# design 1

Figure 1. Gate-type map (design 1).
(2 px per um)
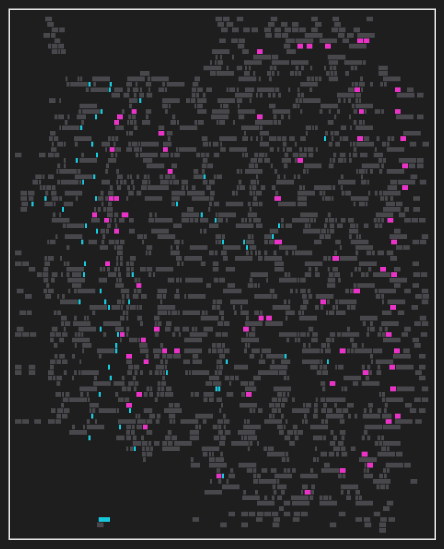

### src/rtl/ej32_pkg.sv
// ej32_pkg: shared types and defaults for the EJ32 arithmetic unit.
// Revision 1.0
`default_nettype none

package ej32_pkg;
    localparam int DSZ_DEFAULT = 32;

    typedef enum logic [1:0] {
        IDLE = 2'd0,
        ITER = 2'd1,
        FIX  = 2'd2,
        DONE = 2'd3
    } div_st_t;
endpackage

`default_nettype wire

### src/rtl/div_step.sv
// div_step: one combinational restoring shift-subtract step on unsigned magnitudes.
// Revision 1.0
`default_nettype none

module div_step
    import ej32_pkg::*;
#(
    parameter int DSZ = DSZ_DEFAULT
) (
    input  logic [DSZ:0]   pr_i,
    input  logic [DSZ-1:0] d_i,
    input  logic           bit_i,
    output logic [DSZ:0]   pr_o,
    output logic           qbit_o
);
    logic [DSZ+1:0] sh;
    logic [DSZ+1:0] diff;

    // One guard bit above the shifted remainder turns the borrow into the quotient bit.
    always_comb begin
        sh     = {pr_i, bit_i};
        diff   = sh - {2'b00, d_i};
        qbit_o = ~diff[DSZ+1];
        pr_o   = qbit_o ? diff[DSZ:0] : sh[DSZ:0];
    end
endmodule

`default_nettype wire

### src/rtl/ej32_div_ctl.sv
// ej32_div_ctl: multi-cycle signed divide (idiv/irem) with Java truncation semantics.
// Revision 1.0
`default_nettype none

module ej32_div_ctl
    import ej32_pkg::*;
#(
    parameter int DSZ = DSZ_DEFAULT
) (
    input  logic           clk,
    input  logic           rst,
    input  logic           start,
    input  logic           op_rem,
    input  logic           flush,
    input  logic [DSZ-1:0] x,
    input  logic [DSZ-1:0] y,
    output logic           busy,
    output logic           done,
    output logic           dbz,
    output logic [DSZ-1:0] q,
    output logic [DSZ-1:0] r,
    output logic [DSZ-1:0] res
);
    localparam int CW = (DSZ > 1) ? $clog2(DSZ) : 1;

    div_st_t        st_q;
    logic [CW-1:0]  cnt_q;
    logic [DSZ:0]   pr_q;
    logic [DSZ-1:0] dvd_q;
    logic [DSZ-1:0] dvs_q;
    logic           xneg_q;
    logic           qneg_q;
    logic           sel_q;
    logic           busy_q;
    logic           done_q;
    logic           dbz_q;
    logic [DSZ-1:0] q_q;
    logic [DSZ-1:0] r_q;
    logic [DSZ-1:0] res_q;

    logic [DSZ:0]   pr_d;
    logic           qbit_d;
    logic [DSZ-1:0] x_abs_d;
    logic [DSZ-1:0] y_abs_d;
    logic [DSZ-1:0] q_fix_d;
    logic [DSZ-1:0] r_fix_d;

    // The dividend register doubles as the quotient shift register.
    div_step #(.DSZ(DSZ)) u_step (
        .pr_i   (pr_q),
        .d_i    (dvs_q),
        .bit_i  (dvd_q[DSZ-1]),
        .pr_o   (pr_d),
        .qbit_o (qbit_d)
    );

    always_comb begin
        x_abs_d = x[DSZ-1] ? -x : x;
        y_abs_d = y[DSZ-1] ? -y : y;
        q_fix_d = qneg_q ? -dvd_q : dvd_q;
        r_fix_d = xneg_q ? -pr_q[DSZ-1:0] : pr_q[DSZ-1:0];
    end

    always_ff @(posedge clk or posedge rst) begin
        if (rst) begin
            st_q   <= IDLE;
            cnt_q  <= '0;
            pr_q   <= '0;
            dvd_q  <= '0;
            dvs_q  <= '0;
            xneg_q <= 1'b0;
            qneg_q <= 1'b0;
            sel_q  <= 1'b0;
            busy_q <= 1'b0;
            done_q <= 1'b0;
            dbz_q  <= 1'b0;
            q_q    <= '0;
            r_q    <= '0;
            res_q  <= '0;
        end else if (flush) begin
            st_q   <= IDLE;
            busy_q <= 1'b0;
            done_q <= 1'b0;
        end else begin
            case (st_q)
                IDLE: begin
                    done_q <= 1'b0;
                    if (start) begin
                        busy_q <= 1'b1;
                        sel_q  <= op_rem;
                        if (y == '0) begin
                            q_q    <= '1;
                            r_q    <= x;
                            res_q  <= op_rem ? x : '1;
                            dbz_q  <= 1'b1;
                            done_q <= 1'b1;
                            st_q   <= DONE;
                        end else begin
                            pr_q   <= '0;
                            dvd_q  <= x_abs_d;
                            dvs_q  <= y_abs_d;
                            xneg_q <= x[DSZ-1];
                            qneg_q <= x[DSZ-1] ^ y[DSZ-1];
                            cnt_q  <= '0;
                            st_q   <= ITER;
                        end
                    end
                end
                ITER: begin
                    pr_q  <= pr_d;
                    dvd_q <= {dvd_q[DSZ-2:0], qbit_d};
                    cnt_q <= cnt_q + CW'(1);
                    if (cnt_q == CW'(DSZ - 1)) begin
                        st_q <= FIX;
                    end
                end
                FIX: begin
                    q_q    <= q_fix_d;
                    r_q    <= r_fix_d;
                    res_q  <= sel_q ? r_fix_d : q_fix_d;
                    dbz_q  <= 1'b0;
                    done_q <= 1'b1;
                    st_q   <= DONE;
                end
                DONE: begin
                    busy_q <= 1'b0;
                    done_q <= 1'b0;
                    st_q   <= IDLE;
                end
                default: begin
                    busy_q <= 1'b0;
                    done_q <= 1'b0;
                    st_q   <= IDLE;
                end
            endcase
        end
    end

    assign busy = busy_q;
    assign done = done_q;
    assign dbz  = dbz_q;
    assign q    = q_q;
    assign r    = r_q;
    assign res  = res_q;
endmodule

`default_nettype wire

### config.mk
export PLATFORM = sky130hd
export DESIGN_NAME = ej32_div_ctl
export DESIGN_NICKNAME = d
export VERILOG_FILES = /design/src/rtl/ej32_pkg.sv /design/src/rtl/div_step.sv /design/src/rtl/ej32_div_ctl.sv
export SDC_FILE = /design/constraint.sdc
export NUM_CORES = 1
export LEC_CHECK = 0
export CORE_ASPECT_RATIO = 1.25
export CORE_MARGIN = 2
export CORE_UTILIZATION = 25
export CTS_BUF_LIST = sky130_fd_sc_hd__clkbuf_8
export DETAILED_ROUTE_END_ITERATION = 8
export PLACE_DENSITY_LB_ADDON = 0.08
export SLEW_MARGIN = 40
export SYNTH_ARGS = -nofsm -noshare
export SYNTH_HDL_FRONTEND = slang
export SYNTH_SLANG_ARGS = --single-unit
export TNS_END_PERCENT = 10
### constraint.sdc
create_clock -name clk -period 6.7 [get_ports clk]
set_input_delay 1.005 -clock clk [delete_from_list [all_inputs] [get_ports clk]]
set_output_delay 1.005 -clock clk [all_outputs]
set_load 0.02 [all_outputs]
# design 2

--- config.mk ---
export PLATFORM = sky130hd
export DESIGN_NAME = alu_arbiter
export DESIGN_NICKNAME = d
export VERILOG_FILES = /design/src/rtl/alu_arbiter.sv
export SDC_FILE = /design/constraint.sdc
export NUM_CORES = 1
export LEC_CHECK = 0
export CORE_AREA = 2 2 110 112
export DETAILED_ROUTE_END_ITERATION = 8
export DIE_AREA = 0 0 112 114
export HOLD_SLACK_MARGIN = 0.02
export PLACE_DENSITY = 0.73
export SYNTH_ARGS = -nofsm -noshare
export SYNTH_HDL_FRONTEND = slang
export SYNTH_SLANG_ARGS = --single-unit
--- constraint.sdc ---
create_clock -name clk -period 3.95 [get_ports clk]
set_input_delay 0.5925 -clock clk [delete_from_list [all_inputs] [get_ports clk]]
set_output_delay 0.5925 -clock clk [all_outputs]
set_load 0.02 [all_outputs]
--- src/rtl/alu_arbiter.sv ---
// Two-requester arbiter in front of a shared combinational ALU.
// Grants alternate under contention, the granted operands are steered to the
// ALU, and the result is captured into a single response slot.
//
// state | meaning
// ------+--------------------------------------------------------------
// EMPTY | response slot free, rsp_valid=0
// FULL  | response slot holds a result, rsp_valid=1, waits for rsp_ready
module alu_arbiter #(
    parameter int PRIO_RESET = 0
) (
    input  logic        clk,
    input  logic        rst,
    input  logic        req0_valid,
    output logic        req0_ready,
    input  logic [31:0] req0_a,
    input  logic [31:0] req0_b,
    input  logic [3:0]  req0_op,
    input  logic        req1_valid,
    output logic        req1_ready,
    input  logic [31:0] req1_a,
    input  logic [31:0] req1_b,
    input  logic [3:0]  req1_op,
    output logic [31:0] alu_a,
    output logic [31:0] alu_b,
    output logic [3:0]  alu_op,
    input  logic [31:0] alu_res,
    input  logic        alu_zero,
    output logic        rsp_valid,
    input  logic        rsp_ready,
    output logic [31:0] rsp_res,
    output logic        rsp_zero,
    output logic        rsp_id,
    output logic        rsp_err
);

    typedef enum logic {
        EMPTY = 1'b0,
        FULL  = 1'b1
    } slot_t;

    slot_t state;
    slot_t state_nxt;
    logic  last_gnt;
    logic  slot_avail;
    logic  gnt0;
    logic  gnt1;
    logic  accept;
    logic  op_legal;

    // Slot state register; reset empties the slot immediately.
    always_ff @(posedge clk or posedge rst) begin
        if (rst) state <= EMPTY;
        else     state <= state_nxt;
    end

    // Grant selection and slot next-state. Grants are masked while rst is
    // high so nothing is handed out during reset.
    always_comb begin
        state_nxt  = state;
        slot_avail = (state == EMPTY) || rsp_ready;
        gnt0       = 1'b0;
        gnt1       = 1'b0;
        if (!rst && slot_avail) begin
            if (req0_valid && (!req1_valid || last_gnt)) gnt0 = 1'b1;
            else if (req1_valid)                         gnt1 = 1'b1;
        end
        accept = gnt0 | gnt1;
        case (state)
            EMPTY: if (accept) state_nxt = FULL;
            FULL:  if (rsp_ready) state_nxt = accept ? FULL : EMPTY;
            default: state_nxt = EMPTY;
        endcase
    end

    // Handshake outputs.
    always_comb begin
        req0_ready = gnt0;
        req1_ready = gnt1;
        rsp_valid  = (state == FULL);
    end

    // Steer the granted requester onto the ALU; idle drives zeros.
    always_comb begin
        alu_a  = 32'h0;
        alu_b  = 32'h0;
        alu_op = 4'h0;
        if (gnt0) begin
            alu_a  = req0_a;
            alu_b  = req0_b;
            alu_op = req0_op;
        end else if (gnt1) begin
            alu_a  = req1_a;
            alu_b  = req1_b;
            alu_op = req1_op;
        end
    end

    // Legal op codes: and, or, add, sub, unsigned slt.
    always_comb begin
        case (alu_op)
            4'd0, 4'd1, 4'd2, 4'd6, 4'd7: op_legal = 1'b1;
            default:                      op_legal = 1'b0;
        endcase
    end

    // Last-grant register moves only on an accepted request, so the loser of
    // a contention wins the next one.
    always_ff @(posedge clk or posedge rst) begin
        if (rst)         last_gnt <= (PRIO_RESET == 0) ? 1'b1 : 1'b0;
        else if (accept) last_gnt <= gnt1;
    end

    // Response capture. Illegal ops report a clean zero result regardless of
    // what the ALU produced.
    always_ff @(posedge clk or posedge rst) begin
        if (rst) begin
            rsp_res  <= 32'h0;
            rsp_zero <= 1'b0;
            rsp_id   <= 1'b0;
            rsp_err  <= 1'b0;
        end else if (accept) begin
            rsp_res  <= op_legal ? alu_res : 32'h0;
            rsp_zero <= op_legal ? alu_zero : 1'b1;
            rsp_id   <= gnt1;
            rsp_err  <= ~op_legal;
        end
    end

endmodule

# design 3

<file path="src/rtl/back_iconch_multi_interface_pkg.sv">
// Shared types and default widths for the per-EU interconnect bridge.
// Latency: n/a (declarations only).
// Backpressure: n/a (declarations only).
package back_iconch_multi_interface_pkg;

    // Default field widths; the top exposes them as overridable parameters.
    localparam int ICONCH_EUIDX_W = 3;
    localparam int ICONCH_DATA_W  = 16;
    localparam int ICONCH_ADDR_W  = 8;

    // TX request service states.
    typedef enum logic [1:0] {
        IDLE = 2'd0,
        BUSY = 2'd1,
        RESP = 2'd2
    } type_iconch_tx_state;

    // One RX FIFO entry at the default widths (data word plus its source address).
    typedef struct packed {
        logic [ICONCH_DATA_W-1:0] data;
        logic [ICONCH_ADDR_W-1:0] src_addr;
    } type_iconch_rx_entry;

endpackage

</file>
<file path="src/rtl/back_iconch_multi_interface_rr_arbiter.sv">
// Round-robin arbiter: picks the first requester at or after ptr.
// Latency: combinational, grant valid in the same cycle as req.
// Backpressure: none; the caller advances ptr only when a grant is consumed.
module back_iconch_rr_arbiter #(
    parameter int N  = 2,
    parameter int IW = (N > 1) ? $clog2(N) : 1
) (
    input  logic [N-1:0]  req,
    input  logic [IW-1:0] ptr,
    output logic [N-1:0]  grant,
    output logic [IW-1:0] idx,
    output logic          any
);

    // Scan from ptr upward with wrap, taking the first active request.
    always_comb begin
        int c;
        grant = '0;
        idx   = '0;
        any   = 1'b0;
        c     = 0;
        for (int i = 0; i < N; i++) begin
            c = int'(ptr) + i;
            if (c >= N) c = c - N;
            if (!any && req[c]) begin
                any      = 1'b1;
                grant[c] = 1'b1;
                idx      = IW'(c);
            end
        end
    end

endmodule

</file>
<file path="src/rtl/back_iconch_multi_interface.sv">
// Per-EU bridge: RR-accepts channel writes into an RX FIFO, RR-serves channel reads to the EU.
// Latency: RX push->head 1 cycle; TX grant->eu_tx_valid_o 1 cycle, EU resp->channel strobe 1 cycle.
// Backpressure: RX losers/full see ich_success_o=0 and retry; TX requesters hold until strobe. Optional TX timeout via ICONCH_TX_TIMEOUT_EN.
module back_iconch_multi_interface
    import back_iconch_multi_interface_pkg::*;
#(
    parameter int EU_IDX   = 0,
    parameter int N_CH     = 2,
    parameter int DATA_W   = ICONCH_DATA_W,
    parameter int ADDR_W   = ICONCH_ADDR_W,
    parameter int EUIDX_W  = ICONCH_EUIDX_W,
    parameter int RX_DEPTH = 4,
    parameter int TIMEOUT  = 15
) (
    input  logic                     clk,
    input  logic                     reset_n,
    input  logic [N_CH-1:0]          ich_req_valid_i,
    input  logic [N_CH-1:0]          ich_data_valid_i,
    input  logic [N_CH*DATA_W-1:0]   ich_data_i,
    input  logic [N_CH-1:0]          ich_req_tx_valid_i,
    input  logic [N_CH*ADDR_W-1:0]   ich_src_addr_i,
    output logic [N_CH-1:0]          ich_success_o,
    output logic [N_CH*DATA_W-1:0]   ich_data_rx_o,
    output logic [N_CH-1:0]          ich_data_valid_rx_o,
    output logic                     eu_rx_valid_o,
    output logic [DATA_W-1:0]        eu_rx_data_o,
    output logic [ADDR_W-1:0]        eu_rx_addr_o,
    input  logic                     eu_rx_ready_i,
    output logic                     eu_tx_valid_o,
    output logic [ADDR_W-1:0]        eu_tx_src_addr_o,
    input  logic                     eu_tx_resp_valid_i,
    input  logic [DATA_W-1:0]        eu_tx_resp_data_i,
    output logic                     tx_timeout_o
);

    localparam int IW = (N_CH > 1) ? $clog2(N_CH) : 1;
    localparam int AW = $clog2(RX_DEPTH);

    if (N_CH < 1 || RX_DEPTH < 2 || (RX_DEPTH & (RX_DEPTH - 1)) != 0 || TIMEOUT < 1)
    begin : g_bad_cfg
        $error("back_iconch_multi_interface: invalid parameter set");
    end

    typedef struct packed {
        logic [DATA_W-1:0] data;
        logic [ADDR_W-1:0] src_addr;
    } rx_entry_t;

    // ------------------------------------------------------------------ RX path
    logic [N_CH-1:0] rx_req;
    logic [N_CH-1:0] rx_gnt;
    logic [IW-1:0]   rx_ptr;
    logic [IW-1:0]   rx_idx;
    logic            rx_any;

    assign rx_req = ich_req_valid_i & ich_data_valid_i;

    back_iconch_rr_arbiter #(.N(N_CH), .IW(IW)) u_rx_arb (
        .req   (rx_req),
        .ptr   (rx_ptr),
        .grant (rx_gnt),
        .idx   (rx_idx),
        .any   (rx_any)
    );

    rx_entry_t     fifo_mem [RX_DEPTH];
    rx_entry_t     push_entry;
    rx_entry_t     head_entry;
    logic [AW-1:0] wr_ptr;
    logic [AW-1:0] rd_ptr;
    logic [AW:0]   count;
    logic          fifo_empty;
    logic          fifo_full;
    logic          rx_pop;
    logic          rx_push;

    assign fifo_empty = (count == '0);
    assign fifo_full  = (count == (AW+1)'(RX_DEPTH));
    assign rx_pop     = !fifo_empty && eu_rx_ready_i;
    // A simultaneous pop frees the slot, so a full FIFO still accepts.
    assign rx_push    = rx_any && (!fifo_full || rx_pop);

    assign ich_success_o       = rx_push ? rx_gnt : '0;
    assign push_entry.data     = ich_data_i[int'(rx_idx)*DATA_W +: DATA_W];
    assign push_entry.src_addr = ich_src_addr_i[int'(rx_idx)*ADDR_W +: ADDR_W];

    // FIFO storage; contents need no reset because the head is masked when empty.
    always_ff @(posedge clk) begin
        if (rx_push) fifo_mem[wr_ptr] <= push_entry;
    end

    // FIFO pointers, occupancy and RX round-robin pointer.
    always_ff @(posedge clk or negedge reset_n) begin
        if (!reset_n) begin
            wr_ptr <= '0;
            rd_ptr <= '0;
            count  <= '0;
            rx_ptr <= '0;
        end else begin
            if (rx_push) begin
                wr_ptr <= wr_ptr + AW'(1);
                rx_ptr <= (int'(rx_idx) == N_CH - 1) ? '0 : rx_idx + IW'(1);
            end
            if (rx_pop) rd_ptr <= rd_ptr + AW'(1);
            case ({rx_push, rx_pop})
                2'b10:   count <= count + (AW+1)'(1);
                2'b01:   count <= count - (AW+1)'(1);
                default: count <= count;
            endcase
        end
    end

    assign head_entry    = fifo_mem[rd_ptr];
    assign eu_rx_valid_o = !fifo_empty;
    assign eu_rx_data_o  = fifo_empty ? '0 : head_entry.data;
    assign eu_rx_addr_o  = fifo_empty ? '0 : head_entry.src_addr;

    // ------------------------------------------------------------------ TX path
    logic [N_CH-1:0]     tx_req;
    logic [N_CH-1:0]     tx_gnt;
    logic [IW-1:0]       tx_ptr;
    logic [IW-1:0]       tx_idx;
    logic                tx_any;
    logic [ADDR_W-1:0]   tx_gnt_addr;
    type_iconch_tx_state state;
    type_iconch_tx_state next_state;
    logic [IW-1:0]       tx_ch;
    logic [ADDR_W-1:0]   tx_addr;
    logic [DATA_W-1:0]   tx_data;
    logic                tx_hold;
    logic                tx_expire;

    for (genvar k = 0; k < N_CH; k++) begin : g_tx_req
        assign tx_req[k] = ich_req_tx_valid_i[k] &&
            (ich_src_addr_i[k*ADDR_W + ADDR_W - 1 -: EUIDX_W] == EUIDX_W'(EU_IDX));
    end

    back_iconch_rr_arbiter #(.N(N_CH), .IW(IW)) u_tx_arb (
        .req   (tx_req),
        .ptr   (tx_ptr),
        .grant (tx_gnt),
        .idx   (tx_idx),
        .any   (tx_any)
    );

    // Select the granted channel's address from the one-hot grant.
    always_comb begin
        tx_gnt_addr = '0;
        for (int k = 0; k < N_CH; k++) begin
            if (tx_gnt[k]) tx_gnt_addr = tx_gnt_addr | ich_src_addr_i[k*ADDR_W +: ADDR_W];
        end
    end

    assign tx_hold = ich_req_tx_valid_i[tx_ch];

`ifdef ICONCH_TX_TIMEOUT_EN
    localparam int TW = $clog2(TIMEOUT + 1);
    logic [TW-1:0] tx_cnt;

    // Resp and withdrawal take priority over expiry.
    assign tx_expire = (state == BUSY) && !eu_tx_resp_valid_i && tx_hold &&
                       (tx_cnt == TW'(TIMEOUT - 1));

    // BUSY wait counter, cleared on entry.
    always_ff @(posedge clk or negedge reset_n) begin
        if (!reset_n) begin
            tx_cnt <= '0;
        end else if (state == IDLE && tx_any) begin
            tx_cnt <= '0;
        end else if (state == BUSY) begin
            tx_cnt <= tx_cnt + TW'(1);
        end
    end
`else
    assign tx_expire = 1'b0;
`endif

    // TX state register.
    always_ff @(posedge clk or negedge reset_n) begin
        if (!reset_n) state <= IDLE;
        else          state <= next_state;
    end

    // TX next-state: response beats withdrawal, withdrawal beats timeout.
    always_comb begin
        next_state = state;
        case (state)
            IDLE: if (tx_any) next_state = BUSY;
            BUSY: begin
                if (eu_tx_resp_valid_i) next_state = RESP;
                else if (!tx_hold)      next_state = IDLE;
                else if (tx_expire)     next_state = IDLE;
            end
            RESP:    next_state = IDLE;
            default: next_state = IDLE;
        endcase
    end

    // TX datapath: latch request on grant, latch response data in BUSY.
    always_ff @(posedge clk or negedge reset_n) begin
        if (!reset_n) begin
            tx_ptr  <= '0;
            tx_ch   <= '0;
            tx_addr <= '0;
            tx_data <= '0;
        end else begin
            if (state == IDLE && tx_any) begin
                tx_ch   <= tx_idx;
                tx_addr <= tx_gnt_addr;
                tx_ptr  <= (int'(tx_idx) == N_CH - 1) ? '0 : tx_idx + IW'(1);
            end
            if (state == BUSY && eu_tx_resp_valid_i) tx_data <= eu_tx_resp_data_i;
        end
    end

    // TX outputs decoded from registered state and latched data.
    always_comb begin
        eu_tx_valid_o       = (state == BUSY);
        eu_tx_src_addr_o    = (state == BUSY) ? tx_addr : '0;
        ich_data_valid_rx_o = '0;
        ich_data_rx_o       = '0;
        tx_timeout_o        = tx_expire;
        if (state == RESP) begin
            ich_data_valid_rx_o[tx_ch]                  = 1'b1;
            ich_data_rx_o[int'(tx_ch)*DATA_W +: DATA_W] = tx_data;
        end
    end

endmodule
</file>
<file path="config.mk">
export PLATFORM = sky130hd
export DESIGN_NAME = back_iconch_multi_interface
export DESIGN_NICKNAME = d
export VERILOG_FILES = /design/src/rtl/back_iconch_multi_interface_pkg.sv /design/src/rtl/back_iconch_multi_interface_rr_arbiter.sv /design/src/rtl/back_iconch_multi_interface.sv
export SDC_FILE = /design/constraint.sdc
export NUM_CORES = 1
export LEC_CHECK = 0
export CORE_ASPECT_RATIO = 0.9
export CORE_MARGIN = 1.5
export CORE_UTILIZATION = 40
export DETAILED_ROUTE_END_ITERATION = 7
export HOLD_SLACK_MARGIN = 0.08
export PLACE_DENSITY_LB_ADDON = 0.15
export SLEW_MARGIN = 20
export SYNTH_ARGS = -nofsm -noshare
export SYNTH_HDL_FRONTEND = slang
export SYNTH_SLANG_ARGS = --single-unit
</file>
<file path="constraint.sdc">
create_clock -name clk -period 3.6 [get_ports clk]
set_clock_uncertainty 0.1 [all_clocks]
set_input_delay 0.72 -clock clk [delete_from_list [all_inputs] [get_ports clk]]
set_output_delay 0.72 -clock clk [all_outputs]
set_load 0.05 [all_outputs]
</file>
Figure 2. Metal 2 (design 2).
(2 px per um)
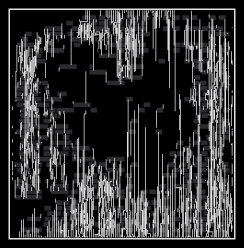
share of all routed wire: 49%
wire length on this layer: 6,730 um
main direction: vertical

==> impl_results.html, design 2 <==
<h3>Flow metrics</h3>
<table>
<tr><th>Metric</th><th>Value</th></tr>
<tr><th colspan="2">Status</th></tr>
<tr><td>Result of the run</td><td>completed</td></tr>
<tr><th colspan="2">Pwr</th></tr>
<tr><td>Largest voltage drop on the vdd net</td><td>0.000195 V</td></tr>
<tr><td>Reported clock group power</td><td>383 uW</td></tr>
<tr><th colspan="2">STA</th></tr>
<tr><td>Maximum achievable frequency</td><td>0.281 GHz</td></tr>
<tr><td>PnR worst setup slack</td><td>0.395 ns</td></tr>
<tr><td>Slew Limit Headroom</td><td>66.5%</td></tr>
<tr><td>Clock skew</td><td>0.00668 ns</td></tr>
<tr><td>Tightest Pin Transition</td><td>0.502 ns</td></tr>
<tr><th colspan="2">Cells and area</th></tr>
<tr><td>Multi-input combinational cell area</td><td>1250 um^2</td></tr>
<tr><td>Sequential cell area share</td><td>17.1%</td></tr>
<tr><td>Clock buffers</td><td>5</td></tr>
<tr><td>Most frequent logic cells in the routed design</td><td>272 x clkdlybuf4s50_1, 66 x a22o_1, 37 x nand2_1</td></tr>
<tr><td>Number of flip-flops and latches</td><td>37</td></tr>
<tr><th colspan="2">Drt</th></tr>
<tr><td>Starting DRT DRC Count</td><td>214</td></tr>
<tr><td>Total routed wire length on the met1 layer</td><td>5260 um</td></tr>
<tr><td>DR WL/cell</td><td>20.2 um</td></tr>
<tr><th colspan="2">Clock network</th></tr>
<tr><td>Post-CTS clock slew at the launch and capture registers of the worst setup and hold paths</td><td>0.06 ns</td></tr>
<tr><td>Clock tree from TritonCTS</td><td>yes</td></tr>
<tr><th colspan="2">Placement</th></tr>
<tr><td>RD Place Congestion</td><td>1.03</td></tr>
<tr><td>HPWL after detailed placement</td><td>11,300 um</td></tr>
<tr><th colspan="2">Min path</th></tr>
<tr><td>Class of the most critical hold timing path</td><td>flop to flop</td></tr>
<tr><th colspan="2">Critical path</th></tr>
<tr><td>Kind of end point of the critical path</td><td>output pin</td></tr>
<tr><th colspan="2">Logic synthesis</th></tr>
<tr><td>Synth top area share</td><td>39.0%</td></tr>
<tr><td>Total nets after synthesis</td><td>433</td></tr>
<tr><th colspan="2">GRT</th></tr>
<tr><td>Initial antenna violation count</td><td>6</td></tr>
<tr><td>Wire length of the first global-routing pass</td><td>20,100 um</td></tr>
<tr><th colspan="2">Floorplanning</th></tr>
<tr><td>IO Count</td><td>280</td></tr>
</table>
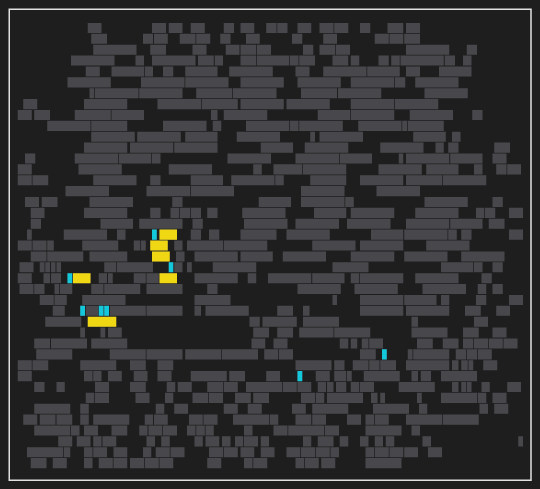
Figure 3: design 3, gate-type map.
(4 px per um)
| color | family | cells | most used |
|---|---|---|---|
| cyan | inv cells | 8 | inv_1 |
| yellow | fa/ha/maj cells | 6 | ha_1 |

==> impl_results.html, design 3 <==
<h3>Flow metrics</h3>
<table>
<tr><th>Metric</th><th>Value</th></tr>
<tr><th colspan="2">GRT</th></tr>
<tr><td>Wire length of the first global-routing pass</td><td>18,800 um</td></tr>
<tr><td>Met1 usage</td><td>20.7%</td></tr>
<tr><td>Grt peak-use layer</td><td>met2</td></tr>
<tr><td>Largest net degree at the start of global routing</td><td>37</td></tr>
<tr><td>GRT Resource Usage Total</td><td>16.5%</td></tr>
<tr><th colspan="2">Clock network</th></tr>
<tr><td>H-tree Lvls</td><td>4</td></tr>
<tr><th colspan="2">Floorplanning</th></tr>
<tr><td>Core Util at FP</td><td>41.2%</td></tr>
<tr><td>Placeable core area</td><td>14,100 um^2</td></tr>
<tr><th colspan="2">Placement</th></tr>
<tr><td>Placed standard-cell area</td><td>7440 um^2</td></tr>
<tr><th colspan="2">Critical path</th></tr>
<tr><td>Maximum cell stage delay along the critical path</td><td>0.95 ns</td></tr>
<tr><td>Critical path launch point type</td><td>flop</td></tr>
<tr><td>WP buf/inv</td><td>2</td></tr>
<tr><th colspan="2">Status</th></tr>
<tr><td>Result of the run</td><td>completed</td></tr>
<tr><th colspan="2">Drt</th></tr>
<tr><td>Starting DRT DRC Count</td><td>173</td></tr>
<tr><td>Total vias in the final route</td><td>3,416</td></tr>
<tr><th colspan="2">Logic synthesis</th></tr>
<tr><td>Area figure in the yosys stat output</td><td>5810 um^2</td></tr>
<tr><td>Cell types with the largest area share after synthesis</td><td>edfxtp_1 50%, dfrtp_1 15%, mux4_2 9.3%</td></tr>
<tr><td>Combined area of all synthesized cells</td><td>5810 um^2</td></tr>
<tr><td>Flops out of synthesis</td><td>132</td></tr>
<tr><td>Most repeated cell in the gate-level netlist after synthesis</td><td>edfxtp_1</td></tr>
<tr><th colspan="2">Cells and area</th></tr>
<tr><td>Post-layout net count</td><td>593</td></tr>
<tr><td>Sequential cell area</td><td>3780 um^2</td></tr>
<tr><td>Cell class with the largest area share</td><td>registers</td></tr>
<tr><th colspan="2">STA</th></tr>
<tr><td>Maximum achievable frequency</td><td>0.306 GHz</td></tr>
<tr><td>Max-slew violation count</td><td>0</td></tr>
<tr><td>Time the final worst path needs with I/O delays and setup</td><td>3.27 ns</td></tr>
<tr><th colspan="2">Pwr</th></tr>
<tr><td>Design Power</td><td>6050 uW</td></tr>
<tr><th colspan="2">Min path</th></tr>
<tr><td>Class of the most critical hold timing path</td><td>primary input to async pin</td></tr>
</table>
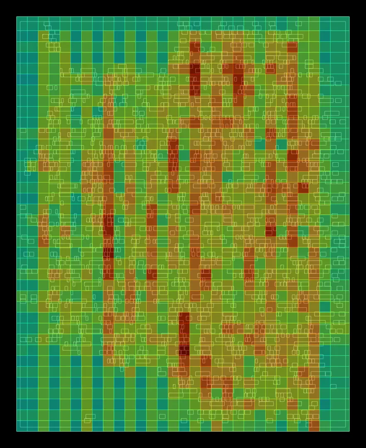
Figure 4: design 1, routing congestion map.
global-route track usage on met3: 2.31%
met2 global-route usage: 28.7%

## Picture notes: Figure 1
| color | family | cells | most used |
|---|---|---|---|
| magenta | non-inverting ao/oa cells | 69 | o22a_1 |
| cyan | inv cells | 57 | inv_1 |

==> impl_results.html, design 1 <==
<h3>Flow metrics</h3>
<table>
<tr><th>Metric</th><th>Value</th></tr>
<tr><th colspan="2">Critical path</th></tr>
<tr><td>Worst-case reg-to-reg path depth</td><td>11</td></tr>
<tr><td>Worst flop-to-flop path startpoint</td><td>pr_q[19]</td></tr>
<tr><td>Origin of the worst setup path</td><td>y[8]</td></tr>
<tr><td>Destination of the critical timing path</td><td>res[4]</td></tr>
<tr><th colspan="2">Pwr</th></tr>
<tr><td>Power of the combinational group</td><td>3710 uW</td></tr>
<tr><td>Sequential cell fraction of total power</td><td>30.8%</td></tr>
<tr><td>Switching power share of the total</td><td>45.0%</td></tr>
<tr><td>Reported clock group power</td><td>1310 uW</td></tr>
<tr><th colspan="2">STA</th></tr>
<tr><td>PnR worst setup slack</td><td>1.93 ns</td></tr>
<tr><th colspan="2">Logic synthesis</th></tr>
<tr><td>Cell types with the largest area share after synthesis</td><td>dfrtp_1 38%, o21ai_0 5.9%, xor2_1 5.2%</td></tr>
<tr><td>Post-synthesis adder-cell area fraction</td><td>4.03%</td></tr>
<tr><th colspan="2">Drt</th></tr>
<tr><td>Post-detailed-route count of antenna-violating nets</td><td>0</td></tr>
<tr><td>Total vias in the final route</td><td>12,152</td></tr>
<tr><th colspan="2">Status</th></tr>
<tr><td>Result of the run</td><td>completed</td></tr>
<tr><th colspan="2">Cells and area</th></tr>
<tr><td>Largest register by flop count</td><td>pr_q</td></tr>
<tr><th colspan="2">Placement</th></tr>
<tr><td>Count of placed standard cells including taps</td><td>2,396</td></tr>
</table>

# design 4

Figure 5. Routing congestion map (design 4).
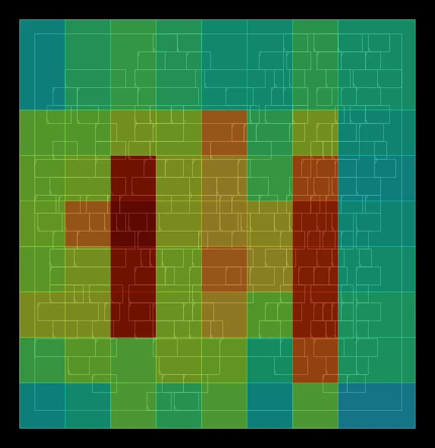

### src/rtl/con_pkg.sv
// con_pkg: shared state encodings, opcode values, address-mux codes and decoded-op bundle
package con_pkg;
   typedef enum logic [1:0] {
      ST_START = 2'b00,
      ST_FETCH = 2'b01,
      ST_EXEC  = 2'b10,
      ST_HALT  = 2'b11
   } state_t;
   localparam int OP_MOVA = 0;
   localparam int OP_MOVB = 1;
   localparam int OP_MOVC = 2;
   localparam int OP_MOVD = 3;
   localparam int OP_ADD  = 4;
   localparam int OP_SUB  = 5;
   localparam int OP_JMP  = 6;
   localparam int OP_JG   = 7;
   localparam int OP_IN   = 8;
   localparam int OP_OUT  = 9;
   localparam int OP_MOVI = 10;
   localparam int OP_JZ   = 11;
   localparam int OP_HALT = 15;
   localparam logic [1:0] S_PC   = 2'b00;
   localparam logic [1:0] S_MOVC = 2'b01;
   localparam logic [1:0] S_MOVB = 2'b10;
   typedef struct packed {
      logic mova, movb, movc, movd, add, sub, jmp, jg, inp, outp, movi, jz, hlt, ill;
   } op_t;
endpackage

### src/rtl/con_op_dec.sv
// con_op_dec: opcode field to one-hot instruction lines; anything unlisted is illegal
module con_op_dec
   import con_pkg::*;
#(
   parameter int OPC_W = 4
) (
   input  logic [OPC_W-1:0] opc,
   output op_t              op
);
   // one compare per defined opcode, illegal when none matched
   always_comb begin
      op.mova = opc == OPC_W'(OP_MOVA);
      op.movb = opc == OPC_W'(OP_MOVB);
      op.movc = opc == OPC_W'(OP_MOVC);
      op.movd = opc == OPC_W'(OP_MOVD);
      op.add  = opc == OPC_W'(OP_ADD);
      op.sub  = opc == OPC_W'(OP_SUB);
      op.jmp  = opc == OPC_W'(OP_JMP);
      op.jg   = opc == OPC_W'(OP_JG);
      op.inp  = opc == OPC_W'(OP_IN);
      op.outp = opc == OPC_W'(OP_OUT);
      op.movi = opc == OPC_W'(OP_MOVI);
      op.jz   = opc == OPC_W'(OP_JZ);
      op.hlt  = opc == OPC_W'(OP_HALT);
      op.ill  = !(op.mova | op.movb | op.movc | op.movd | op.add | op.sub | op.jmp |
                  op.jg | op.inp | op.outp | op.movi | op.jz | op.hlt);
   end
endmodule

### src/rtl/con_fsm.sv
// con_fsm: multi-cycle FETCH/EXEC control unit with ready handshakes, illegal flag and retire counter
module con_fsm
   import con_pkg::*;
#(
   parameter int DATA_W = 8,
   parameter int OPC_W  = 4,
   parameter int REG_AW = 2,
   parameter int CNT_W  = 16
) (
   input  logic              clk,
   input  logic              rst_n,
   input  logic              run,
   input  logic [DATA_W-1:0] ir,
   input  logic              g,
   input  logic              z,
   input  logic              mem_rdy,
   input  logic              in_vld,
   input  logic              out_rdy,
   output logic              ir_ld,
   output logic              ram_re,
   output logic              ram_wr,
   output logic              pc_ld,
   output logic              pc_inc,
   output logic              reg_we,
   output logic [REG_AW-1:0] reg_sr,
   output logic [REG_AW-1:0] reg_dr,
   output logic [1:0]        s,
   output logic              au_en,
   output logic [OPC_W-1:0]  au_ac,
   output logic              gf_en,
   output logic              mux_s,
   output logic              in_en,
   output logic              out_en,
   output logic              halted,
   output logic              ill,
   output logic [CNT_W-1:0]  icount,
   output logic [1:0]        state
);
   state_t           st;
   op_t              op;
   logic [OPC_W-1:0] opc;
   logic             fetch, exec, done, mem_op, wb_ok;

   assign opc   = ir[DATA_W-1 -: OPC_W];
   assign state = st;

   con_op_dec #(.OPC_W(OPC_W)) u_dec (.opc(opc), .op(op));

   // strobes decoded from state, opcode and the handshake that ends the current wait
   always_comb begin
      fetch  = st == ST_FETCH;
      exec   = st == ST_EXEC;
      mem_op = op.movb | op.movc | op.movi;
      done   = mem_op ? mem_rdy : op.inp ? in_vld : op.outp ? out_rdy : 1'b1;
      wb_ok  = op.mova | op.add | op.sub | ((op.movc | op.movi) & mem_rdy) | (op.inp & in_vld);
      ir_ld  = fetch & mem_rdy;
      ram_re = fetch | (exec & (op.movc | op.movi));
      ram_wr = exec & op.movb;
      pc_ld  = exec & (op.jmp | (op.jg & g) | (op.jz & z));
      pc_inc = mem_rdy & (fetch | (exec & op.movi));
      reg_we = exec & (wb_ok | op.movd);
      mux_s  = exec & wb_ok;
      au_en  = exec & (op.mova | op.add | op.sub | op.movb | op.outp);
      gf_en  = exec & op.sub;
      in_en  = exec & op.inp;
      out_en = exec & op.outp;
      s      = !exec ? S_PC : op.movb ? S_MOVB : op.movc ? S_MOVC : S_PC;
      au_ac  = exec ? opc : '0;
      reg_sr = exec ? ir[REG_AW-1:0] : '0;
      reg_dr = exec ? ir[2*REG_AW-1:REG_AW] : '0;
      halted = st == ST_HALT;
   end

   // sequencer: an instruction retires when its wait ends; HALT is terminal and not counted
   always_ff @(posedge clk or negedge rst_n) begin
      if (!rst_n) begin
         st     <= ST_START;
         ill    <= 1'b0;
         icount <= '0;
      end else begin
         case (st)
            ST_START: if (run) st <= ST_FETCH;
            ST_FETCH: if (mem_rdy) st <= ST_EXEC;
            ST_EXEC:
               if (op.hlt) st <= ST_HALT;
               else if (done) begin
                  st     <= ST_FETCH;
                  icount <= icount + 1'b1;
                  ill    <= ill | op.ill;
               end
            ST_HALT: st <= ST_HALT;
         endcase
      end
   end
endmodule
### config.mk
export PLATFORM = sky130hd
export DESIGN_NAME = con_fsm
export DESIGN_NICKNAME = d
export VERILOG_FILES = /design/src/rtl/con_pkg.sv /design/src/rtl/con_op_dec.sv /design/src/rtl/con_fsm.sv
export SDC_FILE = /design/constraint.sdc
export NUM_CORES = 1
export LEC_CHECK = 0
export CAP_MARGIN = 20
export CORE_AREA = 2 2 58 60
export CTS_CLUSTER_DIAMETER = 50
export DETAILED_ROUTE_END_ITERATION = 8
export DIE_AREA = 0 0 60 62
export GPL_TIMING_DRIVEN = 0
export MAX_ROUTING_LAYER = met4
export PLACE_DENSITY = 0.82
export SLEW_MARGIN = 0
export SYNTH_ARGS = -nofsm -noshare
export SYNTH_HDL_FRONTEND = slang
export SYNTH_SLANG_ARGS = --single-unit
### constraint.sdc
create_clock -name clk -period 3.2 [get_ports clk]
set_input_delay 0.8 -clock clk [delete_from_list [all_inputs] [get_ports clk]]
set_output_delay 0.8 -clock clk [all_outputs]
set_load 0.03 [all_outputs]
# design 5

### config.mk
export PLATFORM = sky130hd
export DESIGN_NAME = cmd_grant_scheduler_flat
export DESIGN_NICKNAME = d
export VERILOG_FILES = /design/src/rtl/cmd_grant_scheduler_if.sv /design/src/rtl/cmd_grant_scheduler.sv /design/src/flat_wrapper.sv
export SDC_FILE = /design/constraint.sdc
export NUM_CORES = 1
export LEC_CHECK = 0
export ABC_AREA = 1
export CAP_MARGIN = 0
export CORE_ASPECT_RATIO = 0.75
export CORE_MARGIN = 2
export CORE_UTILIZATION = 48
export DETAILED_ROUTE_END_ITERATION = 6
export GPL_ROUTABILITY_DRIVEN = 0
export HOLD_SLACK_MARGIN = 0.05
export PLACE_DENSITY = 0.85
export SLEW_MARGIN = 20
export SYNTH_ARGS = -nofsm -noshare
export SYNTH_HDL_FRONTEND = slang
export SYNTH_SLANG_ARGS = --single-unit
### constraint.sdc
create_clock -name clk -period 1.8 [get_ports clk]
set_clock_uncertainty 0.05 [all_clocks]
set_input_delay 0.18 -clock clk [delete_from_list [all_inputs] [get_ports clk]]
set_output_delay 0.18 -clock clk [all_outputs]
set_load 0.02 [all_outputs]
### src/rtl/cmd_grant_scheduler_if.sv
// Handshake bundle between the per-rank command requesters, the rank-to-rank
// turnaround counter and the CMD grant scheduler on one channel.
interface cmd_grant_scheduler_if #(
    parameter int NUM_RANKS = 4
);
    localparam int RANK_W = $clog2(NUM_RANKS);

    logic [NUM_RANKS-1:0] rank_req;
    logic [NUM_RANKS-1:0] rank_cmd_issued;
    logic                 cmd_turnaround_free;
    logic                 rank_transition;
    logic [NUM_RANKS-1:0] rank_grant;
    logic                 grant_valid;
    logic [RANK_W-1:0]    grant_rank;

    // Scheduler side: consumes requests/issue pulses/free, produces grants.
    modport slave (
        input  rank_req,
        input  rank_cmd_issued,
        input  cmd_turnaround_free,
        output rank_transition,
        output rank_grant,
        output grant_valid,
        output grant_rank
    );

    // Environment side: ranks plus turnaround counter.
    modport master (
        output rank_req,
        output rank_cmd_issued,
        output cmd_turnaround_free,
        input  rank_transition,
        input  rank_grant,
        input  grant_valid,
        input  grant_rank
    );
endinterface

### src/rtl/cmd_grant_scheduler.sv
// Channel-level CMD bus arbiter. Prefers the rank that last owned the bus to
// avoid rank-to-rank turnaround penalties, caps back-to-back grants to one
// rank while others wait, and signals every owner change to the turnaround
// counter with a registered one-cycle pulse before the new grant is given.
module cmd_grant_scheduler #(
    parameter  int NUM_RANKS  = 4,
    parameter  int MAX_CONSEC = 4,
    localparam int RANK_W     = $clog2(NUM_RANKS)
) (
    input  logic                 clk,
    input  logic                 rst,
    cmd_grant_scheduler_if.slave bus
);
    localparam int                CNT_W      = $clog2(MAX_CONSEC + 1);
    localparam logic [CNT_W-1:0]  CONSEC_MAX = CNT_W'(MAX_CONSEC);
    localparam logic [RANK_W-1:0] LAST_IDX   = RANK_W'(NUM_RANKS - 1);

    typedef enum logic [1:0] {
        IDLE,
        SWITCH,
        WAIT_TA,
        GRANT
    } state_t;

    state_t               state_q, state_d;
    logic [RANK_W-1:0]    target_q, target_d;
    logic [RANK_W-1:0]    lastRank_q, lastRank_d;
    logic                 lastValid_q, lastValid_d;
    logic [RANK_W-1:0]    rrPtr_q, rrPtr_d;
    logic [CNT_W-1:0]     consecCnt_q, consecCnt_d;
    logic                 transition_q, transition_d;
    logic [NUM_RANKS-1:0] grant_q, grant_d;
    logic                 grantValid_q, grantValid_d;

    logic [NUM_RANKS-1:0] lastMask;
    logic                 otherReq;
    logic                 stickyOk;
    logic [RANK_W-1:0]    rrIdx;
    logic                 rrFound;
    logic [RANK_W-1:0]    rrPick;
    logic [RANK_W-1:0]    pick;

    // Candidate selection: keep the current owner unless it hit the cap with
    // someone else waiting, otherwise scan round-robin from rrPtr_q.
    always_comb begin
        lastMask = NUM_RANKS'(1) << lastRank_q;
        otherReq = |(bus.rank_req & ~lastMask);
        stickyOk = lastValid_q && bus.rank_req[lastRank_q] &&
                   ((consecCnt_q < CONSEC_MAX) || !otherReq);
        rrPick   = rrPtr_q;
        rrFound  = 1'b0;
        rrIdx    = rrPtr_q;
        for (int i = 0; i < NUM_RANKS; i++) begin
            rrIdx = RANK_W'((int'(rrPtr_q) + i) % NUM_RANKS);
            if (!rrFound && bus.rank_req[rrIdx]) begin
                rrFound = 1'b1;
                rrPick  = rrIdx;
            end
        end
        pick = stickyOk ? lastRank_q : rrPick;
    end

    // Next-state logic; output flops are loaded from the next state so that
    // grant and transition line up with the state they belong to.
    always_comb begin
        state_d      = state_q;
        target_d     = target_q;
        lastRank_d   = lastRank_q;
        lastValid_d  = lastValid_q;
        rrPtr_d      = rrPtr_q;
        consecCnt_d  = consecCnt_q;
        case (state_q)
            IDLE: begin
                if (|bus.rank_req) begin
                    target_d = pick;
                    if (!lastValid_q || (pick == lastRank_q)) begin
                        state_d    = GRANT;
                        lastRank_d = pick;
                    end else begin
                        state_d = SWITCH;
                    end
                end
            end
            SWITCH: begin
                lastRank_d  = target_q;
                consecCnt_d = '0;
                state_d     = WAIT_TA;
            end
            WAIT_TA: begin
                if (!bus.rank_req[target_q]) begin
                    state_d = IDLE;
                end else if (bus.cmd_turnaround_free) begin
                    state_d = GRANT;
                end
            end
            GRANT: begin
                lastValid_d = 1'b1;
                if (bus.rank_cmd_issued[target_q]) begin
                    state_d = IDLE;
                    if (consecCnt_q < CONSEC_MAX) begin
                        consecCnt_d = consecCnt_q + 1'b1;
                    end
                    rrPtr_d = (target_q == LAST_IDX) ? '0 : target_q + 1'b1;
                end else if (!bus.rank_req[target_q]) begin
                    state_d = IDLE;
                end
            end
            default: state_d = IDLE;
        endcase
        transition_d = (state_d == SWITCH);
        grantValid_d = (state_d == GRANT);
        grant_d      = (state_d == GRANT) ? (NUM_RANKS'(1) << target_d) : '0;
    end

    // State and registered outputs; reset drops any grant immediately.
    always_ff @(posedge clk or negedge rst) begin
        if (!rst) begin
            state_q      <= IDLE;
            target_q     <= '0;
            lastRank_q   <= '0;
            lastValid_q  <= 1'b0;
            rrPtr_q      <= '0;
            consecCnt_q  <= '0;
            transition_q <= 1'b0;
            grant_q      <= '0;
            grantValid_q <= 1'b0;
        end else begin
            state_q      <= state_d;
            target_q     <= target_d;
            lastRank_q   <= lastRank_d;
            lastValid_q  <= lastValid_d;
            rrPtr_q      <= rrPtr_d;
            consecCnt_q  <= consecCnt_d;
            transition_q <= transition_d;
            grant_q      <= grant_d;
            grantValid_q <= grantValid_d;
        end
    end

    assign bus.rank_transition = transition_q;
    assign bus.rank_grant      = grant_q;
    assign bus.grant_valid     = grantValid_q;
    assign bus.grant_rank      = target_q;

endmodule
### src/flat_wrapper.sv
// flat-port wrapper written by rule: the top's interface ports become plain ports
module cmd_grant_scheduler_flat 
#(
    parameter  int NUM_RANKS  = 4,
    parameter  int MAX_CONSEC = 4,
    localparam int RANK_W     = $clog2(NUM_RANKS)
)
  (clk, rst, bus_rank_req, bus_rank_cmd_issued, bus_cmd_turnaround_free, bus_rank_transition, bus_rank_grant, bus_grant_valid, bus_grant_rank);
  cmd_grant_scheduler_if #(.NUM_RANKS(NUM_RANKS)) bus_i ();
  input  logic clk;
  input  logic rst;
  input wire logic [$bits(bus_i.rank_req)-1:0] bus_rank_req;
  input wire logic [$bits(bus_i.rank_cmd_issued)-1:0] bus_rank_cmd_issued;
  input wire logic [$bits(bus_i.cmd_turnaround_free)-1:0] bus_cmd_turnaround_free;
  output wire logic [$bits(bus_i.rank_transition)-1:0] bus_rank_transition;
  output wire logic [$bits(bus_i.rank_grant)-1:0] bus_rank_grant;
  output wire logic [$bits(bus_i.grant_valid)-1:0] bus_grant_valid;
  output wire logic [$bits(bus_i.grant_rank)-1:0] bus_grant_rank;
  assign bus_i.rank_req = bus_rank_req;
  assign bus_i.rank_cmd_issued = bus_rank_cmd_issued;
  assign bus_i.cmd_turnaround_free = bus_cmd_turnaround_free;
  assign bus_rank_transition = bus_i.rank_transition;
  assign bus_rank_grant = bus_i.rank_grant;
  assign bus_grant_valid = bus_i.grant_valid;
  assign bus_grant_rank = bus_i.grant_rank;
  cmd_grant_scheduler #(.NUM_RANKS(NUM_RANKS), .MAX_CONSEC(MAX_CONSEC)) u_core (.clk(clk), .rst(rst), .bus(bus_i));
endmodule
# design 6

File: src/rtl/csr_regblock_pkg.sv
// csr_regblock_pkg: shared types and constants for the CSR register block.
// Contents: FSM state type, register word offsets, CTRL/STATUS field layout.
package csr_regblock_pkg;

    typedef enum logic {
        IDLE,
        RESP
    } state_t;

    // Word offsets, decoded from bus_addr[3:2]
    localparam logic [1:0] REG_CTRL    = 2'd0;
    localparam logic [1:0] REG_STATUS  = 2'd1;
    localparam logic [1:0] REG_SCRATCH = 2'd2;
    localparam logic [1:0] REG_COUNTER = 2'd3;

    localparam int CTRL_EN       = 0;
    localparam int CTRL_CLR      = 1;
    localparam int CTRL_MASK_LSB = 8;
    localparam int CTRL_MASK_MSB = 15;

    localparam int STATUS_W = 8;

endpackage

File: src/rtl/csr_sat_counter.sv
// csr_sat_counter: event counter that saturates at all-ones; clear beats increment.
// Ports: clk, rst (async, active-high), en, clr, inc -> cnt[W-1:0].
module csr_sat_counter #(
    parameter int W = 16
) (
    input  logic         clk,
    input  logic         rst,
    input  logic         en,
    input  logic         clr,
    input  logic         inc,
    output logic [W-1:0] cnt
);

    always_ff @(posedge clk or posedge rst) begin
        if (rst) begin
            cnt <= '0;
        end else if (clr) begin
            cnt <= '0;
        end else if (en && inc && (cnt != '1)) begin
            cnt <= cnt + W'(1);
        end
    end

endmodule

File: src/rtl/csr_regblock.sv
// csr_regblock: CTRL/STATUS(W1C)/SCRATCH/COUNTER registers behind a req/ready bus.
// Ports: bus_* request/response, hw_ctrl, hw_status_set, hw_event, irq.
module csr_regblock
    import csr_regblock_pkg::*;
#(
    parameter int ADDR_WIDTH = 4,
    parameter int DATA_WIDTH = 32,
    parameter int CNT_WIDTH  = 16
) (
    input  logic                    clk,
    input  logic                    rst,
    input  logic                    bus_req,
    input  logic                    bus_req_is_wr,
    input  logic [ADDR_WIDTH-1:0]   bus_addr,
    input  logic [DATA_WIDTH-1:0]   bus_wr_data,
    input  logic [DATA_WIDTH/8-1:0] bus_wr_biten,
    output logic                    bus_ready,
    output logic [DATA_WIDTH-1:0]   bus_rd_data,
    output logic                    bus_err,
    output logic [DATA_WIDTH-1:0]   hw_ctrl,
    input  logic [STATUS_W-1:0]     hw_status_set,
    input  logic                    hw_event,
    output logic                    irq
);

    localparam int NB = DATA_WIDTH / 8;

    state_t                state;
    logic [DATA_WIDTH-1:0] ctrl_q;
    logic [DATA_WIDTH-1:0] scratch_q;
    logic [STATUS_W-1:0]   status_q;
    logic [CNT_WIDTH-1:0]  cnt;

    logic [1:0]            sel;
    logic                  aligned;
    logic                  mapped;
    logic                  acc;
    logic                  err_n;
    logic                  wr_en;
    logic                  hit_ctrl;
    logic                  hit_status;
    logic                  hit_scratch;
    logic                  hit_counter;
    logic                  cnt_clr;
    logic [DATA_WIDTH-1:0] bmask;
    logic [DATA_WIDTH-1:0] rd_mux;
    logic [DATA_WIDTH-1:0] ctrl_wr;
    logic [STATUS_W-1:0]   w1c;

    assign sel     = bus_addr[3:2];
    assign aligned = (bus_addr[1:0] == 2'b00);

    // Any address above the four word registers is unmapped
    if (ADDR_WIDTH > 4) begin : g_hi
        assign mapped = ~|bus_addr[ADDR_WIDTH-1:4];
    end else begin : g_lo
        assign mapped = 1'b1;
    end

    assign hit_ctrl    = (sel == REG_CTRL);
    assign hit_status  = (sel == REG_STATUS);
    assign hit_scratch = (sel == REG_SCRATCH);
    assign hit_counter = (sel == REG_COUNTER);

    // Access executes only on the IDLE->RESP transition
    assign acc   = (state == IDLE) && bus_req;
    assign err_n = !aligned || !mapped
                 || (bus_req_is_wr && hit_counter);
    assign wr_en = acc && bus_req_is_wr && !err_n;

    assign cnt_clr = wr_en && hit_ctrl
                   && bus_wr_biten[0]
                   && bus_wr_data[CTRL_CLR];

    assign w1c = (wr_en && hit_status && bus_wr_biten[0])
               ? bus_wr_data[STATUS_W-1:0] : '0;

    assign hw_ctrl = ctrl_q;

    always_comb begin
        bmask = '0;
        for (int b = 0; b < NB; b++) begin
            bmask[b*8 +: 8] = {8{bus_wr_biten[b]}};
        end
    end

    // CTRL clear bit is a pulse, never stored
    always_comb begin
        ctrl_wr           = (ctrl_q & ~bmask) | (bus_wr_data & bmask);
        ctrl_wr[CTRL_CLR] = 1'b0;
    end

    always_comb begin
        rd_mux = '0;
        unique case (1'b1)
            hit_ctrl:    rd_mux = ctrl_q;
            hit_status:  rd_mux = DATA_WIDTH'(status_q);
            hit_scratch: rd_mux = scratch_q;
            hit_counter: rd_mux = DATA_WIDTH'(cnt);
            default:     rd_mux = '0;
        endcase
    end

    always_ff @(posedge clk or posedge rst) begin
        if (rst) begin
            ctrl_q    <= '0;
            scratch_q <= '0;
            status_q  <= '0;
            irq       <= 1'b0;
        end else begin
            if (wr_en && hit_ctrl) begin
                ctrl_q <= ctrl_wr;
            end
            if (wr_en && hit_scratch) begin
                scratch_q <= (scratch_q & ~bmask)
                           | (bus_wr_data & bmask);
            end
            // hw set wins over a same-cycle W1C
            status_q <= (status_q & ~w1c) | hw_status_set;
            irq      <= |(status_q
                        & ctrl_q[CTRL_MASK_MSB:CTRL_MASK_LSB]);
        end
    end

    always_ff @(posedge clk or posedge rst) begin
        if (rst) begin
            state       <= IDLE;
            bus_ready   <= 1'b0;
            bus_err     <= 1'b0;
            bus_rd_data <= '0;
        end else begin
            case (state)
                IDLE: begin
                    if (bus_req) begin
                        state       <= RESP;
                        bus_ready   <= 1'b1;
                        bus_err     <= err_n;
                        bus_rd_data <= (!bus_req_is_wr && !err_n)
                                     ? rd_mux : '0;
                    end
                end
                RESP: begin
                    state       <= IDLE;
                    bus_ready   <= 1'b0;
                    bus_err     <= 1'b0;
                    bus_rd_data <= '0;
                end
            endcase
        end
    end

    csr_sat_counter #(
        .W(CNT_WIDTH)
    ) u_cnt (
        .clk(clk),
        .rst(rst),
        .en (ctrl_q[CTRL_EN]),
        .clr(cnt_clr),
        .inc(hw_event),
        .cnt(cnt)
    );

endmodule

File: config.mk
export PLATFORM = sky130hd
export DESIGN_NAME = csr_regblock
export DESIGN_NICKNAME = d
export VERILOG_FILES = /design/src/rtl/csr_regblock_pkg.sv /design/src/rtl/csr_sat_counter.sv /design/src/rtl/csr_regblock.sv
export SDC_FILE = /design/constraint.sdc
export NUM_CORES = 1
export LEC_CHECK = 0
export ABC_AREA = 0
export CORE_ASPECT_RATIO = 0.75
export CORE_MARGIN = 2
export CORE_UTILIZATION = 36
export CTS_BUF_LIST = sky130_fd_sc_hd__clkbuf_16
export DETAILED_ROUTE_END_ITERATION = 10
export PLACE_DENSITY = 0.67
export SYNTH_ARGS = -nofsm -noshare
export SYNTH_HDL_FRONTEND = slang
export SYNTH_SLANG_ARGS = --single-unit
File: constraint.sdc
create_clock -name clk -period 7 [get_ports clk]
set_input_delay 1.05 -clock clk [delete_from_list [all_inputs] [get_ports clk]]
set_output_delay 1.05 -clock clk [all_outputs]
set_load 0.005 [all_outputs]
# design 7

[src/rtl/mem_resp_pkg.sv]
// Shared types for the data-side response path: load-op bit indices, pending-entry record, extension helpers.
package mem_resp_pkg;

  typedef logic [31:0] uint32_t;

  localparam int LOAD_OP_W   = 7;
  localparam int LOAD_OP_LB  = 0;
  localparam int LOAD_OP_LBU = 1;
  localparam int LOAD_OP_LH  = 2;
  localparam int LOAD_OP_LHU = 3;
  localparam int LOAD_OP_LW  = 4;
  localparam int LOAD_OP_LWL = 5;
  localparam int LOAD_OP_LWR = 6;

  typedef struct packed {
    logic                 is_load;
    logic [LOAD_OP_W-1:0] load_op;
    logic [1:0]           addr_lo;
    uint32_t              rt_old;
    uint32_t              rdata;
    logic                 done;
    logic                 cancel;
  } mem_pend_t;

  function automatic uint32_t sext8(input logic [7:0] v);
    return {{24{v[7]}}, v};
  endfunction

  function automatic uint32_t sext16(input logic [15:0] v);
    return {{16{v[15]}}, v};
  endfunction

endpackage

[src/rtl/mem_load_align.sv]
// Combinational load-data extraction: picks byte/half/word from the aligned word and merges lwl/lwr with rt.
module mem_load_align
  import mem_resp_pkg::*;
(
  input  logic [LOAD_OP_W-1:0] load_op,
  input  logic [1:0]           addr_lo,
  input  uint32_t              rt_old,
  input  uint32_t              rdata,
  output uint32_t              load_data
);

  logic [7:0]  byte_s;
  logic [15:0] half_s;

  // Byte and halfword lanes selected by the low address bits
  always_comb begin
    byte_s = 8'h00;
    case (addr_lo)
      2'd0:    byte_s = rdata[7:0];
      2'd1:    byte_s = rdata[15:8];
      2'd2:    byte_s = rdata[23:16];
      2'd3:    byte_s = rdata[31:24];
      default: byte_s = 8'h00;
    endcase
    half_s = addr_lo[1] ? rdata[31:16] : rdata[15:0];
  end

  // Final result per load op; lwl/lwr keep the rt bytes the unaligned access does not cover
  always_comb begin
    load_data = 32'h0000_0000;
    if (load_op[LOAD_OP_LB]) begin
      load_data = sext8(byte_s);
    end else if (load_op[LOAD_OP_LBU]) begin
      load_data = {24'h00_0000, byte_s};
    end else if (load_op[LOAD_OP_LH]) begin
      load_data = sext16(half_s);
    end else if (load_op[LOAD_OP_LHU]) begin
      load_data = {16'h0000, half_s};
    end else if (load_op[LOAD_OP_LW]) begin
      load_data = rdata;
    end else if (load_op[LOAD_OP_LWL]) begin
      case (addr_lo)
        2'd0:    load_data = {rdata[7:0],  rt_old[23:0]};
        2'd1:    load_data = {rdata[15:0], rt_old[15:0]};
        2'd2:    load_data = {rdata[23:0], rt_old[7:0]};
        2'd3:    load_data = rdata;
        default: load_data = 32'h0000_0000;
      endcase
    end else if (load_op[LOAD_OP_LWR]) begin
      case (addr_lo)
        2'd0:    load_data = rdata;
        2'd1:    load_data = {rt_old[31:24], rdata[31:8]};
        2'd2:    load_data = {rt_old[31:16], rdata[31:16]};
        2'd3:    load_data = {rt_old[31:8],  rdata[31:24]};
        default: load_data = 32'h0000_0000;
      endcase
    end else begin
      load_data = 32'h0000_0000;
    end
  end

endmodule

[src/rtl/mem_resp.sv]
// In-order response tracker for the data SRAM interface; drops responses of flushed requests.
// Define MEM_RESP_OUT_REG_EN to register the resp_* outputs (data_ok -> resp_valid latency 2).
module mem_resp
  import mem_resp_pkg::*;
#(
  parameter int DEPTH = 2
) (
  input  logic                 clk,
  input  logic                 reset,
  input  logic                 req_fire,
  output logic                 req_ready,
  input  logic                 req_is_load,
  input  logic [LOAD_OP_W-1:0] req_load_op,
  input  logic [1:0]           req_addr_lo,
  input  logic [31:0]          req_rt_old,
  input  logic                 data_data_ok,
  input  logic [31:0]          data_rdata,
  input  logic                 flush,
  output logic                 resp_valid,
  input  logic                 resp_ready,
  output logic                 resp_is_load,
  output logic [31:0]          resp_data,
  output logic                 idle,
  output logic                 err_unexp
);

  localparam int IDX_W = $clog2(DEPTH);
  localparam int PTR_W = IDX_W + 1;

  // Pointers carry one wrap bit so full/empty and filled/unfilled are unambiguous
  mem_pend_t        ent_r [DEPTH];
  logic [PTR_W-1:0] wr_r, fill_r, rd_r;
  logic             err_r;

  logic [PTR_W-1:0] count_s;
  logic             not_full_s, push_s, fill_s, head_busy_s;
  logic             head_valid_s, head_drop_s, pop_s, free_s;
  mem_pend_t        head_s;
  uint32_t          align_data_s, head_data_s;

  assign count_s      = wr_r - rd_r;
  assign not_full_s   = (count_s != PTR_W'(DEPTH));
  assign push_s       = req_fire & not_full_s;
  assign fill_s       = data_data_ok & (fill_r != wr_r);
  assign head_busy_s  = (count_s != PTR_W'(0));
  assign head_s       = ent_r[rd_r[IDX_W-1:0]];
  assign head_valid_s = head_busy_s & head_s.done & ~head_s.cancel & ~flush;
  assign head_drop_s  = head_busy_s & head_s.done & head_s.cancel;
  assign free_s       = head_drop_s | pop_s;
  assign head_data_s  = head_s.is_load ? align_data_s : 32'h0000_0000;

  assign req_ready = not_full_s;
  assign idle      = ~head_busy_s;
  assign err_unexp = err_r;

  mem_load_align u_align (
    .load_op   (head_s.load_op),
    .addr_lo   (head_s.addr_lo),
    .rt_old    (head_s.rt_old),
    .rdata     (head_s.rdata),
    .load_data (align_data_s)
  );

  // Queue state: push at wr, capture data at fill, release at rd; flush marks every slot cancelled
  always_ff @(posedge clk) begin
    if (reset) begin
      wr_r   <= PTR_W'(0);
      fill_r <= PTR_W'(0);
      rd_r   <= PTR_W'(0);
      err_r  <= 1'b0;
      for (int i = 0; i < DEPTH; i++) begin
        ent_r[i].done   <= 1'b0;
        ent_r[i].cancel <= 1'b0;
      end
    end else begin
      err_r <= data_data_ok & (fill_r == wr_r);
      if (flush) begin
        for (int i = 0; i < DEPTH; i++) begin
          ent_r[i].cancel <= 1'b1;
        end
      end
      if (push_s) begin
        ent_r[wr_r[IDX_W-1:0]] <= '{is_load: req_is_load, load_op: req_load_op,
                                   addr_lo: req_addr_lo, rt_old: req_rt_old,
                                   rdata: 32'h0000_0000, done: 1'b0, cancel: flush};
        wr_r <= wr_r + PTR_W'(1);
      end
      if (fill_s) begin
        ent_r[fill_r[IDX_W-1:0]].rdata <= data_rdata;
        ent_r[fill_r[IDX_W-1:0]].done  <= 1'b1;
        fill_r <= fill_r + PTR_W'(1);
      end
      if (free_s) begin
        ent_r[rd_r[IDX_W-1:0]].done <= 1'b0;
        rd_r <= rd_r + PTR_W'(1);
      end
    end
  end

`ifdef MEM_RESP_OUT_REG_EN
  logic    out_valid_r, out_is_load_r, out_load_s;
  uint32_t out_data_r;

  assign out_load_s   = ~out_valid_r | resp_ready;
  assign pop_s        = head_valid_s & out_load_s;
  assign resp_valid   = out_valid_r & ~flush;
  assign resp_is_load = out_is_load_r;
  assign resp_data    = out_data_r;

  // Single output stage, refilled from the head whenever empty or being consumed
  always_ff @(posedge clk) begin
    if (reset || flush) begin
      out_valid_r   <= 1'b0;
      out_is_load_r <= 1'b0;
      out_data_r    <= 32'h0000_0000;
    end else if (out_load_s) begin
      out_valid_r   <= head_valid_s;
      out_is_load_r <= head_valid_s & head_s.is_load;
      out_data_r    <= head_valid_s ? head_data_s : 32'h0000_0000;
    end
  end
`else
  assign pop_s        = head_valid_s & resp_ready;
  assign resp_valid   = head_valid_s;
  assign resp_is_load = head_valid_s & head_s.is_load;
  assign resp_data    = head_valid_s ? head_data_s : 32'h0000_0000;
`endif

endmodule

[config.mk]
export PLATFORM = sky130hd
export DESIGN_NAME = mem_resp
export DESIGN_NICKNAME = d
export VERILOG_FILES = /design/src/rtl/mem_resp_pkg.sv /design/src/rtl/mem_load_align.sv /design/src/rtl/mem_resp.sv
export SDC_FILE = /design/constraint.sdc
export NUM_CORES = 1
export LEC_CHECK = 0
export CORE_MARGIN = 2
export CORE_UTILIZATION = 46
export CTS_BUF_LIST = sky130_fd_sc_hd__clkbuf_8 sky130_fd_sc_hd__clkbuf_16
export DETAILED_ROUTE_END_ITERATION = 16
export HOLD_SLACK_MARGIN = 0.08
export PLACE_DENSITY = 0.71
export REMOVE_ABC_BUFFERS = 1
export SLEW_MARGIN = 25
export SYNTH_ARGS = -nofsm -noshare
export SYNTH_HDL_FRONTEND = slang
export SYNTH_SLANG_ARGS = --single-unit
[constraint.sdc]
create_clock -name clk -period 4.5 [get_ports clk]
set_input_delay 0.9 -clock clk [delete_from_list [all_inputs] [get_ports clk]]
set_output_delay 0.9 -clock clk [all_outputs]
set_load 0.005 [all_outputs]
Figure 6. Gate-type map (design 6).
(3 px per um)
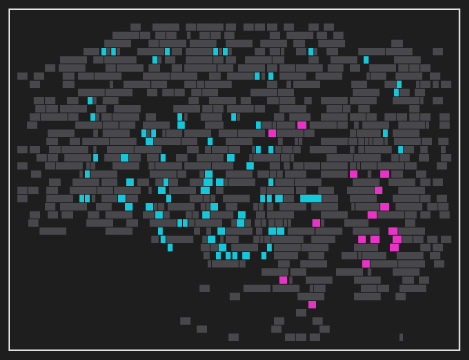
| color | family | cells |
|---|---|---|
| magenta | non-inverting ao/oa cells | 16 |
| cyan | aoi and oai cells | 71 |

==> impl_results.html, design 6 <==
<h3>Flow metrics</h3>
<table>
<tr><th>Metric</th><th>Value</th></tr>
<tr><th colspan="2">Status</th></tr>
<tr><td>Result of the run</td><td>completed</td></tr>
<tr><th colspan="2">Clock network</th></tr>
<tr><td>H-tree Lvls</td><td>4</td></tr>
<tr><td>Clock tree from TritonCTS</td><td>yes</td></tr>
<tr><td>Number of resized instances in the post-cts repair step</td><td>0</td></tr>
<tr><td>Number of hold buffers added after cts</td><td>0</td></tr>
<tr><th colspan="2">Pwr</th></tr>
<tr><td>Internal power</td><td>1430 uW</td></tr>
<tr><td>Power of the combinational group</td><td>205 uW</td></tr>
<tr><td>Combinational Power Share</td><td>10.9%</td></tr>
<tr><td>Flip-flop and latch power</td><td>794 uW</td></tr>
<tr><th colspan="2">Floorplanning</th></tr>
<tr><td>Placeable core area</td><td>15,400 um^2</td></tr>
<tr><td>Tapcells inserted</td><td>205</td></tr>
<tr><th colspan="2">Logic synthesis</th></tr>
<tr><td>Most repeated cell in the gate-level netlist after synthesis</td><td>dfrtp_1</td></tr>
<tr><td>Post-synthesis adder-cell area fraction</td><td>0.219%</td></tr>
<tr><th colspan="2">GRT</th></tr>
<tr><td>Initial antenna violation count</td><td>0</td></tr>
<tr><td>Residual overflow from global routing</td><td>0</td></tr>
<tr><th colspan="2">Drt</th></tr>
<tr><td>Routed length on met3</td><td>1210 um</td></tr>
<tr><td>Final wirelength</td><td>15,000 um</td></tr>
<tr><td>Starting DRT DRC Count</td><td>248</td></tr>
<tr><th colspan="2">Cells and area</th></tr>
<tr><td>Finished layout cell area</td><td>7660 um^2</td></tr>
<tr><td>Cell class with the largest area share</td><td>registers</td></tr>
<tr><th colspan="2">STA</th></tr>
<tr><td>Time the final worst path needs with I/O delays and setup</td><td>3.07 ns</td></tr>
<tr><th colspan="2">Job</th></tr>
<tr><td>Number of logged tool warnings</td><td>26</td></tr>
<tr><th colspan="2">Placement</th></tr>
<tr><td>HPWL after detailed placement</td><td>10,600 um</td></tr>
<tr><th colspan="2">Critical path</th></tr>
<tr><td>Kind of end point of the critical path</td><td>flop</td></tr>
</table>
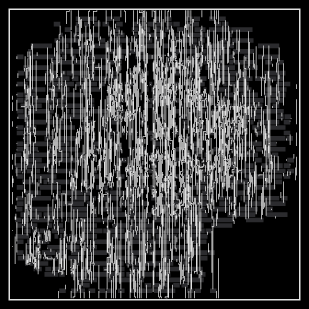
Figure 7: design 7, metal 2.
(2 px per um)
wire length on this layer: 12,600 um
longest straight run: 95.5 um
main direction: vertical
nets with wire on the layer: 848
share of all routed wire: 49%

==> impl_results.html, design 7 <==
<h3>Flow metrics</h3>
<table>
<tr><th>Metric</th><th>Value</th></tr>
<tr><th colspan="2">Status</th></tr>
<tr><td>Result of the run</td><td>completed</td></tr>
<tr><th colspan="2">Logic synthesis</th></tr>
<tr><td>Main flop type</td><td>edfxtp_1</td></tr>
<tr><td>Gate count of the mapped netlist</td><td>797</td></tr>
<tr><td>Combined area of all synthesized cells</td><td>9070 um^2</td></tr>
<tr><td>Number of flops mapped to enable cells by yosys</td><td>148</td></tr>
<tr><td>Syn avg cell area</td><td>11.4 um^2</td></tr>
<tr><th colspan="2">GRT</th></tr>
<tr><td>Met1 usage</td><td>34.0%</td></tr>
<tr><td>Initial antenna violation count</td><td>0</td></tr>
<tr><th colspan="2">Clock network</th></tr>
<tr><td>Num Clock Sinks</td><td>160</td></tr>
<tr><td>Clock buffer count from CTS</td><td>17</td></tr>
<tr><td>Number of resized instances in the post-cts repair step</td><td>0</td></tr>
<tr><th colspan="2">Cells and area</th></tr>
<tr><td>Non-clk invs</td><td>8</td></tr>
<tr><td>Post-layout net count</td><td>1,002</td></tr>
<tr><td>Non-clock buffer share of cell area</td><td>13.9%</td></tr>
<tr><td>Most frequent logic cells in the routed design</td><td>148 x edfxtp_1, 116 x clkdlybuf4s50_1, 91 x mux2i_1</td></tr>
<tr><td>Cell class with the largest area share</td><td>registers</td></tr>
<tr><th colspan="2">Placement</th></tr>
<tr><td>RD Place Congestion</td><td>0.989</td></tr>
<tr><td>Setup slack after placement</td><td>0.417 ns</td></tr>
<tr><th colspan="2">Critical path</th></tr>
<tr><td>Worst Path Max Fanout</td><td>50</td></tr>
<tr><th colspan="2">Job</th></tr>
<tr><td>Number of logged tool warnings</td><td>25</td></tr>
<tr><th colspan="2">Floorplanning</th></tr>
<tr><td>Die x size</td><td>144 um</td></tr>
<tr><td>Tapcells inserted</td><td>265</td></tr>
<tr><th colspan="2">Drt</th></tr>
<tr><td>Starting DRT DRC Count</td><td>770</td></tr>
<tr><th colspan="2">STA</th></tr>
<tr><td>Final Setup Violations</td><td>0</td></tr>
<tr><td>Max-slew violation count</td><td>0</td></tr>
<tr><th colspan="2">Min path</th></tr>
<tr><td>Hold Path Cell Cnt</td><td>2</td></tr>
<tr><td>End point of the worst hold path</td><td>ent_r[0][1]</td></tr>
<tr><td>Origin of the worst min-delay path</td><td>ent_r[0][1]</td></tr>
<tr><th colspan="2">Pwr</th></tr>
<tr><td>Power of the combinational group</td><td>742 uW</td></tr>
</table>
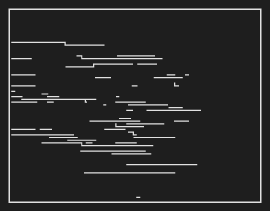
Figure 8: design 5, M3 wires.
(4 px per um)
main direction: horizontal
share of all routed wire: 9.7%
nets with wire on the layer: 42
wire length on this layer: 370 um
longest straight run: 22.5 um

==> impl_results.html, design 5 <==
<h3>Flow metrics</h3>
<table>
<tr><th>Metric</th><th>Value</th></tr>
<tr><th colspan="2">Status</th></tr>
<tr><td>Result of the run</td><td>complete, but fails checks</td></tr>
<tr><td>Violations in the final reports</td><td>negative setup slack</td></tr>
<tr><th colspan="2">GRT</th></tr>
<tr><td>Global-route track usage on met3</td><td>4.71%</td></tr>
<tr><td>Grt peak-use layer</td><td>met2</td></tr>
<tr><th colspan="2">Floorplanning</th></tr>
<tr><td>Core Util at FP</td><td>52.1%</td></tr>
<tr><td>Tapcells inserted</td><td>34</td></tr>
<tr><th colspan="2">Critical path</th></tr>
<tr><td>Critical Path, Cell by Cell</td><td>buf_6 &gt; nand2_1 &gt; nand2_2 &gt; nand2_2 &gt; nand2_4 &gt; a21oi_4 &gt; nand2_2 &gt; nand2_2 &gt; nand2_2 &gt; nand2_2 &gt; nand2_1 &gt; nand2_1 &gt; nand3_2 &gt; nand2_2 &gt; nand2_4 &gt; nand2_4 &gt; nand2_4 &gt; nor2_1</td></tr>
<tr><td>Setup slack of the worst register-to-register path</td><td>-0.30 ns</td></tr>
<tr><td>Destination of the critical timing path</td><td>u_core.bus.rank_grant[1]</td></tr>
<tr><td>Dominant delay contributor by cell family on the critical path</td><td>simple AND/OR/NAND/NOR gates</td></tr>
<tr><th colspan="2">Drt</th></tr>
<tr><td>Topmost layer with routed signal wires</td><td>met4</td></tr>
<tr><th colspan="2">Logic synthesis</th></tr>
<tr><td>Total nets after synthesis</td><td>206</td></tr>
<tr><th colspan="2">Job</th></tr>
<tr><td>Number of logged tool warnings</td><td>29</td></tr>
<tr><th colspan="2">STA</th></tr>
<tr><td>Final Setup Violations</td><td>11</td></tr>
<tr><td>Aggregate negative setup slack</td><td>-2.56 ns</td></tr>
<tr><td>PnR worst setup slack</td><td>-0.302 ns</td></tr>
<tr><th colspan="2">Pwr</th></tr>
<tr><td>Pwr dens</td><td>1940 nW/um^2</td></tr>
<tr><th colspan="2">Clock network</th></tr>
<tr><td>Number of hold buffers added after cts</td><td>0</td></tr>
</table>
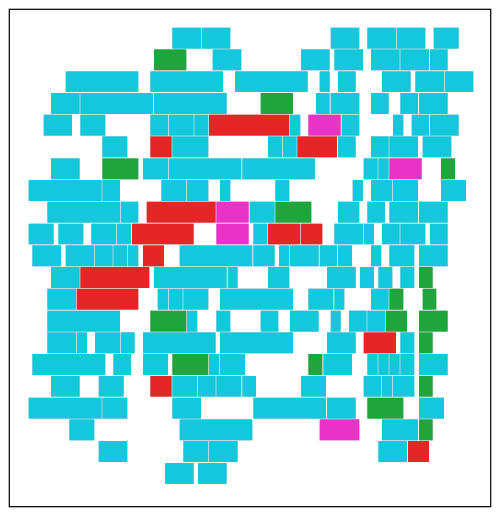
Figure 9: design 4, sizing map.
(8 px per um)
| color | size | cells | share |
|---|---|---|---|
| red | x3 and x4 | 13 | 6.6% |
| magenta | x6 and larger | 5 | 2.6% |
| green | x2 | 17 | 8.7% |
| cyan | x1 and smaller | 161 | 82% |
P&R area growth vs syn: 46.5%
Signal buffers: 64
PnR worst setup slack: 0.0301 ns
finished layout cell area: 1990 um^2

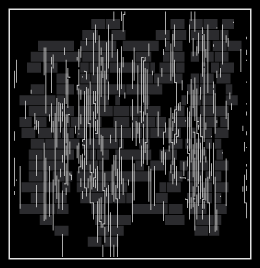
Figure 10: design 4, metal 2.
(4 px per um)
nets with wire on the layer: 189
wire length on this layer: 1,620 um

## Picture notes: Figure 5
GRT Resource Usage Total: 20.1%
met2 global-route usage: 34.0%

==> impl_results.html, design 4 <==
<h3>Flow metrics</h3>
<table>
<tr><th>Metric</th><th>Value</th></tr>
<tr><th colspan="2">Floorplanning</th></tr>
<tr><td>Placeable core area</td><td>3180 um^2</td></tr>
<tr><td>Die x size</td><td>60 um</td></tr>
<tr><td># rows</td><td>21</td></tr>
<tr><th colspan="2">Drt</th></tr>
<tr><td>Routed length on met3</td><td>230 um</td></tr>
<tr><td>Starting DRT DRC Count</td><td>80</td></tr>
<tr><th colspan="2">Cells and area</th></tr>
<tr><td>Sequential cell area share</td><td>23.9%</td></tr>
<tr><td>Core Util, Final</td><td>62.6%</td></tr>
<tr><td>Cell class with the largest area share</td><td>combinational gates</td></tr>
<tr><td>Most frequent logic cells in the routed design</td><td>40 x clkdlybuf4s50_1, 19 x dfrtp_1, 9 x nor2_1, 9 x xor2_1, 8 x a21oi_1</td></tr>
<tr><th colspan="2">Critical path</th></tr>
<tr><td>Worst flop-to-flop path startpoint</td><td>state[0]</td></tr>
<tr><td>Critical path launch point type</td><td>primary input</td></tr>
<tr><th colspan="2">STA</th></tr>
<tr><td>Post-route clock period utilization</td><td>99.1%</td></tr>
<tr><td>Final Setup Violations</td><td>0</td></tr>
<tr><td>Max-slew violation count</td><td>0</td></tr>
<tr><th colspan="2">Pwr</th></tr>
<tr><td>Design Power</td><td>1050 uW</td></tr>
<tr><th colspan="2">Status</th></tr>
<tr><td>Result of the run</td><td>completed</td></tr>
<tr><th colspan="2">Logic synthesis</th></tr>
<tr><td>Simple Share, Synth</td><td>34.7%</td></tr>
<tr><td>Biggest area consumer among synthesized cells</td><td>dfrtp_1</td></tr>
</table>


==> gallery <==
Gate-type map.
(a)
(3 px per um)
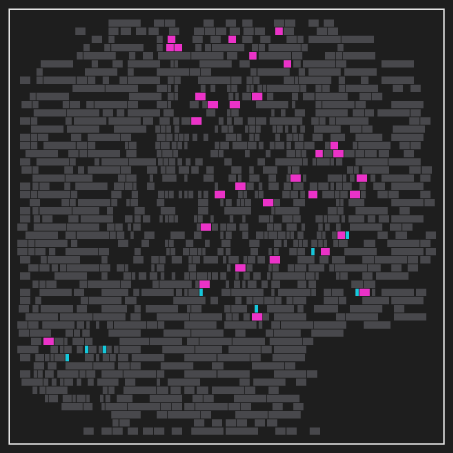
(b)
(8 px per um)
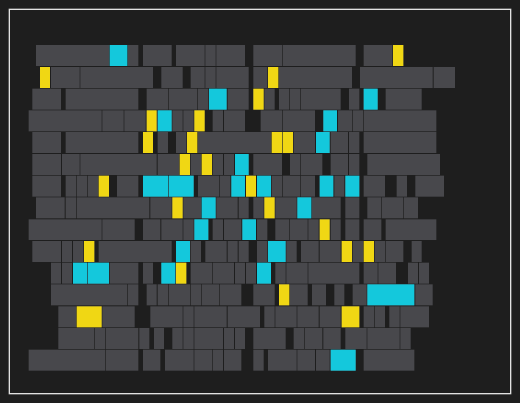
(c)
(4 px per um)
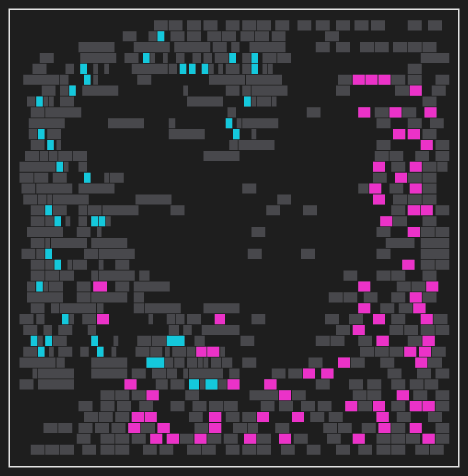
(d)
(8 px per um)
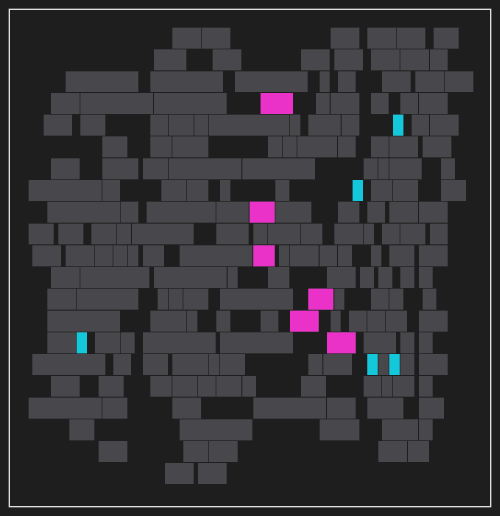
For design 5, see (b).
For design 2, see (c).
For design 7, see (a).
For design 4, see (d).
Of these, most cells: (a)
Of these, fewest cells: (d)

Key to (b):
| color | family | cells | most used |
|---|---|---|---|
| yellow | inv cells | 24 | inv_1 |
| cyan | aoi and oai cells | 25 | o21ai_0 |


==> gallery <==
Routing congestion map.
image #1
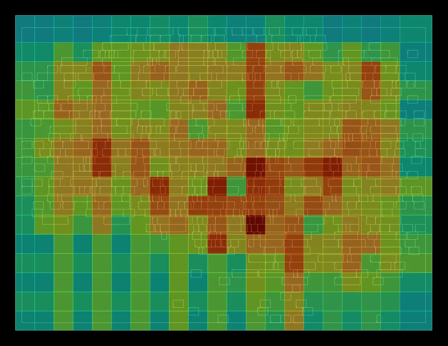
image #2
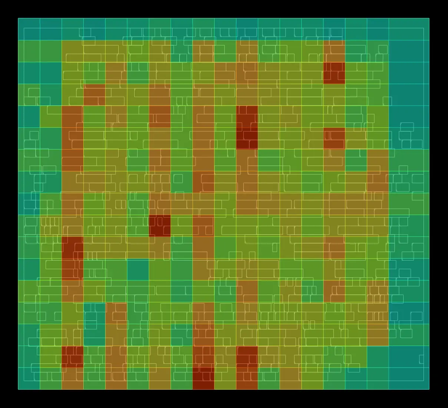
image #3
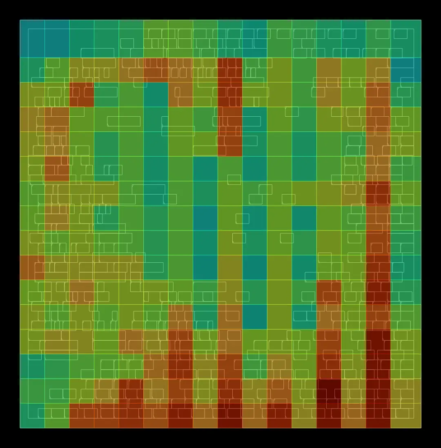
image #4
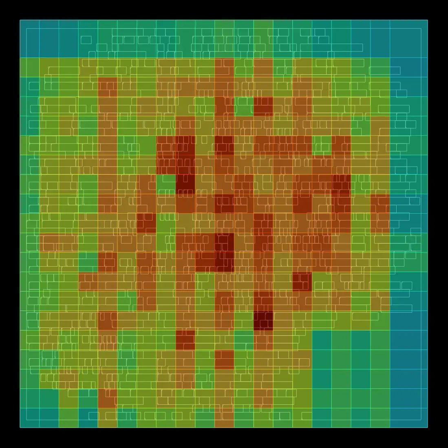
Image #3 is design 2.
Image #4 is design 7.
Image #1 is design 6.
Image #2 is design 3.
The one with the least wire per cell is image #2.

No activity file was given, so power comes from the tool's default toggle rates.
